# ---- window_assembler_flat ----
window_assembler_flat, routing congestion map:
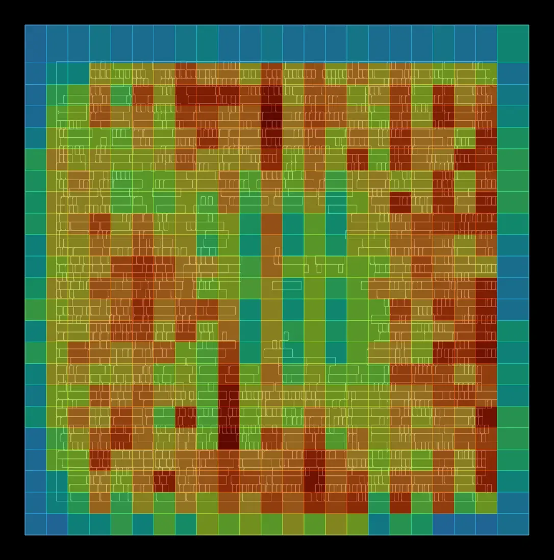
window_assembler_flat, signal wires by layer:
The bar under the picture is 50 microns long.
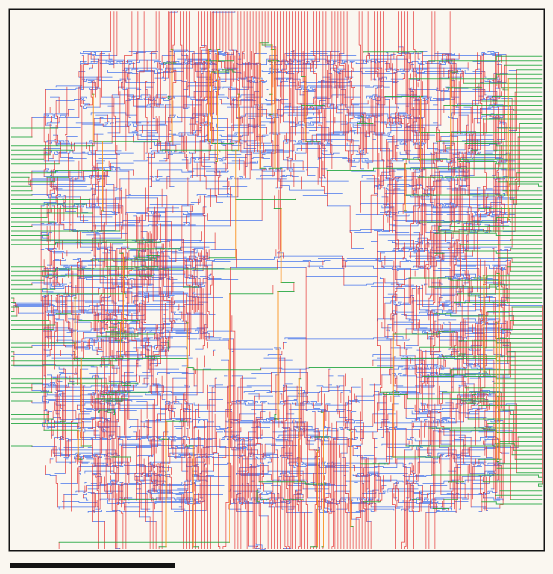
window_assembler_flat, local utilization:
The die is cut into 16 by 16 equal tiles; dark blue is low, red is high, 0 to 100% covered.
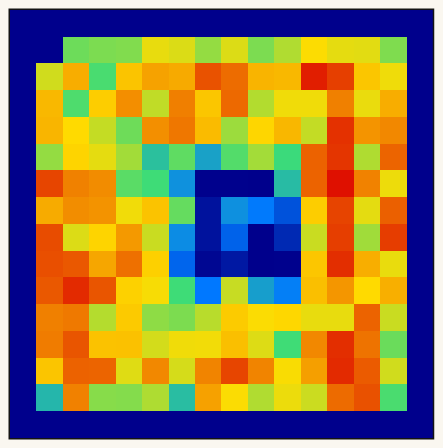
File: src/rtl/lsh_pkg.sv
// Shared types for the LSH front end: nucleotide encoding, decoder payload,
// window stride derivation and the window_assembler FSM state enum.
package lsh_pkg;

    localparam int unsigned WINDOW_SIZE_DEF   = 128;
    localparam int unsigned KMER_SIZE_DEF     = 16;
    localparam int unsigned MAX_WIN_REF_DEF   = 512;
    localparam int unsigned MAX_WIN_READ_DEF  = 16;

    typedef logic [1:0] nucleotide_t;

    localparam nucleotide_t NUC_A = 2'b00;
    localparam nucleotide_t NUC_C = 2'b01;
    localparam nucleotide_t NUC_G = 2'b10;
    localparam nucleotide_t NUC_T = 2'b11;

    // Decoder result: valid=0 means the character is consumed but not stored
    typedef struct packed {
        logic        valid;
        nucleotide_t nuc;
    } nuc_dec_t;

    typedef enum logic [2:0] {
        WA_FILL   = 3'd0,
        WA_HRST   = 3'd1,
        WA_HASH   = 3'd2,
        WA_COMMIT = 3'd3,
        WA_DONE   = 3'd4
    } wa_state_e;

    // New characters needed between consecutive overlapping windows
    function automatic int unsigned wa_stride(input int unsigned window_size,
                                              input int unsigned kmer_size);
        return window_size - kmer_size + 1;
    endfunction

endpackage

File: src/rtl/window_assembler_if.sv
// Stream, window and hasher-handshake signals of window_assembler.
// master = sequence source / hasher side, slave = the assembler.
interface window_assembler_if #(
    parameter int unsigned WINDOW_SIZE = lsh_pkg::WINDOW_SIZE_DEF
);
    logic                 nuc_valid;
    logic [7:0]           nuc_data;
    logic                 nuc_last;
    logic                 nuc_ready;
    logic                 is_reference;
    lsh_pkg::nucleotide_t window [0:WINDOW_SIZE-1];
    logic [31:0]          window_id;
    logic                 reset_window_hasher;
    logic                 ready_for_hashing;
    logic                 hashing_is_done;
    logic                 is_insert;
    logic                 is_query;
    logic                 stream_done;
    logic                 window_overflow;

    modport master (
        output nuc_valid, nuc_data, nuc_last, is_reference, hashing_is_done,
        input  nuc_ready, window, window_id, reset_window_hasher, ready_for_hashing,
               is_insert, is_query, stream_done, window_overflow
    );

    modport slave (
        input  nuc_valid, nuc_data, nuc_last, is_reference, hashing_is_done,
        output nuc_ready, window, window_id, reset_window_hasher, ready_for_hashing,
               is_insert, is_query, stream_done, window_overflow
    );
endinterface

File: src/rtl/nuc_decoder.sv
// Combinational ASCII to 2-bit nucleotide decoder.
// WINDOW_ASSEMBLER_LOWERCASE_EN: also accept a/c/g/t.
module nuc_decoder
    import lsh_pkg::*;
(
    input  logic [7:0] i_ascii,
    output nuc_dec_t   o_dec_c
);

    always_comb begin
        o_dec_c.valid = 1'b0;
        o_dec_c.nuc   = NUC_A;
        case (i_ascii)
            8'h41: begin o_dec_c.valid = 1'b1; o_dec_c.nuc = NUC_A; end
            8'h43: begin o_dec_c.valid = 1'b1; o_dec_c.nuc = NUC_C; end
            8'h47: begin o_dec_c.valid = 1'b1; o_dec_c.nuc = NUC_G; end
            8'h54: begin o_dec_c.valid = 1'b1; o_dec_c.nuc = NUC_T; end
`ifdef WINDOW_ASSEMBLER_LOWERCASE_EN
            8'h61: begin o_dec_c.valid = 1'b1; o_dec_c.nuc = NUC_A; end
            8'h63: begin o_dec_c.valid = 1'b1; o_dec_c.nuc = NUC_C; end
            8'h67: begin o_dec_c.valid = 1'b1; o_dec_c.nuc = NUC_G; end
            8'h74: begin o_dec_c.valid = 1'b1; o_dec_c.nuc = NUC_T; end
`else
            8'h61, 8'h63, 8'h67, 8'h74: o_dec_c.valid = 1'b0;
`endif
            default: o_dec_c.valid = 1'b0;
        endcase
    end

endmodule

File: src/rtl/window_assembler.sv
// Packs a streamed nucleotide sequence into overlapping 2-bit windows and runs the
// window_hasher / hash_table handshake. Lowercase support: WINDOW_ASSEMBLER_LOWERCASE_EN.
module window_assembler
    import lsh_pkg::*;
#(
    parameter int unsigned WINDOW_SIZE              = WINDOW_SIZE_DEF,
    parameter int unsigned KMER_SIZE                = KMER_SIZE_DEF,
    parameter int unsigned MAX_WINDOWS_IN_REFERENCE = MAX_WIN_REF_DEF,
    parameter int unsigned MAX_WINDOWS_IN_READ      = MAX_WIN_READ_DEF
) (
    input logic               clk,
    input logic               reset_window_assembler_n,
    window_assembler_if.slave bus
);

    localparam int unsigned FILL_W = $clog2(WINDOW_SIZE + 1);
    localparam int unsigned REFILL = WINDOW_SIZE - wa_stride(WINDOW_SIZE, KMER_SIZE);

    wa_state_e          r_state;
    wa_state_e          w_state_nxt;
    logic [FILL_W-1:0]  r_fill;
    logic [FILL_W-1:0]  w_fill_after;
    logic [31:0]        r_window_id;
    logic [31:0]        w_cap;
    nucleotide_t        r_window [0:WINDOW_SIZE-1];

    logic r_nuc_ready;
    logic r_reset_window_hasher;
    logic r_ready_for_hashing;
    logic r_is_insert;
    logic r_is_query;
    logic r_stream_done;
    logic r_window_overflow;

    logic r_first;
    logic r_is_ref;
    logic r_last_seen;
    logic r_drain;

    nuc_dec_t w_dec;
    logic     w_accept;
    logic     w_write;
    logic     w_cap_hit;
    logic     w_nuc_ready_nxt;
    logic     w_rwh_nxt;
    logic     w_rfh_nxt;
    logic     w_insert_nxt;
    logic     w_query_nxt;
    logic     w_done_nxt;

    nuc_decoder u_nuc_decoder (
        .i_ascii (bus.nuc_data),
        .o_dec_c (w_dec)
    );

    // Accept/write qualification; drained streams consume characters without storing them
    always_comb begin
        w_accept     = bus.nuc_valid && r_nuc_ready;
        w_write      = w_accept && w_dec.valid && !r_drain;
        w_fill_after = w_write ? r_fill + FILL_W'(1) : r_fill;
        w_cap        = r_is_ref ? 32'(MAX_WINDOWS_IN_REFERENCE) : 32'(MAX_WINDOWS_IN_READ);
        w_cap_hit    = (r_window_id == w_cap);
    end

    // Next state and next registered outputs
    always_comb begin
        w_state_nxt     = r_state;
        w_nuc_ready_nxt = 1'b0;
        w_rwh_nxt       = 1'b0;
        w_rfh_nxt       = 1'b0;
        w_insert_nxt    = 1'b0;
        w_query_nxt     = 1'b0;
        w_done_nxt      = 1'b0;

        case (r_state)
            WA_FILL: begin
                if (w_accept) begin
                    if (w_fill_after == FILL_W'(WINDOW_SIZE)) begin
                        w_state_nxt = WA_HRST;
                    end else if (bus.nuc_last) begin
                        w_state_nxt = WA_DONE;
                    end
                end
            end
            WA_HRST:   w_state_nxt = WA_HASH;
            WA_HASH: begin
                if (bus.hashing_is_done) begin
                    w_state_nxt = WA_COMMIT;
                end
            end
            WA_COMMIT: w_state_nxt = r_last_seen ? WA_DONE : WA_FILL;
            WA_DONE:   w_state_nxt = WA_FILL;
            default:   w_state_nxt = WA_FILL;
        endcase

        w_nuc_ready_nxt = (w_state_nxt == WA_FILL);
        w_rwh_nxt       = (w_state_nxt == WA_HRST);
        w_rfh_nxt       = (w_state_nxt == WA_HASH);
        w_done_nxt      = (w_state_nxt == WA_DONE);
        if ((r_state == WA_HASH) && (w_state_nxt == WA_COMMIT) && !w_cap_hit) begin
            w_insert_nxt = r_is_ref;
            w_query_nxt  = !r_is_ref;
        end
    end

    always_ff @(posedge clk or negedge reset_window_assembler_n) begin
        if (!reset_window_assembler_n) begin
            r_state <= WA_FILL;
        end else begin
            r_state <= w_state_nxt;
        end
    end

    always_ff @(posedge clk or negedge reset_window_assembler_n) begin
        if (!reset_window_assembler_n) begin
            r_nuc_ready           <= 1'b0;
            r_reset_window_hasher <= 1'b0;
            r_ready_for_hashing   <= 1'b0;
            r_is_insert           <= 1'b0;
            r_is_query            <= 1'b0;
            r_stream_done         <= 1'b0;
        end else begin
            r_nuc_ready           <= w_nuc_ready_nxt;
            r_reset_window_hasher <= w_rwh_nxt;
            r_ready_for_hashing   <= w_rfh_nxt;
            r_is_insert           <= w_insert_nxt;
            r_is_query            <= w_query_nxt;
            r_stream_done         <= w_done_nxt;
        end
    end

    // Stream bookkeeping: fill level, window index, stream type, cap/drain and end-of-stream flags
    always_ff @(posedge clk or negedge reset_window_assembler_n) begin
        if (!reset_window_assembler_n) begin
            r_fill            <= '0;
            r_window_id       <= '0;
            r_first           <= 1'b1;
            r_is_ref          <= 1'b0;
            r_last_seen       <= 1'b0;
            r_drain           <= 1'b0;
            r_window_overflow <= 1'b0;
        end else begin
            if (w_accept && r_first) begin
                r_first           <= 1'b0;
                r_is_ref          <= bus.is_reference;
                r_window_overflow <= 1'b0;
            end
            if (w_accept && bus.nuc_last) begin
                r_last_seen <= 1'b1;
            end
            if ((r_state == WA_HASH) && (w_state_nxt == WA_COMMIT) && w_cap_hit) begin
                r_window_overflow <= 1'b1;
            end
            case (r_state)
                WA_FILL: r_fill <= w_fill_after;
                WA_COMMIT: begin
                    r_fill <= FILL_W'(REFILL);
                    if (w_cap_hit) begin
                        r_drain <= 1'b1;
                    end else begin
                        r_window_id <= r_window_id + 32'd1;
                    end
                end
                WA_DONE: begin
                    r_fill      <= '0;
                    r_window_id <= '0;
                    r_first     <= 1'b1;
                    r_last_seen <= 1'b0;
                    r_drain     <= 1'b0;
                end
                default: ;
            endcase
        end
    end

    // Window shift register: newest nucleotide at the top index, oldest at index 0
    always_ff @(posedge clk or negedge reset_window_assembler_n) begin
        if (!reset_window_assembler_n) begin
            for (int i = 0; i < int'(WINDOW_SIZE); i++) begin
                r_window[i] <= NUC_A;
            end
        end else if (w_write) begin
            for (int i = 0; i < int'(WINDOW_SIZE) - 1; i++) begin
                r_window[i] <= r_window[i+1];
            end
            r_window[WINDOW_SIZE-1] <= w_dec.nuc;
        end
    end

    assign bus.nuc_ready           = r_nuc_ready;
    assign bus.window              = r_window;
    assign bus.window_id           = r_window_id;
    assign bus.reset_window_hasher = r_reset_window_hasher;
    assign bus.ready_for_hashing   = r_ready_for_hashing;
    assign bus.is_insert           = r_is_insert;
    assign bus.is_query            = r_is_query;
    assign bus.stream_done         = r_stream_done;
    assign bus.window_overflow     = r_window_overflow;

endmodule

File: src/flat_wrapper.sv
// flat-port wrapper written by rule: the top's interface ports become plain ports
module window_assembler_flat import lsh_pkg::*;
#(
    parameter int unsigned WINDOW_SIZE              = WINDOW_SIZE_DEF,
    parameter int unsigned KMER_SIZE                = KMER_SIZE_DEF,
    parameter int unsigned MAX_WINDOWS_IN_REFERENCE = MAX_WIN_REF_DEF,
    parameter int unsigned MAX_WINDOWS_IN_READ      = MAX_WIN_READ_DEF
)
  (clk, reset_window_assembler_n, bus_nuc_valid, bus_nuc_data, bus_nuc_last, bus_is_reference, bus_hashing_is_done, bus_nuc_ready, bus_window, bus_window_id, bus_reset_window_hasher, bus_ready_for_hashing, bus_is_insert, bus_is_query, bus_stream_done, bus_window_overflow);
  window_assembler_if #(.WINDOW_SIZE(WINDOW_SIZE)) bus_i ();
  input logic clk;
  input logic reset_window_assembler_n;
  input wire logic [$bits(bus_i.nuc_valid)-1:0] bus_nuc_valid;
  input wire logic [$bits(bus_i.nuc_data)-1:0] bus_nuc_data;
  input wire logic [$bits(bus_i.nuc_last)-1:0] bus_nuc_last;
  input wire logic [$bits(bus_i.is_reference)-1:0] bus_is_reference;
  input wire logic [$bits(bus_i.hashing_is_done)-1:0] bus_hashing_is_done;
  output wire logic [$bits(bus_i.nuc_ready)-1:0] bus_nuc_ready;
  output wire logic [$bits(bus_i.window)-1:0] bus_window;
  output wire logic [$bits(bus_i.window_id)-1:0] bus_window_id;
  output wire logic [$bits(bus_i.reset_window_hasher)-1:0] bus_reset_window_hasher;
  output wire logic [$bits(bus_i.ready_for_hashing)-1:0] bus_ready_for_hashing;
  output wire logic [$bits(bus_i.is_insert)-1:0] bus_is_insert;
  output wire logic [$bits(bus_i.is_query)-1:0] bus_is_query;
  output wire logic [$bits(bus_i.stream_done)-1:0] bus_stream_done;
  output wire logic [$bits(bus_i.window_overflow)-1:0] bus_window_overflow;
  assign bus_i.nuc_valid = bus_nuc_valid;
  assign bus_i.nuc_data = bus_nuc_data;
  assign bus_i.nuc_last = bus_nuc_last;
  assign bus_i.is_reference = bus_is_reference;
  assign bus_i.hashing_is_done = bus_hashing_is_done;
  assign bus_nuc_ready = bus_i.nuc_ready;
  assign bus_window = {>>{bus_i.window}};
  assign bus_window_id = bus_i.window_id;
  assign bus_reset_window_hasher = bus_i.reset_window_hasher;
  assign bus_ready_for_hashing = bus_i.ready_for_hashing;
  assign bus_is_insert = bus_i.is_insert;
  assign bus_is_query = bus_i.is_query;
  assign bus_stream_done = bus_i.stream_done;
  assign bus_window_overflow = bus_i.window_overflow;
  window_assembler #(.WINDOW_SIZE(WINDOW_SIZE), .KMER_SIZE(KMER_SIZE), .MAX_WINDOWS_IN_REFERENCE(MAX_WINDOWS_IN_REFERENCE), .MAX_WINDOWS_IN_READ(MAX_WINDOWS_IN_READ)) u_core (.clk(clk), .reset_window_assembler_n(reset_window_assembler_n), .bus(bus_i));
endmodule
File: config.mk
export PLATFORM = sky130hd
export DESIGN_NAME = window_assembler_flat
export DESIGN_NICKNAME = d
export VERILOG_FILES = /design/src/rtl/lsh_pkg.sv /design/src/rtl/window_assembler_if.sv /design/src/rtl/nuc_decoder.sv /design/src/rtl/window_assembler.sv /design/src/flat_wrapper.sv
export SDC_FILE = /design/constraint.sdc
export NUM_CORES = 1
export LEC_CHECK = 0
export CAP_MARGIN = 20
export CORE_AREA = 10 10 152 154
export DETAILED_ROUTE_END_ITERATION = 16
export DIE_AREA = 0 0 162 164
export DONT_BUFFER_PORTS = 1
export MAX_ROUTING_LAYER = met4
export PLACE_DENSITY = 0.84
export SETUP_SLACK_MARGIN = 0.1
export SYNTH_ARGS = -nofsm -noshare
export SYNTH_HDL_FRONTEND = slang
export SYNTH_SLANG_ARGS = --single-unit
File: constraint.sdc
create_clock -name clk -period 2.5 [get_ports clk]
set_input_delay 0.375 -clock clk [delete_from_list [all_inputs] [get_ports clk]]
set_output_delay 0.375 -clock clk [all_outputs]
set_load 0.03 [all_outputs]
==> impl_metrics.toml <==
# implementation run metrics
[floorplanning]
num_rows = 52

[critical_path]
slowest_stage = "dfrtp_1"

[power_and_ir_drop]
p_seq_mw = 5.29
pg_comb_mw = 0.706

[timing]
whs_ns = -0.4744
finalHoldViolCount = 309
fin_ws_ns = 0.2246

[yosys]
xor_share_pct = 2.034
yosysWarnings = 0
synthesis.nets = 1417
fa_ha_area_share_pct = 0.3006
synth_top_cell_by_count = "nand2_1"
synth.largest_area_cell = "dfrtp_1"
area_leaders = "dfrtp_1 62%, nand2_1 24%, xnor2_1 1.3%, nor2_1 1.2%, clkbuf_1 1.1%"

[outcome]
status = "finished, violations left"
violations = "negative hold slack"

[final_layout]
num-nonclk-buffers = 54
sh_seq_area_pct = 54.73
clock_cell_area_share_pct = 7.713
seq_area_sq_mm = 0.007759

[clock_network]
cts_max_level = 1

[global_routing]
met3_usage_pct = 8.536
About 'routing congestion map' of window_assembler_flat:
GR met2 Demand/Resource: 40.73%
GRT Max-Usage Layer: met2
Final Core Density: 70.75%
GRT Util Overall: 24.79%

About 'signal wires by layer' of window_assembler_flat:
| colour | layer | wire length |
|---|---|---|
| red | met2 | 16,600 microns |
| green | met3 | 3,620 microns |
| blue | met1 | 12,000 microns |
| orange | met4 | 1,020 microns |

About 'local utilization' of window_assembler_flat:
fullest tile: 98%
mean over tiles: 52%
nearly empty tiles: 27%
tiles over 75% full: 37%

## metal layers
layer	vias up	wire length (microns)
li1	4439	-
met1	4608	11980
met2	383	16640
met3	75	3623
met4	0	1016
met5	-	0
## flip-flops by register name (all words and copies together) (netlist names)
| signal | count |
|---|---|
| u_core.bus.window | 256 |
| u_core.bus.window_id | 32 |
| u_core.r_fill | 8 |
| u_core.r_state | 3 |
| u_core.bus.is_insert | 1 |
| u_core.bus.is_query | 1 |
| u_core.bus.nuc_ready | 1 |
| u_core.bus.ready_for_hashing | 1 |
| u_core.bus.reset_window_hasher | 1 |
| u_core.bus.stream_done | 1 |
| u_core.bus.window_overflow | 1 |
| u_core.r_drain | 1 |
| u_core.r_first | 1 |
| u_core.r_is_ref | 1 |
| u_core.r_last_seen | 1 |
## cell usage in the layout, fill, tap and decap left out, types with 6 or more instances in the layout
cell type    n
xnor2_1     19
nand2_1    791
nand3_1     21
or3_1        7
nor4_1       7
inv_1       11
o21ai_0     17
xor2_1      10
nor2_1      39
clkbuf_16   31
nor3_1       9
buf_4       43
nand4_1     10
clkinv_2     6
dfrtp_1    309
a21oi_1     12
o31ai_1      6
buf_12       9

# ---- key_debounce_irq ----
key_debounce_irq, routing congestion map:
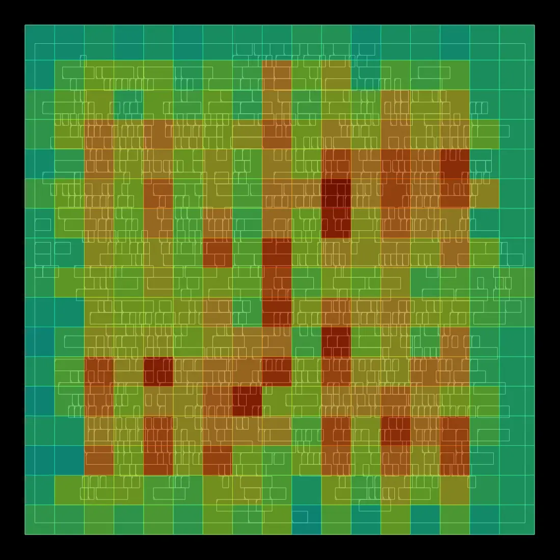
key_debounce_irq, local utilization:
The die is cut into 12 by 12 equal tiles; dark blue is low, red is high, 0 to 100% covered.
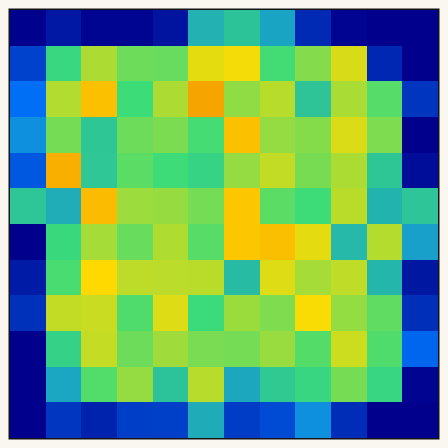
$ cat config.mk
export PLATFORM = sky130hd
export DESIGN_NAME = key_debounce_irq
export DESIGN_NICKNAME = d
export VERILOG_FILES = /design/src/rtl/key_debounce_irq.sv
export SDC_FILE = /design/constraint.sdc
export NUM_CORES = 1
export LEC_CHECK = 0
export ABC_AREA = 1
export CORE_MARGIN = 2
export CORE_UTILIZATION = 45
export CTS_BUF_LIST = sky130_fd_sc_hd__clkbuf_2
export CTS_CLUSTER_SIZE = 24
export DETAILED_ROUTE_END_ITERATION = 10
export HOLD_SLACK_MARGIN = 0.08
export PLACE_DENSITY = 0.69
export SLEW_MARGIN = 5
export SYNTH_ARGS = -nofsm -noshare
export SYNTH_HDL_FRONTEND = slang
export SYNTH_SLANG_ARGS = --single-unit
$ cat constraint.sdc
create_clock -name CLOCK2_50 -period 2.1 [get_ports CLOCK2_50]
set_input_delay 0.21 -clock CLOCK2_50 [delete_from_list [all_inputs] [get_ports CLOCK2_50]]
set_output_delay 0.21 -clock CLOCK2_50 [all_outputs]
set_load 0.01 [all_outputs]
$ cat src/rtl/key_debounce_irq.sv
// rtl/key_debounce_irq.sv - per-key push-button debouncer with press/release pulses and maskable pending interrupt
// Each key: 2-flop synchronizer, 4-state qualification FSM, and a sticky pending bit that feeds a level irq.
module key_debounce_irq #(
  parameter int NUM_KEYS        = 4,
  parameter int DEBOUNCE_CYCLES = 1000000
) (
  input  logic                CLOCK2_50,
  input  logic                RESET,
  input  logic [NUM_KEYS-1:0] KEY,
  input  logic [NUM_KEYS-1:0] irq_mask,
  input  logic [NUM_KEYS-1:0] irq_ack,
  output logic [NUM_KEYS-1:0] key_level,
  output logic [NUM_KEYS-1:0] key_press,
  output logic [NUM_KEYS-1:0] key_release,
  output logic [NUM_KEYS-1:0] irq_pending,
  output logic                irq
);

  localparam int CW = $clog2(DEBOUNCE_CYCLES);
  localparam logic [CW-1:0] CNT_LAST = CW'(DEBOUNCE_CYCLES - 1);

  typedef enum logic [1:0] {UP, WAIT_DOWN, DOWN, WAIT_UP} state_t;

  if (DEBOUNCE_CYCLES < 2) begin : g_bad_cycles
    $error("key_debounce_irq: DEBOUNCE_CYCLES must be at least 2");
  end
  if (NUM_KEYS < 1 || NUM_KEYS > 8) begin : g_bad_keys
    $error("key_debounce_irq: NUM_KEYS must be in 1..8");
  end

  // Synchronizer resets to released so a held key requalifies after reset.
  logic [NUM_KEYS-1:0] key_meta;
  logic [NUM_KEYS-1:0] key_sync;

  always_ff @(posedge CLOCK2_50) begin
    if (RESET) begin
      key_meta <= '1;
      key_sync <= '1;
    end else begin
      key_meta <= KEY;
      key_sync <= key_meta;
    end
  end

  for (genvar i = 0; i < NUM_KEYS; i++) begin : g_key
    state_t        state, state_nxt;
    logic [CW-1:0] cnt, cnt_nxt;
    logic          press_nxt, release_nxt;
    logic          press_q, release_q;
    logic          pressed;

    assign pressed = ~key_sync[i];

    always_ff @(posedge CLOCK2_50) begin
      if (RESET) begin
        state     <= UP;
        cnt       <= '0;
        press_q   <= 1'b0;
        release_q <= 1'b0;
      end else begin
        state     <= state_nxt;
        cnt       <= cnt_nxt;
        press_q   <= press_nxt;
        release_q <= release_nxt;
      end
    end

    // The counter stops at CNT_LAST because the FSM leaves the wait state there.
    always_comb begin
      state_nxt   = state;
      cnt_nxt     = cnt;
      press_nxt   = 1'b0;
      release_nxt = 1'b0;
      case (state)
        UP: begin
          if (pressed) begin
            state_nxt = WAIT_DOWN;
            cnt_nxt   = '0;
          end
        end
        WAIT_DOWN: begin
          if (!pressed) begin
            state_nxt = UP;
          end else if (cnt == CNT_LAST) begin
            state_nxt = DOWN;
            press_nxt = 1'b1;
          end else begin
            cnt_nxt = cnt + CW'(1);
          end
        end
        DOWN: begin
          if (!pressed) begin
            state_nxt = WAIT_UP;
            cnt_nxt   = '0;
          end
        end
        WAIT_UP: begin
          if (pressed) begin
            state_nxt = DOWN;
          end else if (cnt == CNT_LAST) begin
            state_nxt   = UP;
            release_nxt = 1'b1;
          end else begin
            cnt_nxt = cnt + CW'(1);
          end
        end
        default: state_nxt = UP;
      endcase
    end

    assign key_level[i]   = (state == DOWN) || (state == WAIT_UP);
    assign key_press[i]   = press_q;
    assign key_release[i] = release_q;
  end

  // A new press outranks an acknowledge landing in the same cycle.
  always_ff @(posedge CLOCK2_50) begin
    if (RESET) begin
      irq_pending <= '0;
    end else begin
      irq_pending <= (irq_pending & ~irq_ack) | key_press;
    end
  end

  assign irq = |(irq_pending & irq_mask);

endmodule

==> impl_metrics.toml <==
# implementation run metrics
[outcome]
status = "finished clean"

[floorplanning]
die_area_sq_mm = 0.01406
core_region_area_sq_mm = 0.01272
num_rows = 41
taps = 172

[critical_path]
arrival_ns = 1.77
crit_chain = "nand2_1 -> nand4_1 -> clkdlybuf4s50_1"
reg2reg_from = "g_key[0].cnt[0]$_SDFFE_PP0P_"
critPathMaxStageDelay_ns = 0.55
critPathRequiredTime_ns = 1.89
slowest_stage = "clkdlybuf4s50_1"
cp-endpoint = "irq"
startpoint = "irq_pending[3]$_SDFF_PP0_"
cp_num_buf_inv = 1

[timing]
fin_ws_ns = 0.1247
slew_violations = 0
tns_ns = 0
finalHoldViolCount = 0

[final_layout]
diodes = 1
seq_cells = 108
sh_comb_area_pct = 48.39
sh_seq_area_pct = 33.39

[worst_hold_path]
hold_path.startpoint = "KEY[2]"

[drt]
viasPerCell = 4.952
met2_wirelength_microns = 6127
drt-total-wl_microns = 13580
met3WireLength_microns = 647
top_layer = "met4"
firstDrtPassIters = 5
drt_iter0_drc = 532

[power_and_ir_drop]
p_leak_nw = 2.350
internal-power_mw = 2.301
combPwrFrac_pct = 5.2

[clock_network]
clockRootBuffer = "clkbuf_2"
ctsHoldBuffers = 2

[placement]
place_hpwl_microns = 10160

[yosys]
ys_types = 36

[global_routing]
grt_pass1_wl_microns = 23250

[run]
warnings = 26
About 'routing congestion map' of key_debounce_irq:
wire per inst: 12.07 microns
GRT Max-Usage Layer: met2
GRT Util Overall: 20.03%
GR met2 Demand/Resource: 31.82%

About 'local utilization' of key_debounce_irq:
tiles over 75% full: 6.2%
densest ninth of the die: centre
fullest tile: 81%
nearly empty tiles: 10%

## flip-flops by register name (all words and copies together) (netlist names), named ones only
| name | count |
|---|---|
| g_key.press_q | 4 |
| g_key.release_q | 4 |
| irq_pending | 4 |
| g_key.state | 4 |
| g_key.cnt | 80 |
| key_meta | 4 |
| key_sync | 4 |
## layout by cell type, fill, tap and decap left out, drive strengths merged
cell type and count:
a211oi 2, a21oi 57, and2 1, buf 20
clkbuf 10, clkdlybuf4s50 29, clkinv 3, clkinvlp 2
dfxtp 108, diode 1, dlygate4sd3 4, ha 4
inv 105, nand2 221, nand3 82, nand3b 6
nand4 28, nor2 188, nor3 25, nor3b 3
nor4 5, o21ai 18, o31ai 1, or2 9
xnor2 4, xor2 17
## synthesized netlist by cell type (3+ instances only)
master	number
a21oi_1	55
buf_2	8
buf_4	11
buf_6	4
clkbuf_1	12
dfxtp_1	108
ha_1	4
inv_1	98
inv_2	4
nand2_1	216
nand2_2	4
nand3_1	77
nand3_2	4
nand3b_1	6
nand4_1	27
nor2_1	183
nor2_2	5
nor3_1	22
nor3b_1	3
nor4_1	5
o21ai_0	11
o21ai_1	7
or2_2	9
xnor2_1	4
xor2_1	17

# ---- multi_delay_timer ----
File: src/rtl/multi_delay_timer.sv
// ---------------------------------------------------------------------------
// multi_delay_timer
// CHANNELS independent millisecond delay timers sharing one clock. Each
// channel counts a latched duration D (in ms) with a CLK_PER_MS prescaler,
// then emits a one-cycle done pulse. The channel either returns to idle
// (one-shot) or reloads D and keeps counting (periodic).
//
// Optional feature macro: MULTI_DELAY_TIMER_PAUSE_EN
//   When defined, a global "pause" input freezes all prescalers and ms
//   counters and suppresses done. start and cancel still act while paused.
//
// Ports:
//   clock    in   1                single system clock, posedge
//   reset_n  in   1                asynchronous active-low reset
//   start    in   CHANNELS         per-channel start / retrigger
//   cancel   in   CHANNELS         per-channel abort (wins over start)
//   periodic in   CHANNELS         mode, sampled with start (1 = auto-reload)
//   duration in   CHANNELS*DUR_W   channel i duration at [i*DUR_W +: DUR_W]
//   pause    in   1                (macro only) global freeze
//   done     out  CHANNELS         one-cycle expiry pulse, registered
//   busy     out  CHANNELS         high while the channel is counting
// ---------------------------------------------------------------------------
module multi_delay_timer #(
    parameter int CHANNELS   = 4,
    parameter int CLK_PER_MS = 25000,
    parameter int DUR_W      = 11
) (
    input  logic                      clock,
    input  logic                      reset_n,
    input  logic [CHANNELS-1:0]       start,
    input  logic [CHANNELS-1:0]       cancel,
    input  logic [CHANNELS-1:0]       periodic,
    input  logic [CHANNELS*DUR_W-1:0] duration,
`ifdef MULTI_DELAY_TIMER_PAUSE_EN
    input  logic                      pause,
`endif
    output logic [CHANNELS-1:0]       done,
    output logic [CHANNELS-1:0]       busy
);

    localparam int PW = (CLK_PER_MS > 1) ? $clog2(CLK_PER_MS) : 1;

    localparam logic [0:0] ST_IDLE  = 1'b0;
    localparam logic [0:0] ST_COUNT = 1'b1;

    // Prescaler value loaded at start: the first ms lasts CLK_PER_MS cycles
    // and the final observation of ms==0 adds one cycle, giving D*CLK_PER_MS+1.
    localparam logic [PW-1:0] PRE_TOP = PW'(CLK_PER_MS - 1);
    // Periodic reload drops one cycle so later periods are exactly
    // D*CLK_PER_MS. With a single-cycle ms there is no prescaler slack, so
    // the cycle is removed from the ms counter instead.
    localparam bit            ONE_CLK = (CLK_PER_MS == 1);
    localparam logic [PW-1:0] PRE_RLD = ONE_CLK ? '0 : PW'(CLK_PER_MS - 2);

    logic [CHANNELS-1:0] r_state;
    logic [CHANNELS-1:0] r_done;
    logic [CHANNELS-1:0] r_per;
    logic [DUR_W-1:0]    r_dur  [CHANNELS];
    logic [DUR_W-1:0]    r_ms   [CHANNELS];
    logic [PW-1:0]       r_pres [CHANNELS];

    logic                w_pause;
    logic [CHANNELS-1:0] w_run;
    logic [CHANNELS-1:0] w_expire;

`ifdef MULTI_DELAY_TIMER_PAUSE_EN
    assign w_pause = pause;
`else
    assign w_pause = 1'b0;
`endif

    // Per-channel advance/expiry decode; expiry is the first edge that sees ms==0.
    always_comb begin
        w_run    = '0;
        w_expire = '0;
        for (int i = 0; i < CHANNELS; i++) begin
            if (r_state[i] == ST_COUNT) begin
                w_run[i]    = ~w_pause;
                w_expire[i] = ~w_pause & (r_ms[i] == '0);
            end else begin
                w_run[i]    = 1'b0;
                w_expire[i] = 1'b0;
            end
        end
    end

    // Channel state, counters, latched fields and registered done pulse.
    always_ff @(posedge clock or negedge reset_n) begin
        if (!reset_n) begin
            r_state <= '0;
            r_done  <= '0;
            r_per   <= '0;
            for (int i = 0; i < CHANNELS; i++) begin
                r_dur[i]  <= '0;
                r_ms[i]   <= '0;
                r_pres[i] <= '0;
            end
        end else begin
            for (int i = 0; i < CHANNELS; i++) begin
                r_done[i] <= 1'b0;
                if (cancel[i]) begin
                    // Abort without a pulse, even on the would-be expiry edge.
                    r_state[i] <= ST_IDLE;
                    r_ms[i]    <= '0;
                    r_pres[i]  <= '0;
                end else begin
                    if (w_expire[i]) begin
                        r_done[i] <= 1'b1;
                    end
                    if (start[i]) begin
                        // A zero duration always behaves as one-shot.
                        r_state[i] <= ST_COUNT;
                        r_dur[i]   <= duration[i*DUR_W +: DUR_W];
                        r_per[i]   <= periodic[i] & (duration[i*DUR_W +: DUR_W] != '0);
                        r_ms[i]    <= duration[i*DUR_W +: DUR_W];
                        r_pres[i]  <= PRE_TOP;
                    end else if (w_expire[i]) begin
                        if (r_per[i]) begin
                            r_ms[i]   <= ONE_CLK ? (r_dur[i] - DUR_W'(1)) : r_dur[i];
                            r_pres[i] <= PRE_RLD;
                        end else begin
                            r_state[i] <= ST_IDLE;
                        end
                    end else if (w_run[i]) begin
                        // ms is non-zero here (zero would have expired), so no wrap.
                        if (r_pres[i] == '0) begin
                            r_pres[i] <= PRE_TOP;
                            r_ms[i]   <= r_ms[i] - DUR_W'(1);
                        end else begin
                            r_pres[i] <= r_pres[i] - PW'(1);
                        end
                    end
                end
            end
        end
    end

    assign done = r_done;
    assign busy = r_state;

endmodule

File: config.mk
export PLATFORM = sky130hd
export DESIGN_NAME = multi_delay_timer
export DESIGN_NICKNAME = d
export VERILOG_FILES = /design/src/rtl/multi_delay_timer.sv
export SDC_FILE = /design/constraint.sdc
export NUM_CORES = 1
export LEC_CHECK = 0
export CAP_MARGIN = 15
export CORE_MARGIN = 2
export CORE_UTILIZATION = 48
export DETAILED_ROUTE_END_ITERATION = 16
export DONT_BUFFER_PORTS = 1
export HOLD_SLACK_MARGIN = 0.1
export PLACE_DENSITY = 0.75
export RECOVER_POWER = 25
export SYNTH_ARGS = -nofsm -noshare
export SYNTH_HDL_FRONTEND = slang
export SYNTH_SLANG_ARGS = --single-unit
File: constraint.sdc
create_clock -name clock -period 3.34 [get_ports clock]
set_input_delay 0.501 -clock clock [delete_from_list [all_inputs] [get_ports clock]]
set_output_delay 0.501 -clock clock [all_outputs]
set_load 0.02 [all_outputs]
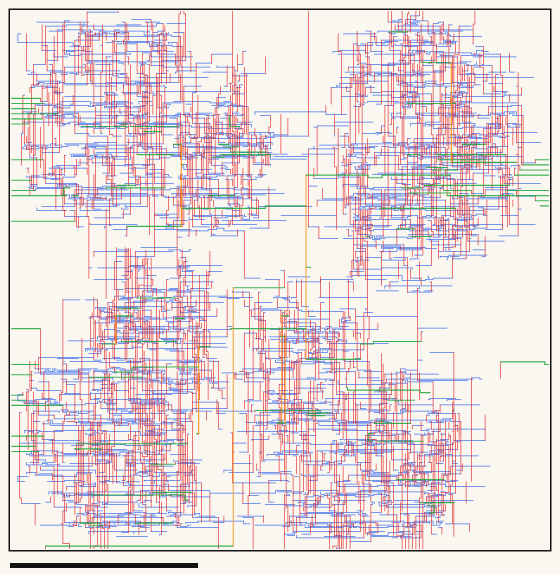
multi_delay_timer: signal wires by layer
The bar under the picture is 50 microns long.
| colour | layer | wire length |
|---|---|---|
| orange | met4 | 248 microns |
| red | met2 | 10,100 microns |
| blue | met1 | 10,000 microns |
| green | met3 | 1,030 microns |

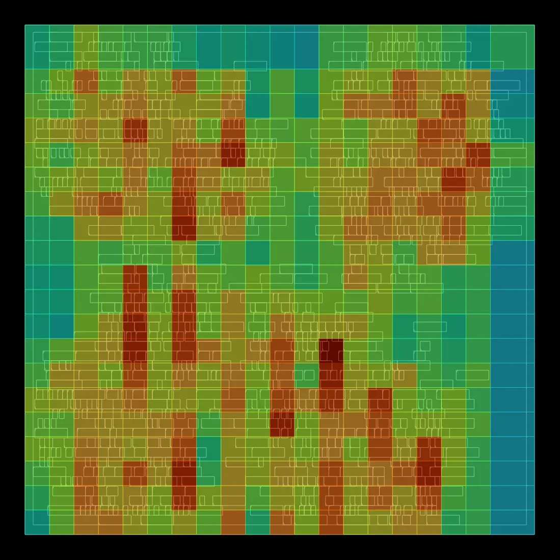
multi_delay_timer: routing congestion map
GRT Max-Usage Layer: met2
GR met2 Demand/Resource: 34.94%
Final Core Density: 52.66%

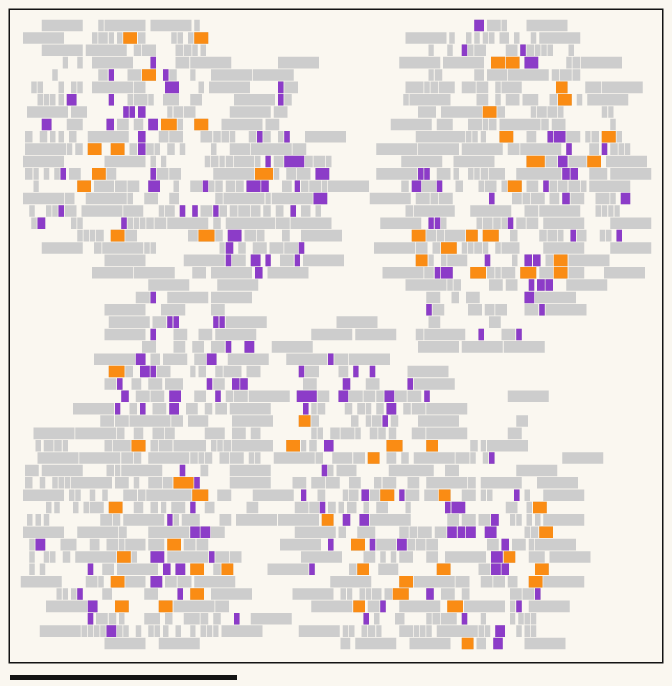
multi_delay_timer: gate families picked out
The bar under the picture is 50 microns long.
| colour | family | cells | most used | where |
|---|---|---|---|---|
| purple | NOR gates | 168 | nor2_1 | all over the die |
| orange | AND-OR and OR-AND gates | 65 | a22o_1 | all over the die |

## registers in the layout (all words and copies together) (netlist names)
signal	count
r_ms	44
r_dur	44
busy	4
r_per	4
r_pres	60
done	4
## area by class of cell
cell class | instances | area (sq um) | area share [%]
Timing Repair Buffer | 19 | 142.6 | 1.406
Clock buffer | 18 | 429.2 | 4.229
Tap cell | 265 | 331.6 | 3.268
Sequential cell | 160 | 4004 | 39.46
Inverter | 38 | 142.6 | 1.406
Clock inverter | 13 | 138.9 | 1.369
Multi-Input combinational cell | 807 | 4959 | 48.87
## kinds of logic after synthesis
| logic type | count (synthesis) | share of synthesized area [%] |
|---|---|---|
| flops | 160 | 42.86 |
| mux | 17 | 1.889 |
| compound gates | 256 | 20.17 |
| fa+ha+maj | 16 | 2.143 |
| xor+xnor | 49 | 4.594 |
| buf+inv | 89 | 4.058 |
| simple gates | 469 | 24.28 |
## per-layer routing
| metal | part of all wire, % | vias up | routed length, microns |
|---|---|---|---|
| met5 | 0 | - | 0 |
| met4 | 1.2 | 0 | 247 |
| met3 | 4.8 | 22 | 1028 |
| met2 | 47 | 180 | 10070 |
| met1 | 47 | 3778 | 10050 |
| li1 | - | 3805 | - |
==> impl_metrics.toml <==
# implementation run metrics
[outcome]
status = "finished, violations left"
violations = "negative hold slack"

[yosys]
synth_cells = 1056
yosysWarnings = 0
ys_seq_share_pct = 42.86
synth_top_cell_by_count = "nand2_1"
synth_area_sq_mm = 0.009341
async_flop_share_pct = 100.0
yosysCellCount = 1056

[clock_network]
cts_inserted_buffers = 17
cts_sinks = 160
cts_setup_buffers = 0

[global_routing]
grt_max_degree = 161
grt_pass1_vias = 7480
grt_usage_pct = 21.85

[timing]
whs_ns = -0.2389
clock.fmax_mhz = 372.4
finalHoldViolCount = 160
setup_viol = 0

[final_layout]
instances_no_fill = 1320
diodes = 0

[power_and_ir_drop]
p_switching_mw = 1.875

[critical_path]
r2r_slack_ns = 0.65
rr_endpoint = "r_ms[37]$_DFFE_PN0P_"

[run]
warnings = 38

[worst_hold_path]
hp-class = "input pin to async pin"

# ---- simple_processor_param ----
[src/rtl/simple_processor_pkg.sv]
`default_nettype none
// ---------------------------------------------------------------------------
// simple_processor_pkg : opcode/step enums and instruction-field helpers
// Revision: 1.0
// ---------------------------------------------------------------------------
package simple_processor_pkg;

    localparam int c_OP_W = 3;

    typedef enum logic [2:0] {
        OP_MV   = 3'b000,
        OP_ADD  = 3'b001,
        OP_SUB  = 3'b010,
        OP_MVI  = 3'b011,
        OP_AND  = 3'b100,
        OP_OR   = 3'b101,
        OP_XOR  = 3'b110,
        OP_MVNZ = 3'b111
    } op_t;

    typedef enum logic [1:0] {
        T0 = 2'd0,
        T1 = 2'd1,
        T2 = 2'd2,
        T3 = 2'd3
    } step_t;

    function automatic int op_msb(input int dw);
        return dw - 1;
    endfunction

    function automatic int rx_msb(input int dw);
        return dw - 1 - c_OP_W;
    endfunction

    function automatic int ry_msb(input int dw, input int rw);
        return dw - 1 - c_OP_W - rw;
    endfunction

endpackage
`default_nettype wire

[src/rtl/sp_alu.sv]
`default_nettype none
// ---------------------------------------------------------------------------
// sp_alu : combinational ALU (add/sub/and/or/xor) with zero and carry flags
// Revision: 1.0
// ---------------------------------------------------------------------------
module sp_alu
    import simple_processor_pkg::*;
#(
    parameter int DW = 9
) (
    input  op_t           op,
    input  logic [DW-1:0] a,
    input  logic [DW-1:0] b,
    output logic [DW-1:0] result,
    output logic          z,
    output logic          c
);

    logic [DW:0] w_sum;
    logic [DW:0] w_diff;

    assign w_sum  = {1'b0, a} + {1'b0, b};
    // The extra top bit of the difference is the borrow, i.e. a < b.
    assign w_diff = {1'b0, a} - {1'b0, b};

    always_comb begin
        result = b;
        c      = 1'b0;
        case (op)
            OP_ADD: begin
                result = w_sum[DW-1:0];
                c      = w_sum[DW];
            end
            OP_SUB: begin
                result = w_diff[DW-1:0];
                c      = w_diff[DW];
            end
            OP_AND:  result = a & b;
            OP_OR:   result = a | b;
            OP_XOR:  result = a ^ b;
            default: result = b;
        endcase
    end

    assign z = (result == '0);

endmodule
`default_nettype wire

[src/rtl/simple_processor_param.sv]
`default_nettype none
// ---------------------------------------------------------------------------
// simple_processor_param : parametrised multicycle processor, T0..T3 over a shared bus
// Revision: 1.0
// ---------------------------------------------------------------------------
module simple_processor_param
    import simple_processor_pkg::*;
#(
    parameter int DW   = 9,
    parameter int NREG = 8
) (
    input  logic          Clock,
    input  logic          Reset,
    input  logic          Run,
    input  logic [DW-1:0] DIN,
    output logic [DW-1:0] Bus,
    output logic          Done,
    output logic          Zflag,
    output logic          Cflag
);

    localparam int RW       = $clog2(NREG);
    localparam int c_OP_MSB = op_msb(DW);
    localparam int c_RX_MSB = rx_msb(DW);
    localparam int c_RY_MSB = ry_msb(DW, RW);

    step_t         r_step;
    step_t         w_step_nxt;
    logic [DW-1:0] r_ir;
    logic [DW-1:0] r_a;
    logic [DW-1:0] r_g;
    logic [DW-1:0] r_regs [NREG];
    logic          r_z;
    logic          r_c;

    op_t           w_op;
    logic [RW-1:0] w_rx;
    logic [RW-1:0] w_ry;
    logic [DW-1:0] w_bus;
    logic          w_done;
    logic          w_wr_en;
    logic          w_a_en;
    logic          w_g_en;
    logic [DW-1:0] w_alu_res;
    logic          w_alu_z;
    logic          w_alu_c;
    logic          w_unused_ir;

    assign w_op        = op_t'(r_ir[c_OP_MSB -: c_OP_W]);
    assign w_rx        = r_ir[c_RX_MSB -: RW];
    assign w_ry        = r_ir[c_RY_MSB -: RW];
    assign w_unused_ir = ^r_ir;

    sp_alu #(
        .DW (DW)
    ) u_alu (
        .op     (w_op),
        .a      (r_a),
        .b      (w_bus),
        .result (w_alu_res),
        .z      (w_alu_z),
        .c      (w_alu_c)
    );

    always_comb begin
        w_step_nxt = r_step;
        w_bus      = '0;
        w_done     = 1'b0;
        w_wr_en    = 1'b0;
        w_a_en     = 1'b0;
        w_g_en     = 1'b0;
        case (r_step)
            T0: begin
                if (Run) begin
                    w_step_nxt = T1;
                end
            end
            T1: begin
                case (w_op)
                    OP_MV: begin
                        w_bus      = r_regs[w_ry];
                        w_wr_en    = 1'b1;
                        w_done     = 1'b1;
                        w_step_nxt = T0;
                    end
                    OP_MVI: begin
                        w_bus      = DIN;
                        w_wr_en    = 1'b1;
                        w_done     = 1'b1;
                        w_step_nxt = T0;
                    end
                    OP_MVNZ: begin
                        // Conditional move keys off the flag left by the last ALU op.
                        if (!r_z) begin
                            w_bus   = r_regs[w_ry];
                            w_wr_en = 1'b1;
                        end
                        w_done     = 1'b1;
                        w_step_nxt = T0;
                    end
                    default: begin
                        w_bus      = r_regs[w_rx];
                        w_a_en     = 1'b1;
                        w_step_nxt = T2;
                    end
                endcase
            end
            T2: begin
                w_bus      = r_regs[w_ry];
                w_g_en     = 1'b1;
                w_step_nxt = T3;
            end
            T3: begin
                w_bus      = r_g;
                w_wr_en    = 1'b1;
                w_done     = 1'b1;
                w_step_nxt = T0;
            end
            default: w_step_nxt = T0;
        endcase
        if (Reset) begin
            w_bus  = '0;
            w_done = 1'b0;
        end
    end

    always_ff @(posedge Clock) begin
        if (Reset) begin
            r_step <= T0;
            r_ir   <= '0;
            r_a    <= '0;
            r_g    <= '0;
            r_z    <= 1'b0;
            r_c    <= 1'b0;
            for (int i = 0; i < NREG; i++) begin
                r_regs[i] <= '0;
            end
        end else begin
            r_step <= w_step_nxt;
            if (r_step == T0 && Run) begin
                r_ir <= DIN;
            end
            if (w_a_en) begin
                r_a <= w_bus;
            end
            if (w_g_en) begin
                r_g <= w_alu_res;
                r_z <= w_alu_z;
                r_c <= w_alu_c;
            end
            if (w_wr_en) begin
                r_regs[w_rx] <= w_bus;
            end
        end
    end

    assign Bus   = w_bus;
    assign Done  = w_done;
    assign Zflag = r_z;
    assign Cflag = r_c;

endmodule
`default_nettype wire
[config.mk]
export PLATFORM = sky130hd
export DESIGN_NAME = simple_processor_param
export DESIGN_NICKNAME = d
export VERILOG_FILES = /design/src/rtl/simple_processor_pkg.sv /design/src/rtl/sp_alu.sv /design/src/rtl/simple_processor_param.sv
export SDC_FILE = /design/constraint.sdc
export NUM_CORES = 1
export LEC_CHECK = 0
export CORE_UTILIZATION = 56
export DETAILED_ROUTE_END_ITERATION = 6
export PLACE_DENSITY = 0.75
export SKIP_LAST_GASP = 1
export SYNTH_ARGS = -nofsm -noshare
export SYNTH_HDL_FRONTEND = slang
export SYNTH_SLANG_ARGS = --single-unit
[constraint.sdc]
create_clock -name Clock -period 5.6 [get_ports Clock]
set_clock_uncertainty 0.15 [all_clocks]
set_input_delay 0.84 -clock Clock [delete_from_list [all_inputs] [get_ports Clock]]
set_output_delay 0.84 -clock Clock [all_outputs]
set_load 0.02 [all_outputs]
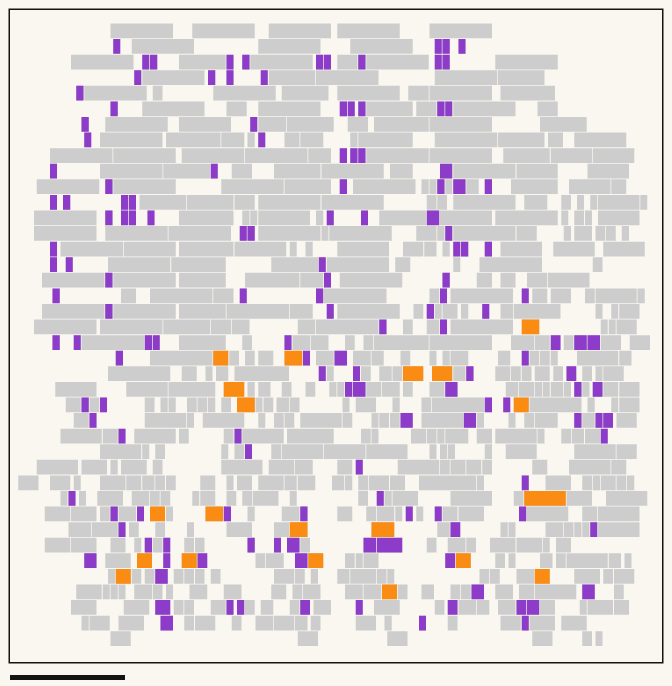
simple_processor_param: gate families picked out
The bar under the picture is 20 microns long.
| colour | family | cells | most used |
|---|---|---|---|
| purple | NOR gates | 149 | nor2_1 |
| orange | AND-OR and OR-AND gates | 20 | a21o_1 |

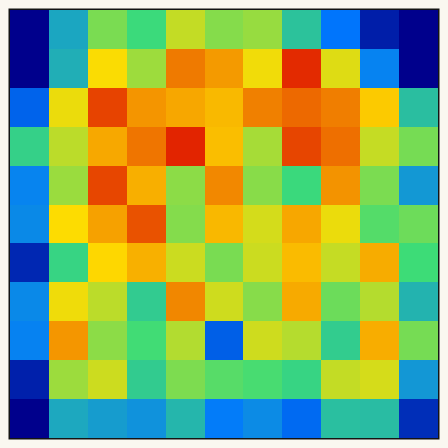
simple_processor_param: local utilization
The die is cut into 11 by 11 equal tiles; dark blue is low, red is high, 0 to 100% covered.
mean over tiles: 57%
nearly empty tiles: 4.1%
fullest tile: 96%
tiles over 75% full: 27%

==> impl_metrics.toml <==
# implementation run metrics
[yosys]
synth_area_per_cell_sq_um = 9.902
numSynthFlops = 109
yosysWarnings = 0
synth.logic.top_family = "simple AND/OR/NAND/NOR gates"
synth_top_cell_by_count = "nor2_1"

[power_and_ir_drop]
internal-power_mw = 1.376
combPwrFrac_pct = 21.2
ir_drop_mv = 0.1971
seqPwrFrac_pct = 47.1
p_switching_mw = 0.6059

[critical_path]
rr_endpoint = "Zflag$_SDFFE_PP0P_"
r2r_slack_ns = 0.68
cp-endpoint = "Zflag$_SDFFE_PP0P_"
start_kind = "register"
worstSetupEndpointType = "register"
worst-path-max-fanout = 11

[global_routing]
grt_use_met1_pct = 47.82
grt_usage_pct = 33.80
met3_usage_pct = 7.014

[drt]
drt_iter0_drc = 945
met2_wirelength_microns = 9578
vias = 6122
viasPerCell = 6.910
drt-total-wl_microns = 21000

[clock_network]
clockRootBuffer = "clkbuf_16"
cts_inserted_buffers = 9

[floorplanning]
fp_util_pct = 57.80
fp.dieW_microns = 113.8
core_region_area_sq_mm = 0.01211
num_rows = 40

[placement]
place_area_sq_mm = 0.007350
place_hpwl_microns = 14980

[timing]
final.min_clock_period_ns = 4.915
finalClockPeriodUsage_pct = 87.77
slew_violations = 0

[outcome]
status = "finished clean"

[run]
warnings = 46
max_cap_violations = 0

[worst_hold_path]
min_to = "r_g[6]$_SDFFE_PP0P_"
power by group through the flow:
stage                     Combinational, mW  Clock, mW  Sequential [mW]
final                                 0.421      0.629            0.933
after global routing                  0.448      0.661            0.936
after CTS                             0.409      0.629            0.930
after detailed placement              0.406          0            0.948
after global placement                0.398          0            0.943
after floorplan                       0.304          0            0.922
cell type report:
class / instances / area (sq um)
Multi-Input combinational cell: 523 / 3759
Clock inverter: 6 / 51.30
Timing Repair Buffer: 42 / 372.9
Fill cell: 987 / 4472
Inverter: 28 / 105.1
Sequential cell: 109 / 2903
Tap cell: 168 / 210.2
Clock buffer: 10 / 239.0
worst max-delay path, cell delays in order (launching register included):
cell,delay (ns)
dfxtp_1,0.53
buf_4,0.32
mux4_1,0.59
mux2i_1,0.27
a21o_1,0.16
o21ai_0,0.10
o21ai_0,0.72
inv_1,0.17
ha_1,0.34
o21ai_0,0.16
o21ai_0,0.15
a2111oi_0,0.46
o31ai_1,0.19
a32oi_1,0.22
nand4b_1,0.13
o31ai_2,0.18

# ---- addsub_seq_ctrl ----
## config.mk

```make
export PLATFORM = sky130hd
export DESIGN_NAME = addsub_seq_ctrl
export DESIGN_NICKNAME = d
export VERILOG_FILES = /design/src/rtl/addsub_pkg.sv /design/src/rtl/four_bit_adder.sv /design/src/rtl/addsub_seq_ctrl.sv
export SDC_FILE = /design/constraint.sdc
export NUM_CORES = 1
export LEC_CHECK = 0
export ABC_AREA = 1
export CAP_MARGIN = 20
export CORE_MARGIN = 4
export CORE_UTILIZATION = 53
export CTS_BUF_LIST = sky130_fd_sc_hd__clkbuf_8
export CTS_CLUSTER_DIAMETER = 100
export DETAILED_ROUTE_END_ITERATION = 10
export PLACE_DENSITY = 0.83
export SETUP_SLACK_MARGIN = 0.15
export SLEW_MARGIN = 20
export SYNTH_ARGS = -nofsm -noshare
export SYNTH_HDL_FRONTEND = slang
export SYNTH_SLANG_ARGS = --single-unit
```

## constraint.sdc

```tcl
create_clock -name clk_i -period 3.2 [get_ports clk_i]
set_clock_uncertainty 0.15 [all_clocks]
set_input_delay 0.48 -clock clk_i [delete_from_list [all_inputs] [get_ports clk_i]]
set_output_delay 0.48 -clock clk_i [all_outputs]
set_load 0.05 [all_outputs]
```

## src/rtl/addsub_pkg.sv

```systemverilog
// ============================================================================
// Module  : addsub_pkg
// Brief   : Shared types and constants for the nibble-serial add/sub sequencer
// Revision: 1.0
// ============================================================================
`default_nettype none

package addsub_pkg;

    localparam int NIBBLE_W = 4;

    typedef enum logic [1:0] {
        IDLE = 2'd0,
        RUN  = 2'd1,
        DONE = 2'd2
    } state_t;

endpackage : addsub_pkg

`default_nettype wire

```

## src/rtl/four_bit_adder.sv

```systemverilog
// ============================================================================
// Module  : four_bit_adder
// Brief   : Combinational 4-bit adder slice exposing the carry into bit 3
// Revision: 1.0
// ============================================================================
`default_nettype none

module four_bit_adder
    import addsub_pkg::*;
(
    input  logic [NIBBLE_W-1:0] a_i,
    input  logic [NIBBLE_W-1:0] b_i,
    input  logic                c_in,
    output logic [NIBBLE_W-1:0] sum_o,
    output logic                carry_o,
    output logic                c3_o
);

    logic [3:0] w_low;
    logic [1:0] w_top;

    // Split at bit 3 so the carry into the sign bit is visible for overflow.
    assign w_low   = {1'b0, a_i[2:0]} + {1'b0, b_i[2:0]} + {3'b000, c_in};
    assign w_top   = {1'b0, a_i[3]} + {1'b0, b_i[3]} + {1'b0, w_low[3]};
    assign sum_o   = {w_top[0], w_low[2:0]};
    assign carry_o = w_top[1];
    assign c3_o    = w_low[3];

endmodule : four_bit_adder

`default_nettype wire

```

## src/rtl/addsub_seq_ctrl.sv

```systemverilog
// ============================================================================
// Module  : addsub_seq_ctrl
// Brief   : Nibble-serial two's-complement add/subtract around one 4-bit slice
// Revision: 1.0
// ============================================================================
`default_nettype none

module addsub_seq_ctrl
    import addsub_pkg::*;
#(
    parameter int NIBBLES = 4
) (
    input  logic                         clk_i,
    input  logic                         rstn_i,
    input  logic                         start_i,
    input  logic                         sub_i,
    input  logic [NIBBLE_W*NIBBLES-1:0]  a_i,
    input  logic [NIBBLE_W*NIBBLES-1:0]  b_i,
    output logic                         busy_o,
    output logic                         done_o,
    output logic [NIBBLE_W*NIBBLES-1:0]  result_o,
    output logic                         carry_o,
    output logic                         overflow_o
);

    localparam int WIDTH = NIBBLE_W * NIBBLES;
    localparam int IDX_W = $clog2(NIBBLES);
    localparam logic [IDX_W-1:0] c_last_idx = IDX_W'(NIBBLES - 1);

    state_t             r_state_q,  w_state_d;
    logic [WIDTH-1:0]   r_a_q,      w_a_d;
    logic [WIDTH-1:0]   r_b_q,      w_b_d;
    logic               r_carry_q,  w_carry_d;
    logic [IDX_W-1:0]   r_idx_q,    w_idx_d;
    logic [WIDTH-1:0]   r_result_q, w_result_d;
    logic               r_cout_q,   w_cout_d;
    logic               r_ovf_q,    w_ovf_d;

    logic [NIBBLE_W-1:0] w_a_nib;
    logic [NIBBLE_W-1:0] w_b_nib;
    logic [NIBBLE_W-1:0] w_slice_sum;
    logic                w_slice_cout;
    logic                w_slice_c3;

    always_comb begin
        w_a_nib = '0;
        w_b_nib = '0;
        for (int k = 0; k < NIBBLES; k++) begin
            if (r_idx_q == IDX_W'(k)) begin
                w_a_nib = r_a_q[k*NIBBLE_W +: NIBBLE_W];
                w_b_nib = r_b_q[k*NIBBLE_W +: NIBBLE_W];
            end
        end
    end

    four_bit_adder u_slice (
        .a_i     (w_a_nib),
        .b_i     (w_b_nib),
        .c_in    (r_carry_q),
        .sum_o   (w_slice_sum),
        .carry_o (w_slice_cout),
        .c3_o    (w_slice_c3)
    );

    always_comb begin
        w_state_d  = r_state_q;
        w_a_d      = r_a_q;
        w_b_d      = r_b_q;
        w_carry_d  = r_carry_q;
        w_idx_d    = r_idx_q;
        w_result_d = r_result_q;
        w_cout_d   = r_cout_q;
        w_ovf_d    = r_ovf_q;

        case (r_state_q)
            IDLE: begin
                if (start_i) begin
                    // Subtract is A + ~B + 1: invert B here, the +1 rides in the carry.
                    w_state_d = RUN;
                    w_a_d     = a_i;
                    w_b_d     = sub_i ? ~b_i : b_i;
                    w_carry_d = sub_i;
                    w_idx_d   = '0;
                end
            end
            RUN: begin
                w_carry_d = w_slice_cout;
                for (int k = 0; k < NIBBLES; k++) begin
                    if (r_idx_q == IDX_W'(k)) begin
                        w_result_d[k*NIBBLE_W +: NIBBLE_W] = w_slice_sum;
                    end
                end
                if (r_idx_q == c_last_idx) begin
                    w_cout_d  = w_slice_cout;
                    w_ovf_d   = w_slice_cout ^ w_slice_c3;
                    w_state_d = DONE;
                end else begin
                    w_idx_d = r_idx_q + IDX_W'(1);
                end
            end
            DONE: begin
                w_state_d = IDLE;
            end
            default: begin
                w_state_d = IDLE;
            end
        endcase
    end

    always_ff @(posedge clk_i) begin
        if (!rstn_i) begin
            r_state_q  <= IDLE;
            r_a_q      <= '0;
            r_b_q      <= '0;
            r_carry_q  <= 1'b0;
            r_idx_q    <= '0;
            r_result_q <= '0;
            r_cout_q   <= 1'b0;
            r_ovf_q    <= 1'b0;
        end else begin
            r_state_q  <= w_state_d;
            r_a_q      <= w_a_d;
            r_b_q      <= w_b_d;
            r_carry_q  <= w_carry_d;
            r_idx_q    <= w_idx_d;
            r_result_q <= w_result_d;
            r_cout_q   <= w_cout_d;
            r_ovf_q    <= w_ovf_d;
        end
    end

    assign busy_o     = (r_state_q != IDLE);
    assign done_o     = (r_state_q == DONE);
    assign result_o   = r_result_q;
    assign carry_o    = r_cout_q;
    assign overflow_o = r_ovf_q;

endmodule : addsub_seq_ctrl

`default_nettype wire
```

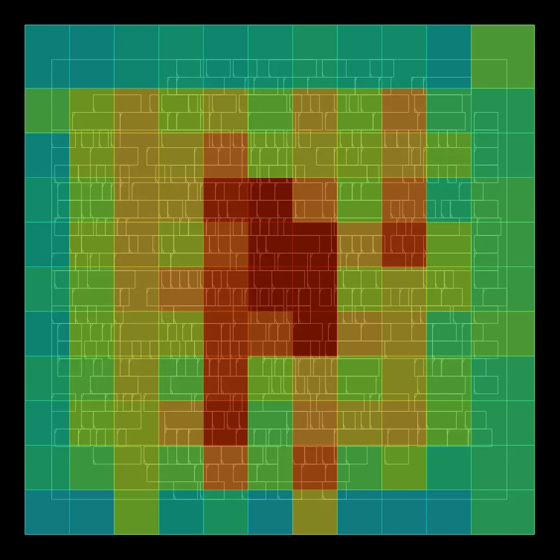
addsub_seq_ctrl: routing congestion map
GRT Util Overall: 20.10%
met1 Use GR: 24.91%
GR met2 Demand/Resource: 35.14%
met3 GRT Util: 4.308%
Final Core Density: 70.80%

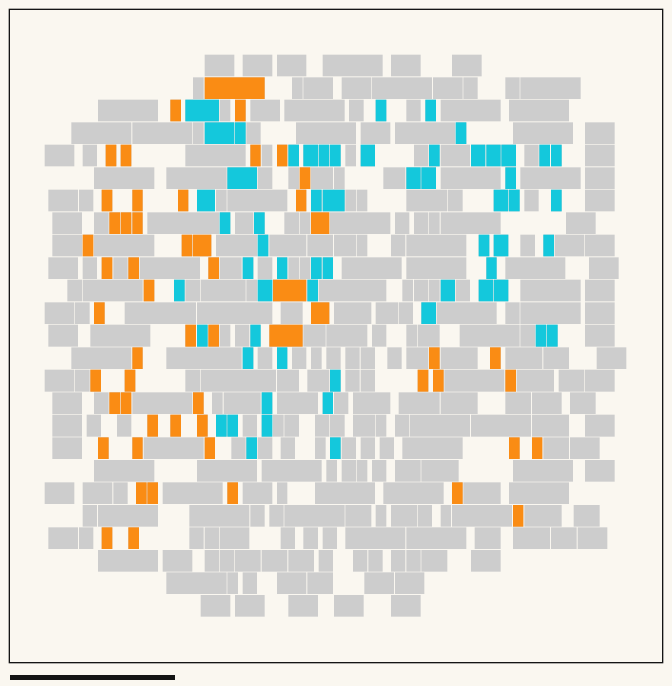
addsub_seq_ctrl: gate families picked out
The bar under the picture is 20 microns long.
| colour | family | cells | most used |
|---|---|---|---|
| orange | NOR gates | 55 | nor2_1 |
| cyan | NAND gates | 59 | nand2_1 |

==> impl_metrics.toml <==
# implementation run metrics
[floorplanning]
fp.dieW_microns = 78.80

[clock_network]
cts.repair.resized = 4
cts_setup_buffers = 0
cts_max_level = 2
cts_sinks = 55

[final_layout]
buffer_area_share_pct = 18.02
clock_buffer_count = 5
comb_area_sq_mm = 0.001384
diodes = 0
logic_gate_count = 231

[yosys]
synth_area_per_cell_sq_um = 7.906
synth_area_sq_mm = 0.002656
ys_sh_mux_pct = 0
async_flop_share_pct = 0
numSynthFlops = 55

[critical_path]
crit_path_frequent_cell = "nand2_1"
worstSetupEndpointType = "register"
cp-endpoint = "result_o[7]$_SDFFE_PN0P_"
arrival_ns = 2.99

[outcome]
status = "finished clean"

[drt]
drt_iter0_drc = 124

[worst_hold_path]
hold_path.startpoint = "r_b_q[9]$_SDFFE_PN0P_"

[power_and_ir_drop]
seqPwrFrac_pct = 49.9
clkPwrFrac_pct = 23.7
combPwrFrac_pct = 26.4

[global_routing]
grt_max_degree = 36

[placement]
place.port_buffers = 55
gp_congestion = 0.9151
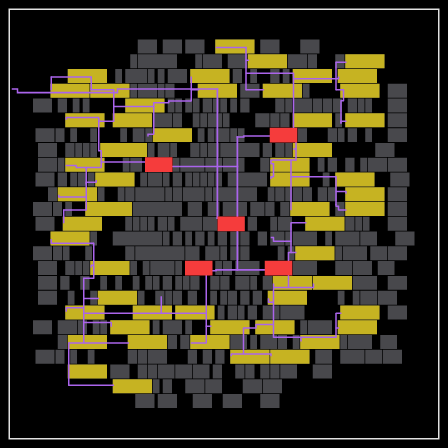
addsub_seq_ctrl: clock wires, drivers and flops
[red] cells driving clock nets | count: 5
[purple] clock wires | length: 541 microns
[yellow] flip-flops | count: 55
flops lie: all over the die

==> power by group through the flow <==
stage | clock network, mW | logic, mW | registers, mW
6_report | 0.362 | 0.404 | 0.763
5_1_grt | 0.398 | 0.444 | 0.768
4_1_cts | 0.367 | 0.382 | 0.761
3_5_place_dp | 0 | 0.377 | 0.776
3_3_place_gp | 0 | 0.366 | 0.775
2_1_floorplan | 0 | 0.235 | 0.795
==> placed cells by master, fill, tap and decap left out, types with 2 or more instances in the layout <==
| cell type | instances |
|---|---|
| inv_1 | 25 |
| dfxtp_1 | 53 |
| o21ai_0 | 39 |
| a211oi_2 | 9 |
| fa_1 | 2 |
| a21oi_1 | 36 |
| buf_4 | 8 |
| ha_1 | 2 |
| clkbuf_8 | 5 |
| xnor2_1 | 10 |
| nor2_1 | 49 |
| nor2_4 | 2 |
| nand3_2 | 2 |
| nand3_1 | 14 |
| nand2_1 | 40 |
| ha_4 | 3 |
| dfxtp_4 | 2 |
| xor2_1 | 7 |
| inv_2 | 6 |
| nor2_2 | 3 |
| a22oi_2 | 2 |
| clkdlybuf4s50_1 | 55 |

# ---- conversor_bcd ----
conversor_bcd, clock wires, drivers and flops:
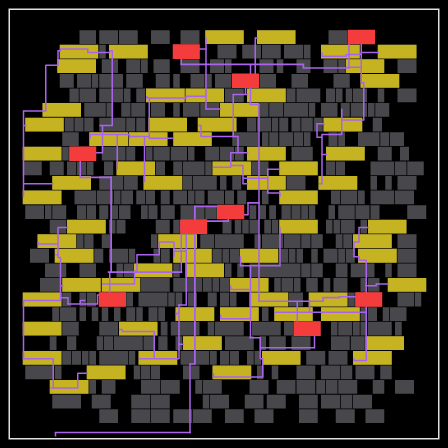
conversor_bcd, signal wires by layer:
The bar under the picture is 20 microns long.
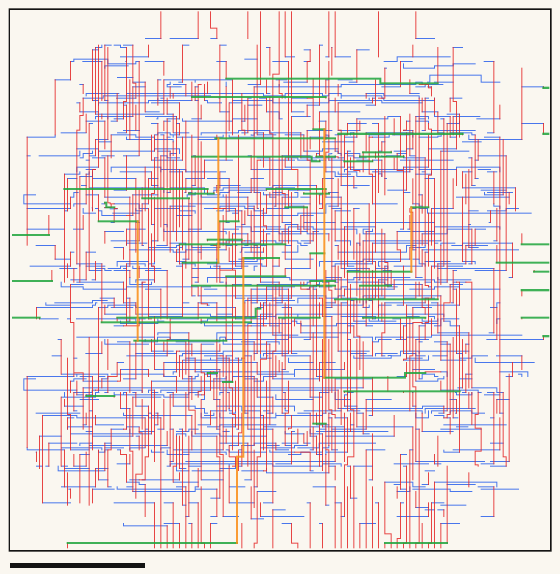
File: config.mk
export PLATFORM = sky130hd
export DESIGN_NAME = conversor_bcd
export DESIGN_NICKNAME = d
export VERILOG_FILES = /design/src/rtl/conversor_bcd_pkg.sv /design/src/rtl/conversor_bcd_corretor.sv /design/src/rtl/conversor_bcd.sv
export SDC_FILE = /design/constraint.sdc
export NUM_CORES = 1
export LEC_CHECK = 0
export CORE_MARGIN = 2
export CORE_UTILIZATION = 57
export DETAILED_ROUTE_END_ITERATION = 12
export GPL_TIMING_DRIVEN = 0
export PLACE_DENSITY = 0.85
export SLEW_MARGIN = 10
export SYNTH_ARGS = -nofsm -noshare
export SYNTH_HDL_FRONTEND = slang
export SYNTH_SLANG_ARGS = --single-unit
File: constraint.sdc
create_clock -name clock -period 2.7 [get_ports clock]
set_input_delay 0.27 -clock clock [delete_from_list [all_inputs] [get_ports clock]]
set_output_delay 0.27 -clock clock [all_outputs]
set_load 0.02 [all_outputs]
File: src/rtl/conversor_bcd_pkg.sv
// Shared types and constants for the binary-to-BCD converter.
package conversor_bcd_pkg;

  typedef enum logic [1:0] {
    IDLE  = 2'd0,
    SHIFT = 2'd1,
    DONE  = 2'd2
  } estado_t;

  localparam int          N_SHIFT       = 17;
  localparam int          N_DIGITOS     = 5;
  localparam int          W_BCD         = 4 * N_DIGITOS;
  localparam int          W_CNT         = 5;
  localparam logic [3:0]  DIGITO_ERRO   = 4'hF;
  localparam int unsigned LIMITE_PADRAO = 99999;

endpackage

File: src/rtl/conversor_bcd_corretor.sv
// One double-dabble correction cell: a BCD nibble of 5 or more gets +3
// so that the following left shift carries correctly into the next digit.
module corretor_bcd (
  input  logic [3:0] d,
  output logic [3:0] q
);

  // Add-3 correction, purely combinational.
  assign q = (d >= 4'd5) ? d + 4'd3 : d;

endmodule

File: src/rtl/conversor_bcd.sv
// Sequential binary-to-BCD converter (shift-add-3). Values above LIMITE
// produce all-F digits with overflow set; digits only change when done rises.
module conversor_bcd
  import conversor_bcd_pkg::*;
#(
  parameter int          W_ENTRADA = 32,
  parameter int unsigned LIMITE    = LIMITE_PADRAO
) (
  input  logic                 clock,
  input  logic                 reset,
  input  logic                 start,
  input  logic [W_ENTRADA-1:0] entrada,
  output logic [3:0]           bcd0,
  output logic [3:0]           bcd1,
  output logic [3:0]           bcd2,
  output logic [3:0]           bcd3,
  output logic [3:0]           bcd4,
  output logic                 overflow,
  output logic                 busy,
  output logic                 done
);

  localparam logic [W_ENTRADA-1:0] LIMITE_W = W_ENTRADA'(LIMITE);

  estado_t            estado, estado_prox;
  logic [N_SHIFT-1:0] binario;
  logic [W_BCD-1:0]   acum;
  logic [W_BCD-1:0]   acum_corr;
  logic [W_BCD-1:0]   acum_prox;
  logic [W_BCD-1:0]   saida;
  logic [W_CNT-1:0]   cnt;
  logic               acima_limite;
  logic               ultimo_shift;

  assign acima_limite = (entrada > LIMITE_W);
  assign ultimo_shift = (cnt == W_CNT'(N_SHIFT - 1));

  // One correction cell per accumulator digit.
  for (genvar gi = 0; gi < N_DIGITOS; gi++) begin : g_corretor
    corretor_bcd u_corretor (
      .d (acum[4*gi +: 4]),
      .q (acum_corr[4*gi +: 4])
    );
  end

  // Accumulator value after the current cycle's correct-then-shift step.
  assign acum_prox = {acum_corr[W_BCD-2:0], binario[N_SHIFT-1]};

  // Next-state decode.
  always_comb begin
    // NOTE: assigning a default before the case keeps every path driven, so no latch is inferred.
    estado_prox = estado;
    case (estado)
      IDLE:    if (start) estado_prox = acima_limite ? DONE : SHIFT;
      SHIFT:   if (ultimo_shift) estado_prox = DONE;
      DONE:    estado_prox = IDLE;
      default: estado_prox = IDLE;
    endcase
  end

  // State register; busy and done are flopped from the next state so they are glitch-free.
  always_ff @(posedge clock) begin
    // NOTE: sequential state uses non-blocking assignments so every flop samples pre-edge values.
    if (reset) begin
      estado <= IDLE;
      busy   <= 1'b0;
      done   <= 1'b0;
    end else begin
      estado <= estado_prox;
      busy   <= (estado_prox != IDLE);
      done   <= (estado_prox == DONE);
    end
  end

  // Capture, shift-add-3 datapath and result registers.
  always_ff @(posedge clock) begin
    if (reset) begin
      binario  <= '0;
      acum     <= '0;
      cnt      <= '0;
      saida    <= '0;
      overflow <= 1'b0;
    end else begin
      case (estado)
        IDLE: begin
          if (start) begin
            acum <= '0;
            cnt  <= '0;
            if (acima_limite) begin
              saida    <= {N_DIGITOS{DIGITO_ERRO}};
              overflow <= 1'b1;
            end else begin
              binario <= entrada[N_SHIFT-1:0];
            end
          end
        end
        SHIFT: begin
          acum    <= acum_prox;
          binario <= {binario[N_SHIFT-2:0], 1'b0};
          cnt     <= cnt + 1'b1;
          if (ultimo_shift) begin
            saida    <= acum_prox;
            overflow <= 1'b0;
          end
        end
        default: ;
      endcase
    end
  end

  assign bcd0 = saida[3:0];
  assign bcd1 = saida[7:4];
  assign bcd2 = saida[11:8];
  assign bcd3 = saida[15:12];
  assign bcd4 = saida[19:16];

endmodule

==> impl_metrics.toml <==
# implementation run metrics
[final_layout]
area.growth.synth_to_final_pct = 25.41
layout_top_cell = "dfxtp_1"

[power_and_ir_drop]
seqPwrFrac_pct = 51.1
powerDensity_mw_per_mm2 = 490.8
ir_drop_mv = 0.3680
switching_share_pct = 24.64

[clock_network]
clockRootBuffer = "clkbuf_8"
cts.repair.resized = 0
clock_latency_ns = 0.35
cts_setup_buffers = 0

[drt]
wl_per_cell_microns = 15.60
drc = 0
top_layer = "met4"
met3WireLength_microns = 470

[global_routing]
grt.met2_usage_pct = 46.30

[worst_hold_path]
hp-class = "register to register"

[critical_path]
critPathRequiredTime_ns = 2.97
cp.depth = 6

[yosys]
synth_top_area_share_pct = 40.90

[outcome]
status = "finished clean"

[floorplanning]
fp_util_pct = 59.19

[placement]
dp_slack_ns = 0.2230
place_area_sq_mm = 0.003940
About 'clock wires, drivers and flops' of conversor_bcd:
[red] cells driving clock nets | count: 9
[yellow] flip-flops | count: 67
[purple] clock wires | length: 823 microns
flops lie: all over the die

About 'signal wires by layer' of conversor_bcd:
| colour | layer | wire length |
|---|---|---|
| red | met2 | 4,060 microns |
| green | met3 | 470 microns |
| orange | met4 | 125 microns |
| blue | met1 | 3,490 microns |

-- cells in the mapped netlist, types with 7 or more instances --
cell       count
ha_1          12
nor3_1        24
nor3b_1        8
clkbuf_1      17
a21oi_1       48
a2111oi_2     13
a221oi_1      18
a21boi_0      14
nand2b_1       7
dfxtp_1       67
inv_1         34
nor2_1        51
-- final cells by class --
class / count / area [sq um]
Sequential cell: 67 / 1341
Clock buffer: 14 / 162.7
Buffer: 26 / 120.1
Fill cell: 408 / 1428
Timing Repair Buffer: 57 / 570.5
Inverter: 34 / 127.6
Tap cell: 72 / 90.09
Clock inverter: 2 / 10.01
Multi-Input combinational cell: 250 / 1690
-- kinds of logic after synthesis --
| kind of cell | after synthesis | share of synthesized area [%] |
|---|---|---|
| adders and majority gates | 12 | 4.578 |
| DFF | 67 | 40.90 |
| AOI/OAI and AO/OA | 119 | 27.78 |
| muxes | 6 | 2.022 |
| and+or+nand+nor | 106 | 15.30 |
| xor gates and xnor gates | 7 | 1.870 |
| buffers and inverters | 60 | 7.554 |

# ---- sd_spi_cmd_receiver ----
sd_spi_cmd_receiver, routing congestion map:
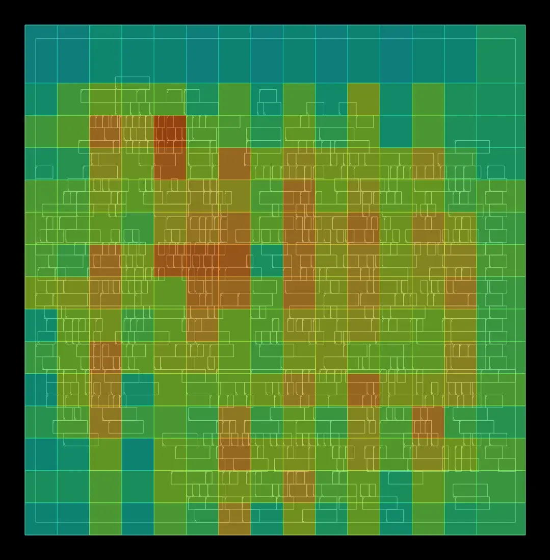
[src/rtl/sd_spi_cmd_receiver.sv]
// sd_spi_cmd_receiver: SD-card SPI command receiver.
// Oversamples SPI_CLK on the system clock, deframes SD command frames
// (start, transmit, index, argument, CRC7, stop), tracks the application
// command flag and shifts a host-supplied R1 byte out on DO.
// Optional feature: define SPI_CRC7_CHECK_EN to check CRC7 over the header.
// Requires CMD_W >= 2, ARG_W >= 2, SYNC_STAGES >= 2.
module sd_spi_cmd_receiver #(
  parameter int CMD_W         = 6,
  parameter int ARG_W         = 32,
  parameter int SYNC_STAGES   = 2,
  parameter int LSB_FIRST     = 1,
  parameter int APP_CMD_INDEX = 55
) (
  input  logic             clock,
  input  logic             reset,
  input  logic             io_SPI_CLK,
  input  logic             io_SPI_CS,
  input  logic             io_SPI_DI,
  output logic             io_SPI_DO,
  input  logic [7:0]       io_RespData,
  input  logic             io_RespValid,
  output logic             io_RespReady,
  output logic             io_CmdValid,
  output logic [CMD_W-1:0] io_CmdIndex,
  output logic [ARG_W-1:0] io_CmdArg,
  output logic             io_CmdIsApp,
  output logic             io_CmdCrcOk,
  output logic             io_FrameError,
  output logic [2:0]       io_State
);

  typedef enum logic [2:0] {
    S_IDLE = 3'd0,
    S_HDR  = 3'd1,
    S_CMD  = 3'd2,
    S_ARG  = 3'd3,
    S_CRC  = 3'd4,
    S_STOP = 3'd5,
    S_RESP = 3'd6
  } state_t;

  localparam logic [5:0] CMD_LAST  = 6'(CMD_W - 1);
  localparam logic [5:0] ARG_LAST  = 6'(ARG_W - 1);
  localparam logic [5:0] CRC_LAST  = 6'd6;
  localparam logic [5:0] RESP_BITS = 6'd8;

  state_t state, state_next;
  logic [5:0] cnt, cnt_next;

  logic [SYNC_STAGES-1:0] clk_sync, cs_sync, di_sync;
  logic sclk_q;
  logic sclk_s, cs_s, di_s, rise, fall;

  logic [CMD_W-1:0] idx_sr;
  logic [ARG_W-1:0] arg_sr;
  logic [7:0]       resp_sr;
  logic             resp_loaded;
  logic             app_flag;
  logic             crc_ok;

  logic shift_idx, shift_arg, shift_crc, shift_hdr;
  logic cmd_done, frame_err, resp_load, resp_shift, do_next;

  // Synchronise the asynchronous SPI pins; CS resets to deselected.
  always_ff @(posedge clock) begin
    if (reset) begin
      clk_sync <= '0;
      cs_sync  <= '1;
      di_sync  <= '0;
      sclk_q   <= 1'b0;
    end else begin
      clk_sync <= {clk_sync[SYNC_STAGES-2:0], io_SPI_CLK};
      cs_sync  <= {cs_sync[SYNC_STAGES-2:0], io_SPI_CS};
      di_sync  <= {di_sync[SYNC_STAGES-2:0], io_SPI_DI};
      sclk_q   <= sclk_s;
    end
  end

  assign sclk_s = clk_sync[SYNC_STAGES-1];
  assign cs_s   = cs_sync[SYNC_STAGES-1];
  assign di_s   = di_sync[SYNC_STAGES-1];
  assign rise   = sclk_s & ~sclk_q;
  assign fall   = ~sclk_s & sclk_q;

  // State and bit counter registers.
  always_ff @(posedge clock) begin
    if (reset) begin
      state <= S_IDLE;
      cnt   <= '0;
    end else begin
      state <= state_next;
      cnt   <= cnt_next;
    end
  end

  // Next-state, counter and datapath strobes; CS abort overrides everything.
  always_comb begin
    state_next = state;
    cnt_next   = cnt;
    shift_idx  = 1'b0;
    shift_arg  = 1'b0;
    shift_crc  = 1'b0;
    shift_hdr  = 1'b0;
    cmd_done   = 1'b0;
    frame_err  = 1'b0;
    resp_load  = 1'b0;
    resp_shift = 1'b0;
    do_next    = io_SPI_DO;
    if (cs_s) begin
      state_next = S_IDLE;
      do_next    = 1'b1;
    end else begin
      case (state)
        S_IDLE: if (rise && !di_s) state_next = S_HDR;
        S_HDR: if (rise) begin
          shift_hdr = 1'b1;
          if (di_s) state_next = S_CMD;
          else begin
            frame_err  = 1'b1;
            state_next = S_IDLE;
          end
        end
        S_CMD: if (rise) begin
          shift_idx = 1'b1;
          shift_hdr = 1'b1;
          cnt_next  = cnt + 6'd1;
          if (cnt == CMD_LAST) state_next = S_ARG;
        end
        S_ARG: if (rise) begin
          shift_arg = 1'b1;
          shift_hdr = 1'b1;
          cnt_next  = cnt + 6'd1;
          if (cnt == ARG_LAST) state_next = S_CRC;
        end
        S_CRC: if (rise) begin
          shift_crc = 1'b1;
          cnt_next  = cnt + 6'd1;
          if (cnt == CRC_LAST) state_next = S_STOP;
        end
        S_STOP: if (rise) begin
          if (di_s) begin
            cmd_done   = 1'b1;
            state_next = S_RESP;
          end else begin
            frame_err  = 1'b1;
            state_next = S_IDLE;
          end
        end
        S_RESP: begin
          if (!resp_loaded) begin
            // An offered handshake is honoured before a new start bit.
            if (io_RespValid) resp_load = 1'b1;
            else if (rise && !di_s) state_next = S_HDR;
          end else if (fall && cnt < RESP_BITS) begin
            do_next    = resp_sr[7];
            resp_shift = 1'b1;
            cnt_next   = cnt + 6'd1;
          end else if (rise && cnt == RESP_BITS) begin
            // Host has sampled the last bit; release DO.
            do_next    = 1'b1;
            state_next = S_IDLE;
          end
        end
        default: state_next = S_IDLE;
      endcase
    end
    if (state_next != state) cnt_next = '0;
  end

  // Index / argument shift registers; bit placement set by LSB_FIRST.
  always_ff @(posedge clock) begin
    if (reset) begin
      idx_sr <= '0;
      arg_sr <= '0;
    end else begin
      if (shift_idx)
        idx_sr <= (LSB_FIRST != 0) ? {di_s, idx_sr[CMD_W-1:1]} : {idx_sr[CMD_W-2:0], di_s};
      if (shift_arg)
        arg_sr <= (LSB_FIRST != 0) ? {di_s, arg_sr[ARG_W-1:1]} : {arg_sr[ARG_W-2:0], di_s};
    end
  end

`ifdef SPI_CRC7_CHECK_EN
  logic [6:0] crc_rx, crc_calc;

  // Serial CRC7 (x^7+x^3+1) over the header in wire order; the start bit
  // is zero so clearing on entry to HDR already accounts for it.
  always_ff @(posedge clock) begin
    if (reset) begin
      crc_rx   <= '0;
      crc_calc <= '0;
    end else begin
      if (state != S_HDR && state_next == S_HDR)
        crc_calc <= '0;
      else if (shift_hdr)
        crc_calc <= {crc_calc[5:3], crc_calc[2] ^ (crc_calc[6] ^ di_s),
                     crc_calc[1:0], crc_calc[6] ^ di_s};
      if (shift_crc) crc_rx <= {crc_rx[5:0], di_s};
    end
  end

  assign crc_ok = (crc_rx == crc_calc);
`else
  assign crc_ok = 1'b1;
`endif

  // Response byte: load on handshake, shift MSB first on falls.
  always_ff @(posedge clock) begin
    if (reset) begin
      resp_sr     <= '0;
      resp_loaded <= 1'b0;
    end else begin
      if (resp_load) resp_sr <= io_RespData;
      else if (resp_shift) resp_sr <= {resp_sr[6:0], 1'b0};
      if (state_next != S_RESP) resp_loaded <= 1'b0;
      else if (resp_load) resp_loaded <= 1'b1;
    end
  end

  // Registered outputs and the application-command flag.
  always_ff @(posedge clock) begin
    if (reset) begin
      io_SPI_DO     <= 1'b1;
      io_CmdValid   <= 1'b0;
      io_FrameError <= 1'b0;
      io_CmdIndex   <= '0;
      io_CmdArg     <= '0;
      io_CmdIsApp   <= 1'b0;
      io_CmdCrcOk   <= 1'b0;
      app_flag      <= 1'b0;
    end else begin
      io_SPI_DO     <= do_next;
      io_CmdValid   <= cmd_done;
      io_FrameError <= frame_err;
      if (cmd_done) begin
        io_CmdIndex <= idx_sr;
        io_CmdArg   <= arg_sr;
        io_CmdIsApp <= app_flag;
        io_CmdCrcOk <= crc_ok;
        app_flag    <= crc_ok && (idx_sr == CMD_W'(APP_CMD_INDEX));
      end
    end
  end

  assign io_RespReady = (state == S_RESP) && !resp_loaded && !cs_s;
  assign io_State     = state;

endmodule

[config.mk]
export PLATFORM = sky130hd
export DESIGN_NAME = sd_spi_cmd_receiver
export DESIGN_NICKNAME = d
export VERILOG_FILES = /design/src/rtl/sd_spi_cmd_receiver.sv
export SDC_FILE = /design/constraint.sdc
export NUM_CORES = 1
export LEC_CHECK = 0
export ABC_AREA = 1
export CORE_AREA = 2 2 105 107
export CTS_CLUSTER_SIZE = 24
export DETAILED_ROUTE_END_ITERATION = 10
export DIE_AREA = 0 0 107 109
export GPL_TIMING_DRIVEN = 0
export PLACE_DENSITY = 0.7
export REMOVE_ABC_BUFFERS = 1
export SYNTH_ARGS = -nofsm -noshare
export SYNTH_HDL_FRONTEND = slang
export SYNTH_SLANG_ARGS = --single-unit
[constraint.sdc]
create_clock -name clock -period 5.3 [get_ports clock]
set_clock_uncertainty 0.15 [all_clocks]
set_input_delay 1.59 -clock clock [delete_from_list [all_inputs] [get_ports clock]]
set_output_delay 1.59 -clock clock [all_outputs]
set_load 0.02 [all_outputs]
==> impl_metrics.toml <==
# implementation run metrics
[drt]
drt_iter0_drc = 214
drc = 0
met2_wirelength_microns = 4029
viasPerCell = 4.829

[global_routing]
grt_pass1_wl_microns = 14820
grt_use_met1_pct = 20.43
met3_usage_pct = 3.288

[power_and_ir_drop]
ir_drop_mv = 0.1483

[placement]
dp_slack_ns = 0.9364
place.port_buffers = 60

[clock_network]
cts.repair.resized = 0
cts_max_level = 3

[critical_path]
cp-endpoint = "cnt[3]$_SDFFE_PP0P_"
startpoint = "reset"
cp.depth = 6
cp_num_buf_inv = 2
crit_path_frequent_cell = "nor2_1"
reg2reg_from = "io_State[0]$_SDFF_PP0_"
crit_chain = "clkdlybuf4s50_1 -> inv_2 -> nand2_1 -> nor2_1 -> nand3_2 -> nor2_1"

[yosys]
ys_seq_share_pct = 51.75
top_cells_by_count = "173 x nor2_1, 107 x dfxtp_1, 77 x o21ai_0"
synth_top_cell_by_count = "nor2_1"
synth_top_area_share_pct = 51.75
fa_ha_area_share_pct = 1.209
synth.logic.top_family = "simple AND/OR/NAND/NOR gates"

[floorplanning]
die-height_microns = 109
die_area_sq_mm = 0.01166

[final_layout]
layout_top_cell = "nor2_1"
finalCoreUtilization_pct = 47.34
post_route_cells_drive_above_1_share_pct = 5.107
area.growth.synth_to_final_pct = 21.28

[worst_hold_path]
hp-class = "register to register"
hold_depth = 2
hold_path.startpoint = "clk_sync[0]$_SDFF_PP0_"

[timing]
final.min_clock_period_ns = 3.943
tns_ns = 0
relSlewSlack_pct = 29.08
clock.fmax_mhz = 253.6
whs_ns = 0.2485

[outcome]
status = "finished clean"
Notes on 'routing congestion map' of sd_spi_cmd_receiver above:
GRT Util Overall: 15.60%
wire per inst: 11.74 microns

[power breakdown]
group	internal (mW)	leakage [nW]	switching, mW	total, mW
Clock	0.189	0.0955	0.280	0.470
Combinational	0.0125	1.27	0.0175	0.0300
Sequential	0.806	0.863	0.00195	0.808
Total	1.01	2.23	0.300	1.31
[sequential cells by signal, summed over array words and instances, names as in the netlist]
name,flops
sclk_q,1
io_CmdCrcOk,1
app_flag,1
resp_sr,8
resp_loaded,1
io_CmdArg,32
io_FrameError,1
io_SPI_DO,1
io_State,3
cnt,6
arg_sr,32
idx_sr,6
di_sync,2
io_CmdValid,1
io_CmdIsApp,1
cs_sync,2
io_CmdIndex,6
clk_sync,2
[final cells by class]
type	instances	area [sq um]
fillers	1055	5583
repair buffers	63	641.9
inverters	39	146.4
clock buffers	10	137.6
multi-input cells	383	1734
well taps	140	175.2
clock inverters	5	42.54
flip-flops and latches	107	2142
[worst register-to-register path, stage by stage, from the launching register on]
cell	delay [ns]
dfxtp_1	0.50
inv_2	0.13
nor4_4	0.75
buf_6	0.26
inv_2	0.27
nor2_1	0.23
nor2_1	0.06

# ---- alu_result_stage ----
alu_result_stage, signal wires by layer:
The bar under the picture is 20 microns long.
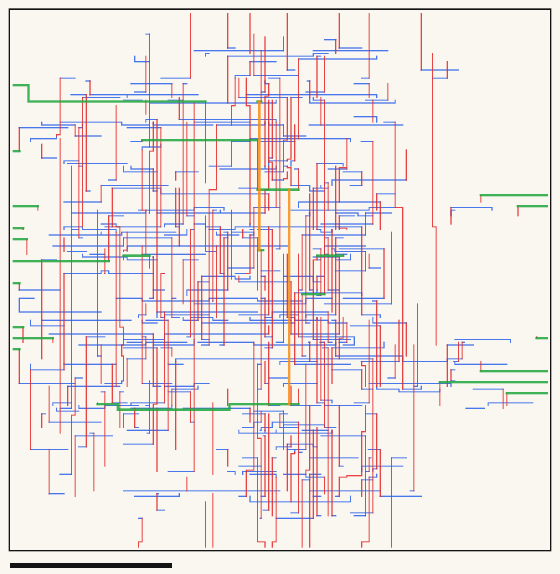
$ cat config.mk
export PLATFORM = sky130hd
export DESIGN_NAME = alu_result_stage
export DESIGN_NICKNAME = d
export VERILOG_FILES = /design/src/rtl/alu_result_stage.sv
export SDC_FILE = /design/constraint.sdc
export NUM_CORES = 1
export LEC_CHECK = 0
export CAP_MARGIN = 15
export CORE_UTILIZATION = 40
export DETAILED_ROUTE_END_ITERATION = 16
export GPL_TIMING_DRIVEN = 0
export PLACE_DENSITY = 0.68
export SLEW_MARGIN = 20
export SYNTH_ARGS = -nofsm -noshare
export SYNTH_HDL_FRONTEND = slang
export SYNTH_SLANG_ARGS = --single-unit
$ cat constraint.sdc
create_clock -name clk -period 2.1 [get_ports clk]
set_input_delay 0.315 -clock clk [delete_from_list [all_inputs] [get_ports clk]]
set_output_delay 0.315 -clock clk [all_outputs]
set_load 0.01 [all_outputs]
$ cat src/rtl/alu_result_stage.sv
// alu_result_stage: registered result/flag capture behind a two-entry FIFO.
// It derives the N/Z/C/V flags at push time and stores them with each result.
// It also keeps a sticky overflow bit for the current operation sequence.
module alu_result_stage #(
    parameter int unsigned DEPTH = 2
) (
    input  logic       clk,
    input  logic       rst,
    input  logic       in_valid,
    output logic       in_ready,
    input  logic       in_op,
    input  logic [7:0] in_res,
    input  logic       in_cout,
    input  logic       in_a7,
    input  logic       in_b7,
    output logic       out_valid,
    input  logic       out_ready,
    output logic [7:0] out_res,
    output logic [3:0] out_flags,
    output logic       sticky_v,
    input  logic       clr_sticky
);

    localparam int unsigned RES_W  = 8;
    localparam int unsigned FLAG_W = 4;
    localparam int unsigned PTR_W  = 1;
    localparam int unsigned CNT_W  = 2;

    logic [RES_W-1:0]  res_mem_q  [DEPTH];
    logic [RES_W-1:0]  res_mem_d  [DEPTH];
    logic [FLAG_W-1:0] flag_mem_q [DEPTH];
    logic [FLAG_W-1:0] flag_mem_d [DEPTH];

    logic [PTR_W-1:0]  wr_ptr_q, wr_ptr_d;
    logic [PTR_W-1:0]  rd_ptr_q, rd_ptr_d;
    logic [CNT_W-1:0]  count_q, count_d;

    logic              in_ready_q, in_ready_d;
    logic              out_valid_q, out_valid_d;
    logic [RES_W-1:0]  out_res_q, out_res_d;
    logic [FLAG_W-1:0] out_flags_q, out_flags_d;
    logic              sticky_q, sticky_d;

    logic              push;
    logic              pop;
    logic              flag_v;
    logic [FLAG_W-1:0] flags_new;

    // Handshakes qualified by registered state only
    assign push = in_valid && in_ready_q;
    assign pop  = out_valid_q && out_ready;

    // Status flags of the incoming result; V depends on whether B was added or subtracted
    always_comb begin
        flag_v    = 1'b0;
        flags_new = '0;
        if (in_op) begin
            flag_v = (in_a7 != in_b7) && (in_res[7] != in_a7);
        end else begin
            flag_v = (in_a7 == in_b7) && (in_res[7] != in_a7);
        end
        flags_new = {in_res[7], (in_res == RES_W'(0)), in_cout, flag_v};
    end

    // Next-state for storage, pointers, count, and the registered head/handshake outputs
    always_comb begin
        for (int i = 0; i < int'(DEPTH); i++) begin
            res_mem_d[i]  = res_mem_q[i];
            flag_mem_d[i] = flag_mem_q[i];
        end
        wr_ptr_d    = wr_ptr_q;
        rd_ptr_d    = rd_ptr_q;
        count_d     = count_q;
        in_ready_d  = in_ready_q;
        out_valid_d = out_valid_q;
        out_res_d   = out_res_q;
        out_flags_d = out_flags_q;
        sticky_d    = sticky_q;

        if (push) begin
            res_mem_d[wr_ptr_q]  = in_res;
            flag_mem_d[wr_ptr_q] = flags_new;
            wr_ptr_d             = wr_ptr_q + PTR_W'(1);
        end
        if (pop) begin
            rd_ptr_d = rd_ptr_q + PTR_W'(1);
        end

        case ({push, pop})
            2'b10:   count_d = count_q + CNT_W'(1);
            2'b01:   count_d = count_q - CNT_W'(1);
            default: count_d = count_q;
        endcase

        in_ready_d  = (count_d < CNT_W'(DEPTH));
        out_valid_d = (count_d != CNT_W'(0));

        // Head is pre-selected from next-state so out_* are true registers; zero while empty
        if (out_valid_d) begin
            out_res_d   = res_mem_d[rd_ptr_d];
            out_flags_d = flag_mem_d[rd_ptr_d];
        end else begin
            out_res_d   = '0;
            out_flags_d = '0;
        end

        // An overflowing push takes priority over a same-cycle clear
        if (push && flag_v) begin
            sticky_d = 1'b1;
        end else if (clr_sticky) begin
            sticky_d = 1'b0;
        end
    end

    // Entry storage; contents are don't-care after reset
    always_ff @(posedge clk) begin
        for (int i = 0; i < int'(DEPTH); i++) begin
            res_mem_q[i]  <= res_mem_d[i];
            flag_mem_q[i] <= flag_mem_d[i];
        end
    end

    // Control and output registers with asynchronous reset
    always_ff @(posedge clk or posedge rst) begin
        if (rst) begin
            wr_ptr_q    <= '0;
            rd_ptr_q    <= '0;
            count_q     <= '0;
            in_ready_q  <= 1'b1;
            out_valid_q <= 1'b0;
            out_res_q   <= '0;
            out_flags_q <= '0;
            sticky_q    <= 1'b0;
        end else begin
            wr_ptr_q    <= wr_ptr_d;
            rd_ptr_q    <= rd_ptr_d;
            count_q     <= count_d;
            in_ready_q  <= in_ready_d;
            out_valid_q <= out_valid_d;
            out_res_q   <= out_res_d;
            out_flags_q <= out_flags_d;
            sticky_q    <= sticky_d;
        end
    end

    assign in_ready  = in_ready_q;
    assign out_valid = out_valid_q;
    assign out_res   = out_res_q;
    assign out_flags = out_flags_q;
    assign sticky_v  = sticky_q;

endmodule

==> impl_metrics.toml <==
# implementation run metrics
[global_routing]
grt_usage_pct = 18.70
grt_max_degree = 20
grt_pass1_vias = 1289

[final_layout]
clock_cell_area_share_pct = 5.344
finalInstanceArea_sq_mm = 0.002201
seq_area_sq_um = 957.2
post_route_cells_drive_above_1_share_pct = 19.79
nNonClkInverters = 6
logic_gate_count = 91
layout_top_cells = "30 x clkdlybuf4s50_1, 24 x dfxtp_1, 18 x dfrtp_1, 17 x nor2_1, 15 x nand2_1"
seq_cells = 43

[timing]
relSlewSlack_pct = 47.95
fin_skew_ns = 0.01023
tightest_slew_ns = 0.7799

[floorplanning]
ios = 32
die-height_microns = 66.74
taps = 50

[drt]
wl_per_cell_microns = 14.95
drt_iter0_drc = 22

[placement]
place_area_sq_mm = 0.002049
place.port_buffers = 31

[run]
warnings = 26

[critical_path]
start_kind = "register"
crit_path_frequent_cell = "nor3b_1"

[clock_network]
cts_sinks = 43

[power_and_ir_drop]
seqPwrFrac_pct = 37.3
totalPowerFinal_mw = 3.697
top_power_group = "combinational cells"

[outcome]
status = "finished clean"

[yosys]
yosysWarnings = 0
Notes on 'signal wires by layer' of alu_result_stage above:
| colour | layer | wire length |
|---|---|---|
| blue | met1 | 1,450 microns |
| green | met3 | 146 microns |
| red | met2 | 1,900 microns |
| orange | met4 | 44.9 microns |

==> layer usage <==
layer  wire length, microns  up-vias  track usage [%]  part of all wire (%)
met3                    145        4            6.507                   4.1
met2                   1901       30            32.70                    54
met4                     44        0            8.245                   1.2
met1                   1451      565            20.11                    41
met5                      0        -                0                     0
li1                       -      567                -                     -
==> state kept, by name, indices dropped and copies added (netlist names) <==
signal,count
sticky_v,1
res_mem_q,16
wr_ptr_q,1
in_ready,1
out_res,8
out_flags,4
flag_mem_q,8
rd_ptr_q,1
out_valid,1
count_q,2
==> final timing paths <==
kind                                          from                 endpoint  slack [ns]  cells past startpoint
hold / removal                                 rst     count_q[1]$_DFF_PP0_        0.46                      2
min in group clk           res_mem_q[0][7]$_DFF_P_  res_mem_q[0][7]$_DFF_P_        0.47                      2
max in group asynchronous                      rst     out_res[5]$_DFF_PP0_        1.15                      2
setup reg to reg                in_ready$_DFF_PP1_     out_res[3]$_DFF_PP0_        0.13                      6
hold reg to reg            res_mem_q[0][7]$_DFF_P_  res_mem_q[0][7]$_DFF_P_        0.47                      2
setup / recovery                in_ready$_DFF_PP1_     out_res[3]$_DFF_PP0_        0.13                      6

# ---- jtag_axi_data_reg ----
`config.mk`:
```
export PLATFORM = sky130hd
export DESIGN_NAME = jtag_axi_data_reg
export DESIGN_NICKNAME = d
export VERILOG_FILES = /design/src/rtl/jtag_axi_pkg.sv /design/src/rtl/jtag_axi_data_reg.sv
export SDC_FILE = /design/constraint.sdc
export NUM_CORES = 1
export LEC_CHECK = 0
export CAP_MARGIN = 20
export CORE_UTILIZATION = 55
export CTS_BUF_LIST = sky130_fd_sc_hd__clkbuf_8
export DETAILED_ROUTE_END_ITERATION = 7
export PLACE_DENSITY = 0.8
export SLEW_MARGIN = 25
export SYNTH_ARGS = -nofsm -noshare
export SYNTH_HDL_FRONTEND = slang
export SYNTH_SLANG_ARGS = --single-unit
```
`constraint.sdc`:
```
create_clock -name tck -period 2.1 [get_ports tck]
set_input_delay 0.525 -clock tck [delete_from_list [all_inputs] [get_ports tck]]
set_output_delay 0.525 -clock tck [all_outputs]
set_load 0.02 [all_outputs]
```
`src/rtl/jtag_axi_pkg.sv`:
```
// Shared types and widths for the JTAG-to-AXI data registers.
// Packed structs list fields MSB first, so the last field sits at bit 0.
package jtag_axi_pkg;

    localparam int JTAG_INFO_DR_W   = 73;
    localparam int JTAG_STATUS_DR_W = 36;

    // Transaction status reported by the dispatch stage.
    typedef enum logic [3:0] {
        IDLE       = 4'd0,
        RUNNING    = 4'd1,
        OKAY       = 4'd2,
        EXOKAY     = 4'd3,
        SLVERR     = 4'd4,
        DECERR     = 4'd5,
        TIMEOUT_AW = 4'd6,
        TIMEOUT_AR = 4'd7,
        TIMEOUT_W  = 4'd8,
        TIMEOUT_B  = 4'd9,
        TIMEOUT_R  = 4'd10
    } axi_jtag_status_e;

    // Control bits: start at bit 0, txn_type (1 = write) at bit 1, size at bits 4:2.
    typedef struct packed {
        logic [2:0] size;
        logic       txn_type;
        logic       start;
    } s_axi_jtag_ctrl_t;

    // INFO DR: ctrl[4:0], wstrb[8:5], data_wr[40:9], addr[72:41].
    typedef struct packed {
        logic [31:0]      addr;
        logic [31:0]      data_wr;
        logic [3:0]       wstrb;
        s_axi_jtag_ctrl_t ctrl;
    } s_axi_jtag_info_t;

    // STATUS DR: status[3:0], data_rd[35:4].
    typedef struct packed {
        logic [31:0]      data_rd;
        axi_jtag_status_e status;
    } s_axi_jtag_status_t;

endpackage

```
`src/rtl/jtag_axi_data_reg.sv`:
```
// JTAG data registers for the AXI bridge: one shared shift register serves
// the 73-bit INFO DR (descriptor load / read-back) and the 36-bit STATUS DR.
module jtag_axi_data_reg
    import jtag_axi_pkg::*;
(
    input  logic               tck,
    input  logic               trstn,
    input  logic               tdi,
    output logic               tdo_o,
    input  logic               capture_dr_i,
    input  logic               shift_dr_i,
    input  logic               update_dr_i,
    input  logic               sel_info_i,
    input  logic               sel_status_i,
    output s_axi_jtag_info_t   axi_info_o,
    output logic               axi_req_new_o,
    input  s_axi_jtag_status_t jtag_status_i,
    output logic               axi_status_rd_o
);

    localparam int SR_HI_W = JTAG_INFO_DR_W - JTAG_STATUS_DR_W;

    logic [JTAG_INFO_DR_W-1:0] r_sr;
    s_axi_jtag_info_t          r_info;
    logic                      r_req_new;
    logic                      r_status_rd;
    logic                      w_dr_sel;

    assign w_dr_sel = sel_info_i | sel_status_i;

    // TAP sequencing: INFO select wins over STATUS, capture > shift > update.
    // Pulses default low each cycle so back-to-back updates give separate pulses.
    always_ff @(posedge tck or negedge trstn) begin
        if (!trstn) begin
            r_sr        <= '0;
            r_info      <= '0;
            r_req_new   <= 1'b0;
            r_status_rd <= 1'b0;
        end else begin
            r_req_new   <= 1'b0;
            r_status_rd <= 1'b0;
            if (sel_info_i) begin
                if (capture_dr_i) begin
                    r_sr <= r_info;
                end else if (shift_dr_i) begin
                    r_sr <= {tdi, r_sr[JTAG_INFO_DR_W-1:1]};
                end else if (update_dr_i) begin
                    r_info    <= s_axi_jtag_info_t'(r_sr);
                    r_req_new <= r_sr[0];
                end
            end else if (sel_status_i) begin
                if (capture_dr_i) begin
                    // Every status capture pops the response FIFO; the
                    // dispatch stage ignores pops when it is empty.
                    r_sr        <= {{SR_HI_W{1'b0}}, jtag_status_i};
                    r_status_rd <= 1'b1;
                end else if (shift_dr_i) begin
                    r_sr[JTAG_STATUS_DR_W-1:0] <= {tdi, r_sr[JTAG_STATUS_DR_W-1:1]};
                end
            end
        end
    end

    assign tdo_o           = w_dr_sel ? r_sr[0] : 1'b0;
    assign axi_info_o      = r_info;
    assign axi_req_new_o   = r_req_new;
    assign axi_status_rd_o = r_status_rd;

endmodule

```
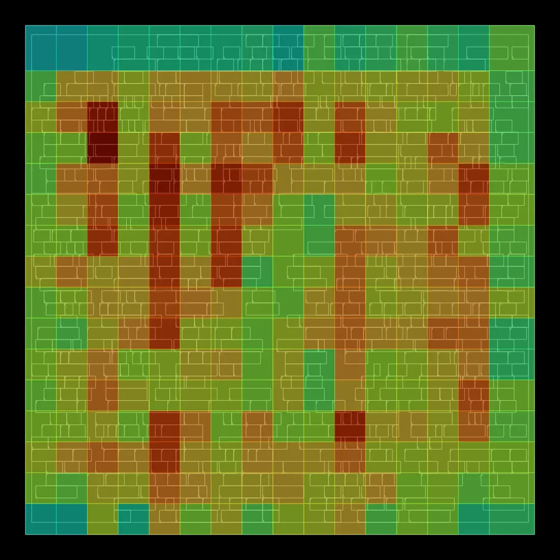
jtag_axi_data_reg: routing congestion map
met1 Use GR: 31.98%
GRT Util Overall: 24.77%

==> impl_metrics.toml <==
# implementation run metrics
[yosys]
numSynthFlops = 148
synth_top_area_share_pct = 54.08
ys_sh_mux_pct = 22.55
fa_ha_area_share_pct = 0
ys_sh_aoi_pct = 15.71
area_leaders = "dfrtp_1 54%, mux2_2 12%, mux2i_1 9.1%, a211oi_1 3.8%, a21o_1 3.8%"

[power_and_ir_drop]
pg_comb_mw = 1.71
internal-power_mw = 5.401

[worst_hold_path]
hp-class = "register to register"

[final_layout]
sh_comb_area_pct = 32.80
layout_top_cells = "148 x dfrtp_1, 115 x clkdlybuf4s50_1, 73 x mux2_2, 62 x mux2i_1, 39 x o21ai_0"
clock_cell_area_share_pct = 4.907
logic_gate_count = 348

[critical_path]
critPathKind = "register to output port"
cp_num_buf_inv = 1
cpLargestDelayFamily = "buffers and inverters"

[floorplanning]
fp_util_pct = 56.77
fp.dieW_microns = 113.6

[drt]
wl_per_cell_microns = 18.31

[timing]
tightest_slew_ns = 0.5102

[outcome]
status = "finished clean"
repair_timing:
| action | in CTS | in global routing |
|---|---|---|
| endpoints found under the setup margin | 1 | 0 |
| hold endpoints to repair | 34 | 0 |
| hold buffers | 1 | 0 |
| resized | 1 | 0 |
| setup buffers | 0 | 0 |
metrics by stage:
stage / setup WS, ns / instances / util (%) / setup TNS (ns) / total power, mW
final: 0.08240 / 837 / 72.29 / 0 / 7.540
after global routing: 0.01436 / 837 / 72.29 / 0 / 7.859
after CTS: 0.05907 / 837 / 72.29 / 0 / 7.607
after detailed placement: -0.1315 / 805 / 68.67 / -0.1315 / 5.257
after global placement: -0.1357 / 805 / 68.67 / -0.1357 / 5.175
after floorplan: 0.1627 / 549 / - / 0 / 4.406
cells in the mapped netlist:
library cell,count
clkbuf_1,20
a211oi_1,35
and3_1,2
o21a_1,1
a221o_1,1
o22ai_2,1
and2_1,1
o211ai_1,9
mux2i_1,62
buf_4,5
buf_2,15
a21oi_2,1
nand2_1,12
a21oi_1,1
o21ai_0,39
mux2_1,9
dfrtp_1,148
buf_6,10
a21o_1,35
a21boi_0,1
nor2_1,36
o41ai_1,27
inv_1,1
nand3b_1,1
mux2_2,73
buf_1,2
nand2b_1,1

# ---- chroni_text_fetch_flat ----
## config.mk

```make
export PLATFORM = sky130hd
export DESIGN_NAME = chroni_text_fetch_flat
export DESIGN_NICKNAME = d
export VERILOG_FILES = /design/src/rtl/chroni_text_fetch_pkg.sv /design/src/rtl/chroni_text_fetch_if.sv /design/src/rtl/chroni_text_fetch_row_ctr.sv /design/src/rtl/chroni_text_fetch.sv /design/src/flat_wrapper.sv
export SDC_FILE = /design/constraint.sdc
export NUM_CORES = 1
export LEC_CHECK = 0
export CAP_MARGIN = 20
export CELL_PAD_IN_SITES_DETAIL_PLACEMENT = 2
export CELL_PAD_IN_SITES_GLOBAL_PLACEMENT = 2
export CORE_MARGIN = 2
export CORE_UTILIZATION = 32
export CTS_CLUSTER_DIAMETER = 40
export CTS_CLUSTER_SIZE = 30
export DETAILED_ROUTE_END_ITERATION = 8
export PLACE_DENSITY_LB_ADDON = 0.1
export SETUP_SLACK_MARGIN = 0.1
export SLEW_MARGIN = 20
export SYNTH_ARGS = -nofsm -noshare
export SYNTH_HDL_FRONTEND = slang
export SYNTH_HIERARCHICAL = 1
export SYNTH_SLANG_ARGS = --single-unit
```

## constraint.sdc

```tcl
create_clock -name vga_clk -period 3 [get_ports vga_clk]
set_input_delay 0.3 -clock vga_clk [delete_from_list [all_inputs] [get_ports vga_clk]]
set_output_delay 0.3 -clock vga_clk [all_outputs]
set_load 0.02 [all_outputs]
```

## src/rtl/chroni_text_fetch_pkg.sv

```systemverilog
// Shared types, defaults and helpers for the chroni text-mode character fetcher.
package chroni_text_fetch_pkg;
    localparam int COLS_DEF    = 100;
    localparam int ROWS_DEF    = 75;
    localparam int FONT_H_DEF  = 8;
    localparam int VRAM_AW_DEF = 13;
    localparam int FETCH_LEAD  = 8;
    localparam int FONT_AW     = 11;

    typedef enum logic {
        ST_IDLE  = 1'b0,
        ST_FETCH = 1'b1
    } fetch_state_e;

    function automatic logic [FONT_AW-1:0] font_addr_pack(input logic [7:0] code,
                                                           input logic [2:0] row);
        return {code, row};
    endfunction
endpackage

```

## src/rtl/chroni_text_fetch_if.sv

```systemverilog
// Memory-side and serializer-side bus of the text fetcher.
interface chroni_text_fetch_if #(
    parameter int VRAM_AW = 13
);
    logic               vram_rd;
    logic [VRAM_AW-1:0] vram_addr;
    logic [15:0]        vram_data;
    logic               font_rd;
    logic [10:0]        font_addr;
    logic [7:0]         font_data;
    logic [7:0]         pix_pattern;
    logic [7:0]         pix_attr;
    logic               pix_load;

    modport master (
        output vram_rd, vram_addr, font_rd, font_addr, pix_pattern, pix_attr, pix_load,
        input  vram_data, font_data
    );

    modport slave (
        input  vram_rd, vram_addr, font_rd, font_addr, pix_pattern, pix_attr, pix_load,
        output vram_data, font_data
    );
endinterface

```

## src/rtl/chroni_text_fetch_row_ctr.sv

```systemverilog
// Tracks glyph scanline, text row and VRAM row base across completed lines.
module chroni_text_fetch_row_ctr
    import chroni_text_fetch_pkg::*;
#(
    parameter int COLS      = COLS_DEF,
    parameter int ROWS      = ROWS_DEF,
    parameter int FONT_H    = FONT_H_DEF,
    parameter int VRAM_BASE = 0,
    parameter int VRAM_AW   = VRAM_AW_DEF
) (
    input  logic               vga_clk,
    input  logic               reset_n,
    input  logic               frame_start,
    input  logic               line_done,
    output logic [2:0]         font_row,
    output logic [VRAM_AW-1:0] row_base,
    output logic               overscan
);
    localparam int CRW = $clog2(ROWS + 1);

    logic [CRW-1:0] char_row;

    always_ff @(posedge vga_clk) begin
        if (!reset_n || frame_start) begin
            font_row <= '0;
            row_base <= VRAM_AW'(VRAM_BASE);
            char_row <= '0;
        end else if (line_done && !overscan) begin
            if (font_row == 3'(FONT_H - 1)) begin
                font_row <= '0;
                row_base <= row_base + VRAM_AW'(COLS);
                char_row <= char_row + 1'b1;
            end else begin
                font_row <= font_row + 3'd1;
            end
        end
    end

    // Past the last text row everything freezes until the next frame.
    assign overscan = (char_row == CRW'(ROWS));
endmodule

```

## src/rtl/chroni_text_fetch.sv

```systemverilog
// Per-scanline character/font fetcher: one 8-cycle slot sequence per text cell.
module chroni_text_fetch
    import chroni_text_fetch_pkg::*;
#(
    parameter int COLS      = COLS_DEF,
    parameter int ROWS      = ROWS_DEF,
    parameter int FONT_H    = FONT_H_DEF,
    parameter int VRAM_BASE = 0,
    parameter int VRAM_AW   = VRAM_AW_DEF
) (
    input  logic vga_clk,
    input  logic reset_n,
    input  logic frame_start,
    input  logic line_start,
    input  logic line_active,
    output logic busy,
    chroni_text_fetch_if.master bus
);
    localparam int CW = $clog2(COLS);

    fetch_state_e       state, state_nxt;
    logic [2:0]         slot;
    logic [CW-1:0]      col;
    logic [VRAM_AW-1:0] addr_q;
    logic [10:0]        font_addr_q, font_addr_c;
    logic [7:0]         attr_lat, staging, pat_q, attr_q;
    logic [2:0]         font_row;
    logic [VRAM_AW-1:0] row_base;
    logic               overscan;
    logic               fetching, start, last_cell, line_done, font_rd_c;

    assign fetching  = (state == ST_FETCH);
    assign start     = line_start && line_active;
    assign last_cell = fetching && (slot == 3'd7) && (col == CW'(COLS - 1));
    // A line interrupted by a new line_start or frame_start never counts as done.
    assign line_done = last_cell && !frame_start && !line_start;

    chroni_text_fetch_row_ctr #(
        .COLS(COLS), .ROWS(ROWS), .FONT_H(FONT_H), .VRAM_BASE(VRAM_BASE), .VRAM_AW(VRAM_AW)
    ) u_row_ctr (
        .vga_clk(vga_clk), .reset_n(reset_n), .frame_start(frame_start),
        .line_done(line_done), .font_row(font_row), .row_base(row_base), .overscan(overscan)
    );

    always_comb begin
        state_nxt = state;
        case (state)
            ST_IDLE:  if (start) state_nxt = ST_FETCH;
            ST_FETCH: begin
                if (start)                                         state_nxt = ST_FETCH;
                else if (frame_start || line_start || last_cell)   state_nxt = ST_IDLE;
            end
            default:  state_nxt = ST_IDLE;
        endcase
    end

    always_ff @(posedge vga_clk) begin
        if (!reset_n) begin
            state       <= ST_IDLE;
            slot        <= '0;
            col         <= '0;
            addr_q      <= '0;
            font_addr_q <= '0;
            attr_lat    <= '0;
            staging     <= '0;
            pat_q       <= '0;
            attr_q      <= '0;
        end else begin
            state       <= state_nxt;
            font_addr_q <= font_addr_c;
            if (start) begin
                slot <= '0;
                col  <= '0;
                // frame_start in the same cycle resets the rows, so begin at row 0.
                if (frame_start)    addr_q <= VRAM_AW'(VRAM_BASE);
                else if (!overscan) addr_q <= row_base;
            end else if (fetching) begin
                slot <= slot + 3'd1;
                if (slot == 3'd7) begin
                    col <= col + 1'b1;
                    if (!last_cell && !overscan) addr_q <= addr_q + 1'b1;
                end
            end
            if (fetching && slot == 3'd1) attr_lat <= bus.vram_data[15:8];
            if (fetching && slot == 3'd2) staging  <= bus.font_data;
            if (fetching && slot == 3'd6) begin
                pat_q  <= overscan ? 8'h00 : staging;
                attr_q <= overscan ? 8'h00 : attr_lat;
            end
        end
    end

    assign font_rd_c   = fetching && (slot == 3'd1) && !overscan;
    assign font_addr_c = font_rd_c ? font_addr_pack(bus.vram_data[7:0], font_row) : font_addr_q;

    assign bus.vram_rd     = fetching && (slot == 3'd0) && !overscan;
    assign bus.vram_addr   = addr_q;
    assign bus.font_rd     = font_rd_c;
    assign bus.font_addr   = font_addr_c;
    assign bus.pix_pattern = pat_q;
    assign bus.pix_attr    = attr_q;
    assign bus.pix_load    = fetching && (slot == 3'd7);
    assign busy            = fetching;
endmodule

```

## src/flat_wrapper.sv

```systemverilog
// flat-port wrapper written by rule: the top's interface ports become plain ports
module chroni_text_fetch_flat import chroni_text_fetch_pkg::*;
#(
    parameter int COLS      = COLS_DEF,
    parameter int ROWS      = ROWS_DEF,
    parameter int FONT_H    = FONT_H_DEF,
    parameter int VRAM_BASE = 0,
    parameter int VRAM_AW   = VRAM_AW_DEF
)
  (vga_clk, reset_n, frame_start, line_start, line_active, busy, bus_vram_rd, bus_vram_addr, bus_font_rd, bus_font_addr, bus_pix_pattern, bus_pix_attr, bus_pix_load, bus_vram_data, bus_font_data);
  chroni_text_fetch_if #(.VRAM_AW(VRAM_AW)) bus_i ();
  input  logic vga_clk;
  input  logic reset_n;
  input  logic frame_start;
  input  logic line_start;
  input  logic line_active;
  output logic busy;
  output wire logic [$bits(bus_i.vram_rd)-1:0] bus_vram_rd;
  output wire logic [$bits(bus_i.vram_addr)-1:0] bus_vram_addr;
  output wire logic [$bits(bus_i.font_rd)-1:0] bus_font_rd;
  output wire logic [$bits(bus_i.font_addr)-1:0] bus_font_addr;
  output wire logic [$bits(bus_i.pix_pattern)-1:0] bus_pix_pattern;
  output wire logic [$bits(bus_i.pix_attr)-1:0] bus_pix_attr;
  output wire logic [$bits(bus_i.pix_load)-1:0] bus_pix_load;
  input wire logic [$bits(bus_i.vram_data)-1:0] bus_vram_data;
  input wire logic [$bits(bus_i.font_data)-1:0] bus_font_data;
  assign bus_vram_rd = bus_i.vram_rd;
  assign bus_vram_addr = bus_i.vram_addr;
  assign bus_font_rd = bus_i.font_rd;
  assign bus_font_addr = bus_i.font_addr;
  assign bus_pix_pattern = bus_i.pix_pattern;
  assign bus_pix_attr = bus_i.pix_attr;
  assign bus_pix_load = bus_i.pix_load;
  assign bus_i.vram_data = bus_vram_data;
  assign bus_i.font_data = bus_font_data;
  chroni_text_fetch #(.COLS(COLS), .ROWS(ROWS), .FONT_H(FONT_H), .VRAM_BASE(VRAM_BASE), .VRAM_AW(VRAM_AW)) u_core (.vga_clk(vga_clk), .reset_n(reset_n), .frame_start(frame_start), .line_start(line_start), .line_active(line_active), .busy(busy), .bus(bus_i));
endmodule
```

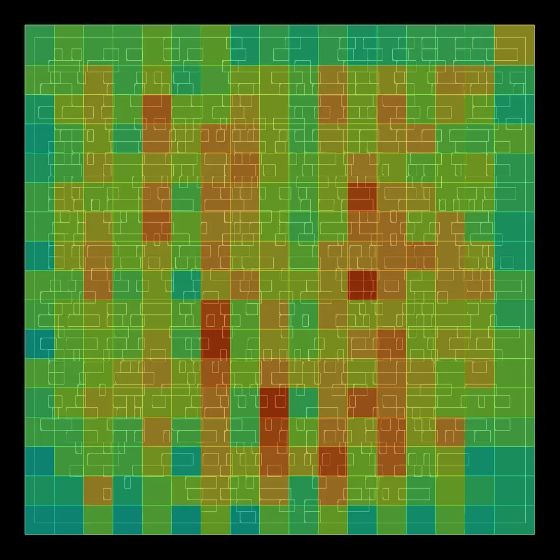
chroni_text_fetch_flat: routing congestion map
met1 Use GR: 23.67%
met3 GRT Util: 3.850%
wire per inst: 17.74 microns
GRT Max-Usage Layer: met2
GRT Util Overall: 18.51%

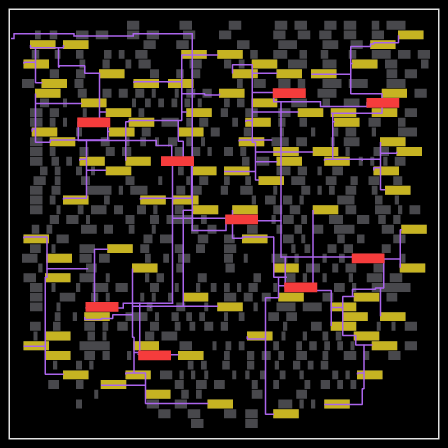
chroni_text_fetch_flat: clock wires, drivers and flops
[red] cells driving clock nets | count: 9
[purple] clock wires | length: 1,360 microns
[yellow] flip-flops | count: 88
routed clock nets: 10
flops lie: all over the die

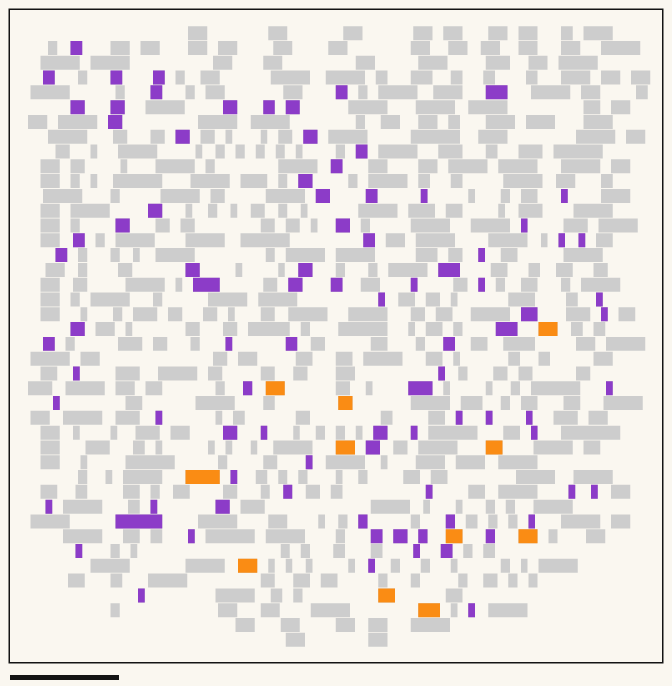
chroni_text_fetch_flat: gate families picked out
The bar under the picture is 20 microns long.
| colour | family | cells | most used |
|---|---|---|---|
| purple | NOR gates | 90 | nor2_1 |
| orange | AND-OR and OR-AND gates | 11 | o211a_1 |

==> impl_metrics.toml <==
# implementation run metrics
[floorplanning]
die-height_microns = 119.9
ios = 73
fp.dieW_microns = 119.9
fp_util_pct = 32.56

[final_layout]
area.growth.synth_to_final_pct = 27.96
nets = 577
largest_reg_flops = 13
diodes = 0
layout_top_cell = "dfxtp_1"
comb_area_sq_mm = 0.002352

[global_routing]
grt_pass1_wl_microns = 20970
grt_max_degree = 44

[clock_network]
clockRootBuffer = "clkbuf_16"

[placement]
dp_cells = 700
place_area_sq_mm = 0.005152
dp_slack_ns = 0.3825

[critical_path]
crit_chain = "or4b_4 -> nor2_4 -> nor2_4 -> mux2_4 -> clkdlybuf4s50_1"
reg2regPathDepth = 10
critPathKind = "register to output port"

[outcome]
status = "finished clean"

[timing]
relSlewSlack_pct = 48.10
whs_ns = 0.4309
tightest_slew_ns = 0.7678
clock.fmax_mhz = 353.7

[drt]
drt-total-wl_microns = 12740
ant_nets = 0
wl_met1_microns = 5843
firstDrtPassIters = 4
viasPerCell = 5.063

[yosys]
synth-edff-count = 0
ys_chip_area_sq_mm = 0.004295
synth_top_cell_by_count = "dfxtp_1"
synth_top_area_share_pct = 41.01
ys_sh_mux_pct = 5.447

[power_and_ir_drop]
totalPowerFinal_mw = 2.507
p_clk_mw = 1.18
p_switching_mw = 0.5675
ir_drop_mv = 0.3066
combPwrFrac_pct = 5.9

[run]
max_cap_violations = 0
==> cell families (layout without fill, tap and decap cells) <==
| logic type | after synthesis | count (layout) |
|---|---|---|
| simple gates | 204 | 205 |
| flops | 88 | 88 |
| buf+inv | 38 | 109 |
| xor+xnor | 22 | 22 |
| fa+ha+maj | 11 | 11 |
| other cells | 1 | 2 |
| mux | 18 | 18 |
| compound gates | 87 | 87 |
==> area by class of cell <==
type                    count  share of cell area [%]
clock inverters             4                  0.9561
clock buffers              12                   4.667
inverters                   8                  0.5463
well taps                 176                   4.006
multi-input cells         345                   42.80
flip-flops and latches     88                   32.05
repair buffers             85                   14.98
==> final timing paths <==
check,startpoint,to,slack (ns)
worst max-delay path,u_core/u_row_ctr/char_row[2]$_SDFFE_PP0P_,bus_font_addr[7],0.17
worst min-delay path,reset_n,u_core/bus.vram_addr[0]$_SDFFE_PN0P_,0.43
worst max register to register,u_core/slot[0]$_SDFFE_PP0P_,u_core/u_row_ctr/row_base[11]$_SDFFE_PP0P_,0.50
worst min register to register,u_core/staging[2]$_SDFFE_PN0P_,u_core/staging[2]$_SDFFE_PN0P_,0.47


## Gallery

Local utilization.
image #1
The die is cut into 8 by 8 equal tiles; dark blue is low, red is high, 0 to 100% covered.
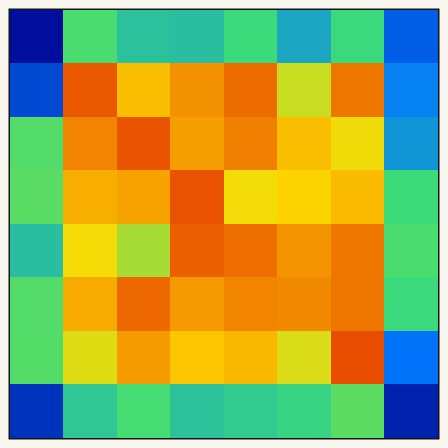
image #2
The die is cut into 7 by 7 equal tiles; dark blue is low, red is high, 0 to 100% covered.
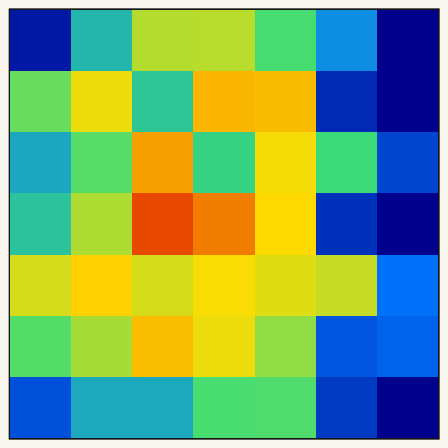
image #3
The die is cut into 11 by 11 equal tiles; dark blue is low, red is high, 0 to 100% covered.
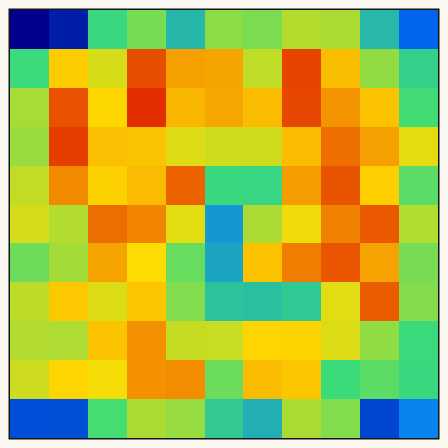
image #4
The die is cut into 11 by 11 equal tiles; dark blue is low, red is high, 0 to 100% covered.
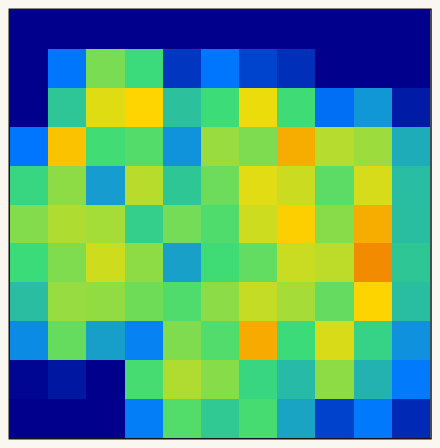
image #5
The die is cut into 8 by 8 equal tiles; dark blue is low, red is high, 0 to 100% covered.
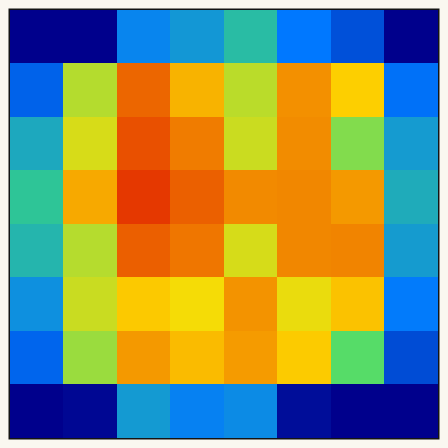
image #6
The die is cut into 14 by 14 equal tiles; dark blue is low, red is high, 0 to 100% covered.
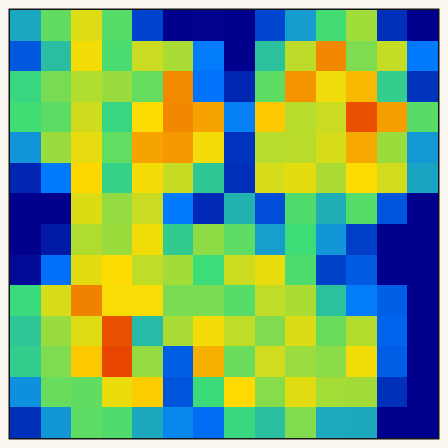
Image #5 comes from addsub_seq_ctrl.
Image #1 comes from conversor_bcd.
Image #6 comes from multi_delay_timer.
Image #4 comes from sd_spi_cmd_receiver.
Image #3 comes from jtag_axi_data_reg.
Image #2 comes from alu_result_stage.

Key to image #6:
tiles over 75% full: 10%
nearly empty tiles: 9.7%
fullest tile: 92%
mean over tiles: 48%


==> screenshots <==
Gate families picked out.
shot_01.png
The bar under the picture is 20 microns long.
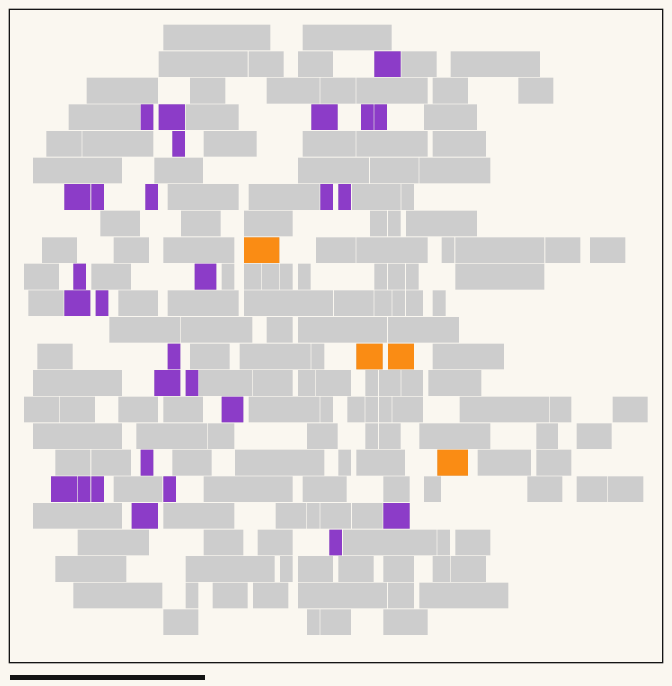
shot_02.png
The bar under the picture is 20 microns long.
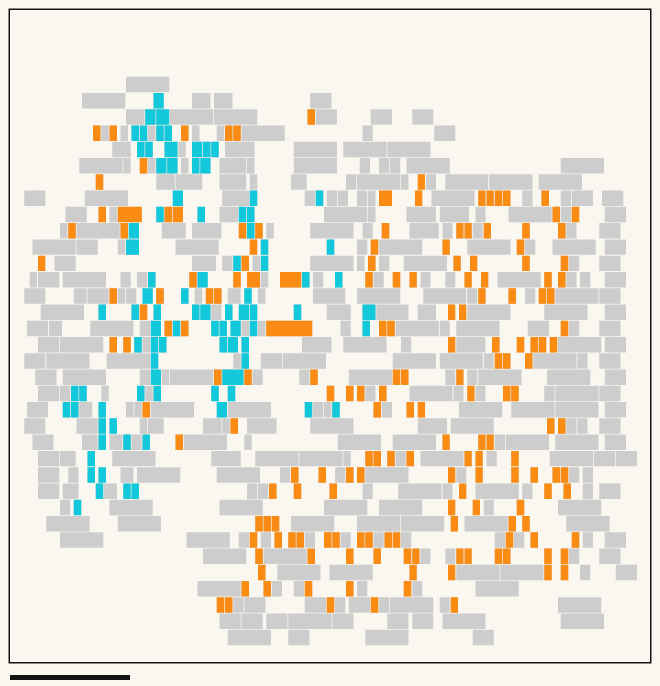
shot_03.png
The bar under the picture is 20 microns long.
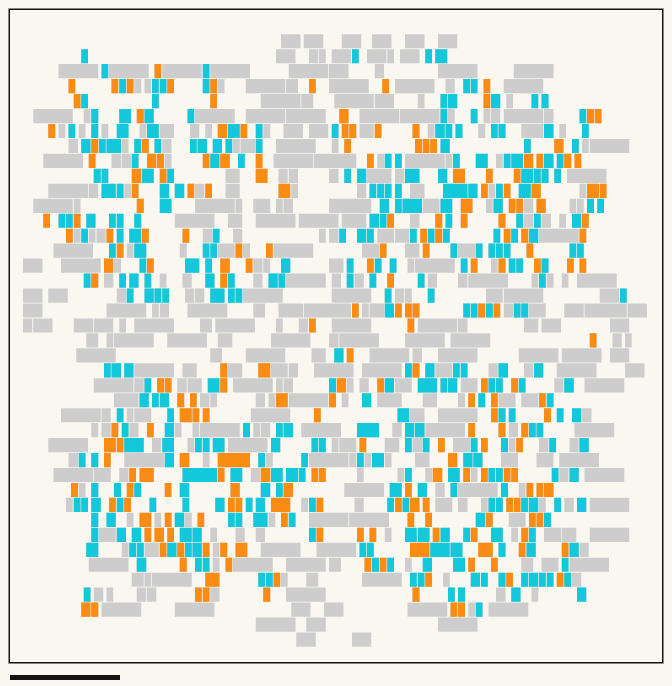
shot_04.png
The bar under the picture is 20 microns long.
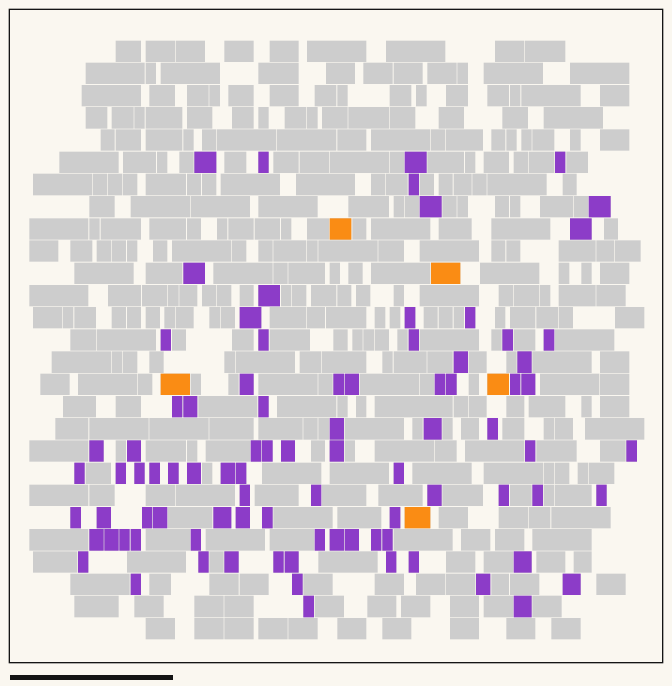
shot_05.png
The bar under the picture is 50 microns long.
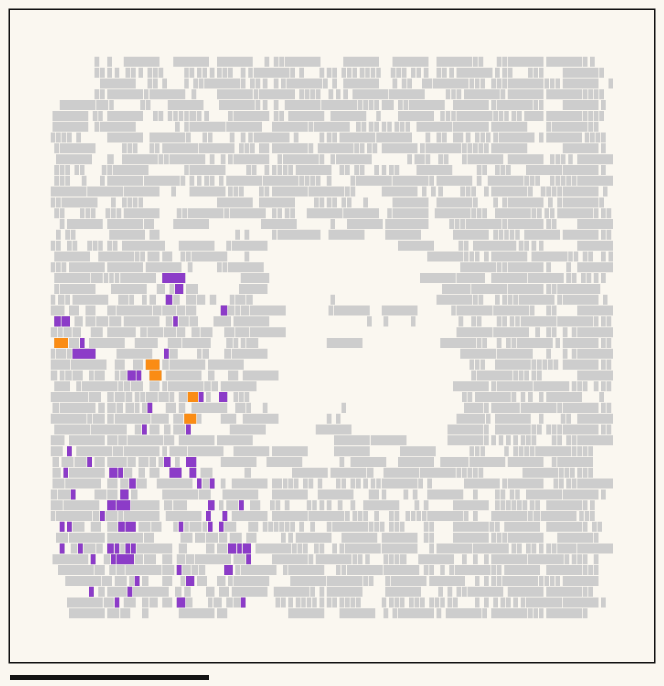
shot_06.png
The bar under the picture is 20 microns long.
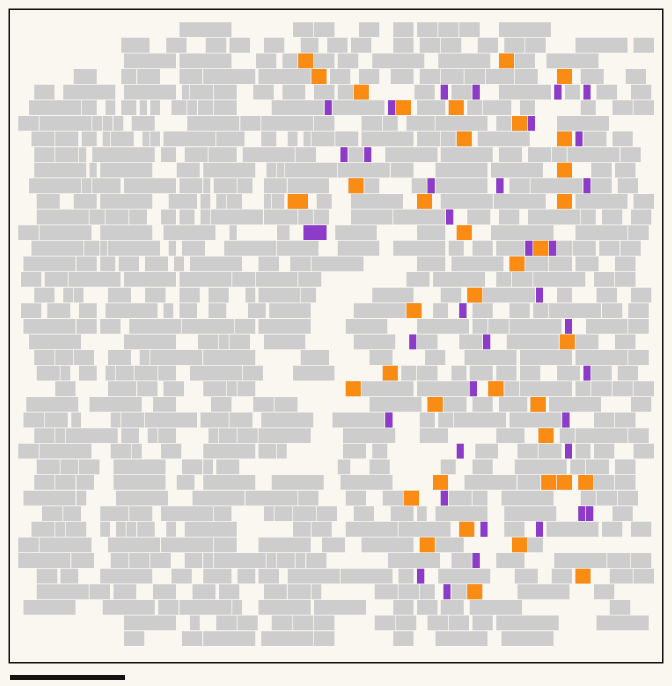
shot_05.png -> window_assembler_flat
shot_06.png -> jtag_axi_data_reg
shot_03.png -> key_debounce_irq
shot_02.png -> sd_spi_cmd_receiver
shot_04.png -> conversor_bcd
shot_01.png -> alu_result_stage
Of these, largest die: shot_05.png

Key to shot_05.png:
| colour | family | cells |
|---|---|---|
| orange | AND-OR and OR-AND gates | 5 |
| purple | NOR gates | 67 |

Power is estimated from default activity; no workload was simulated.
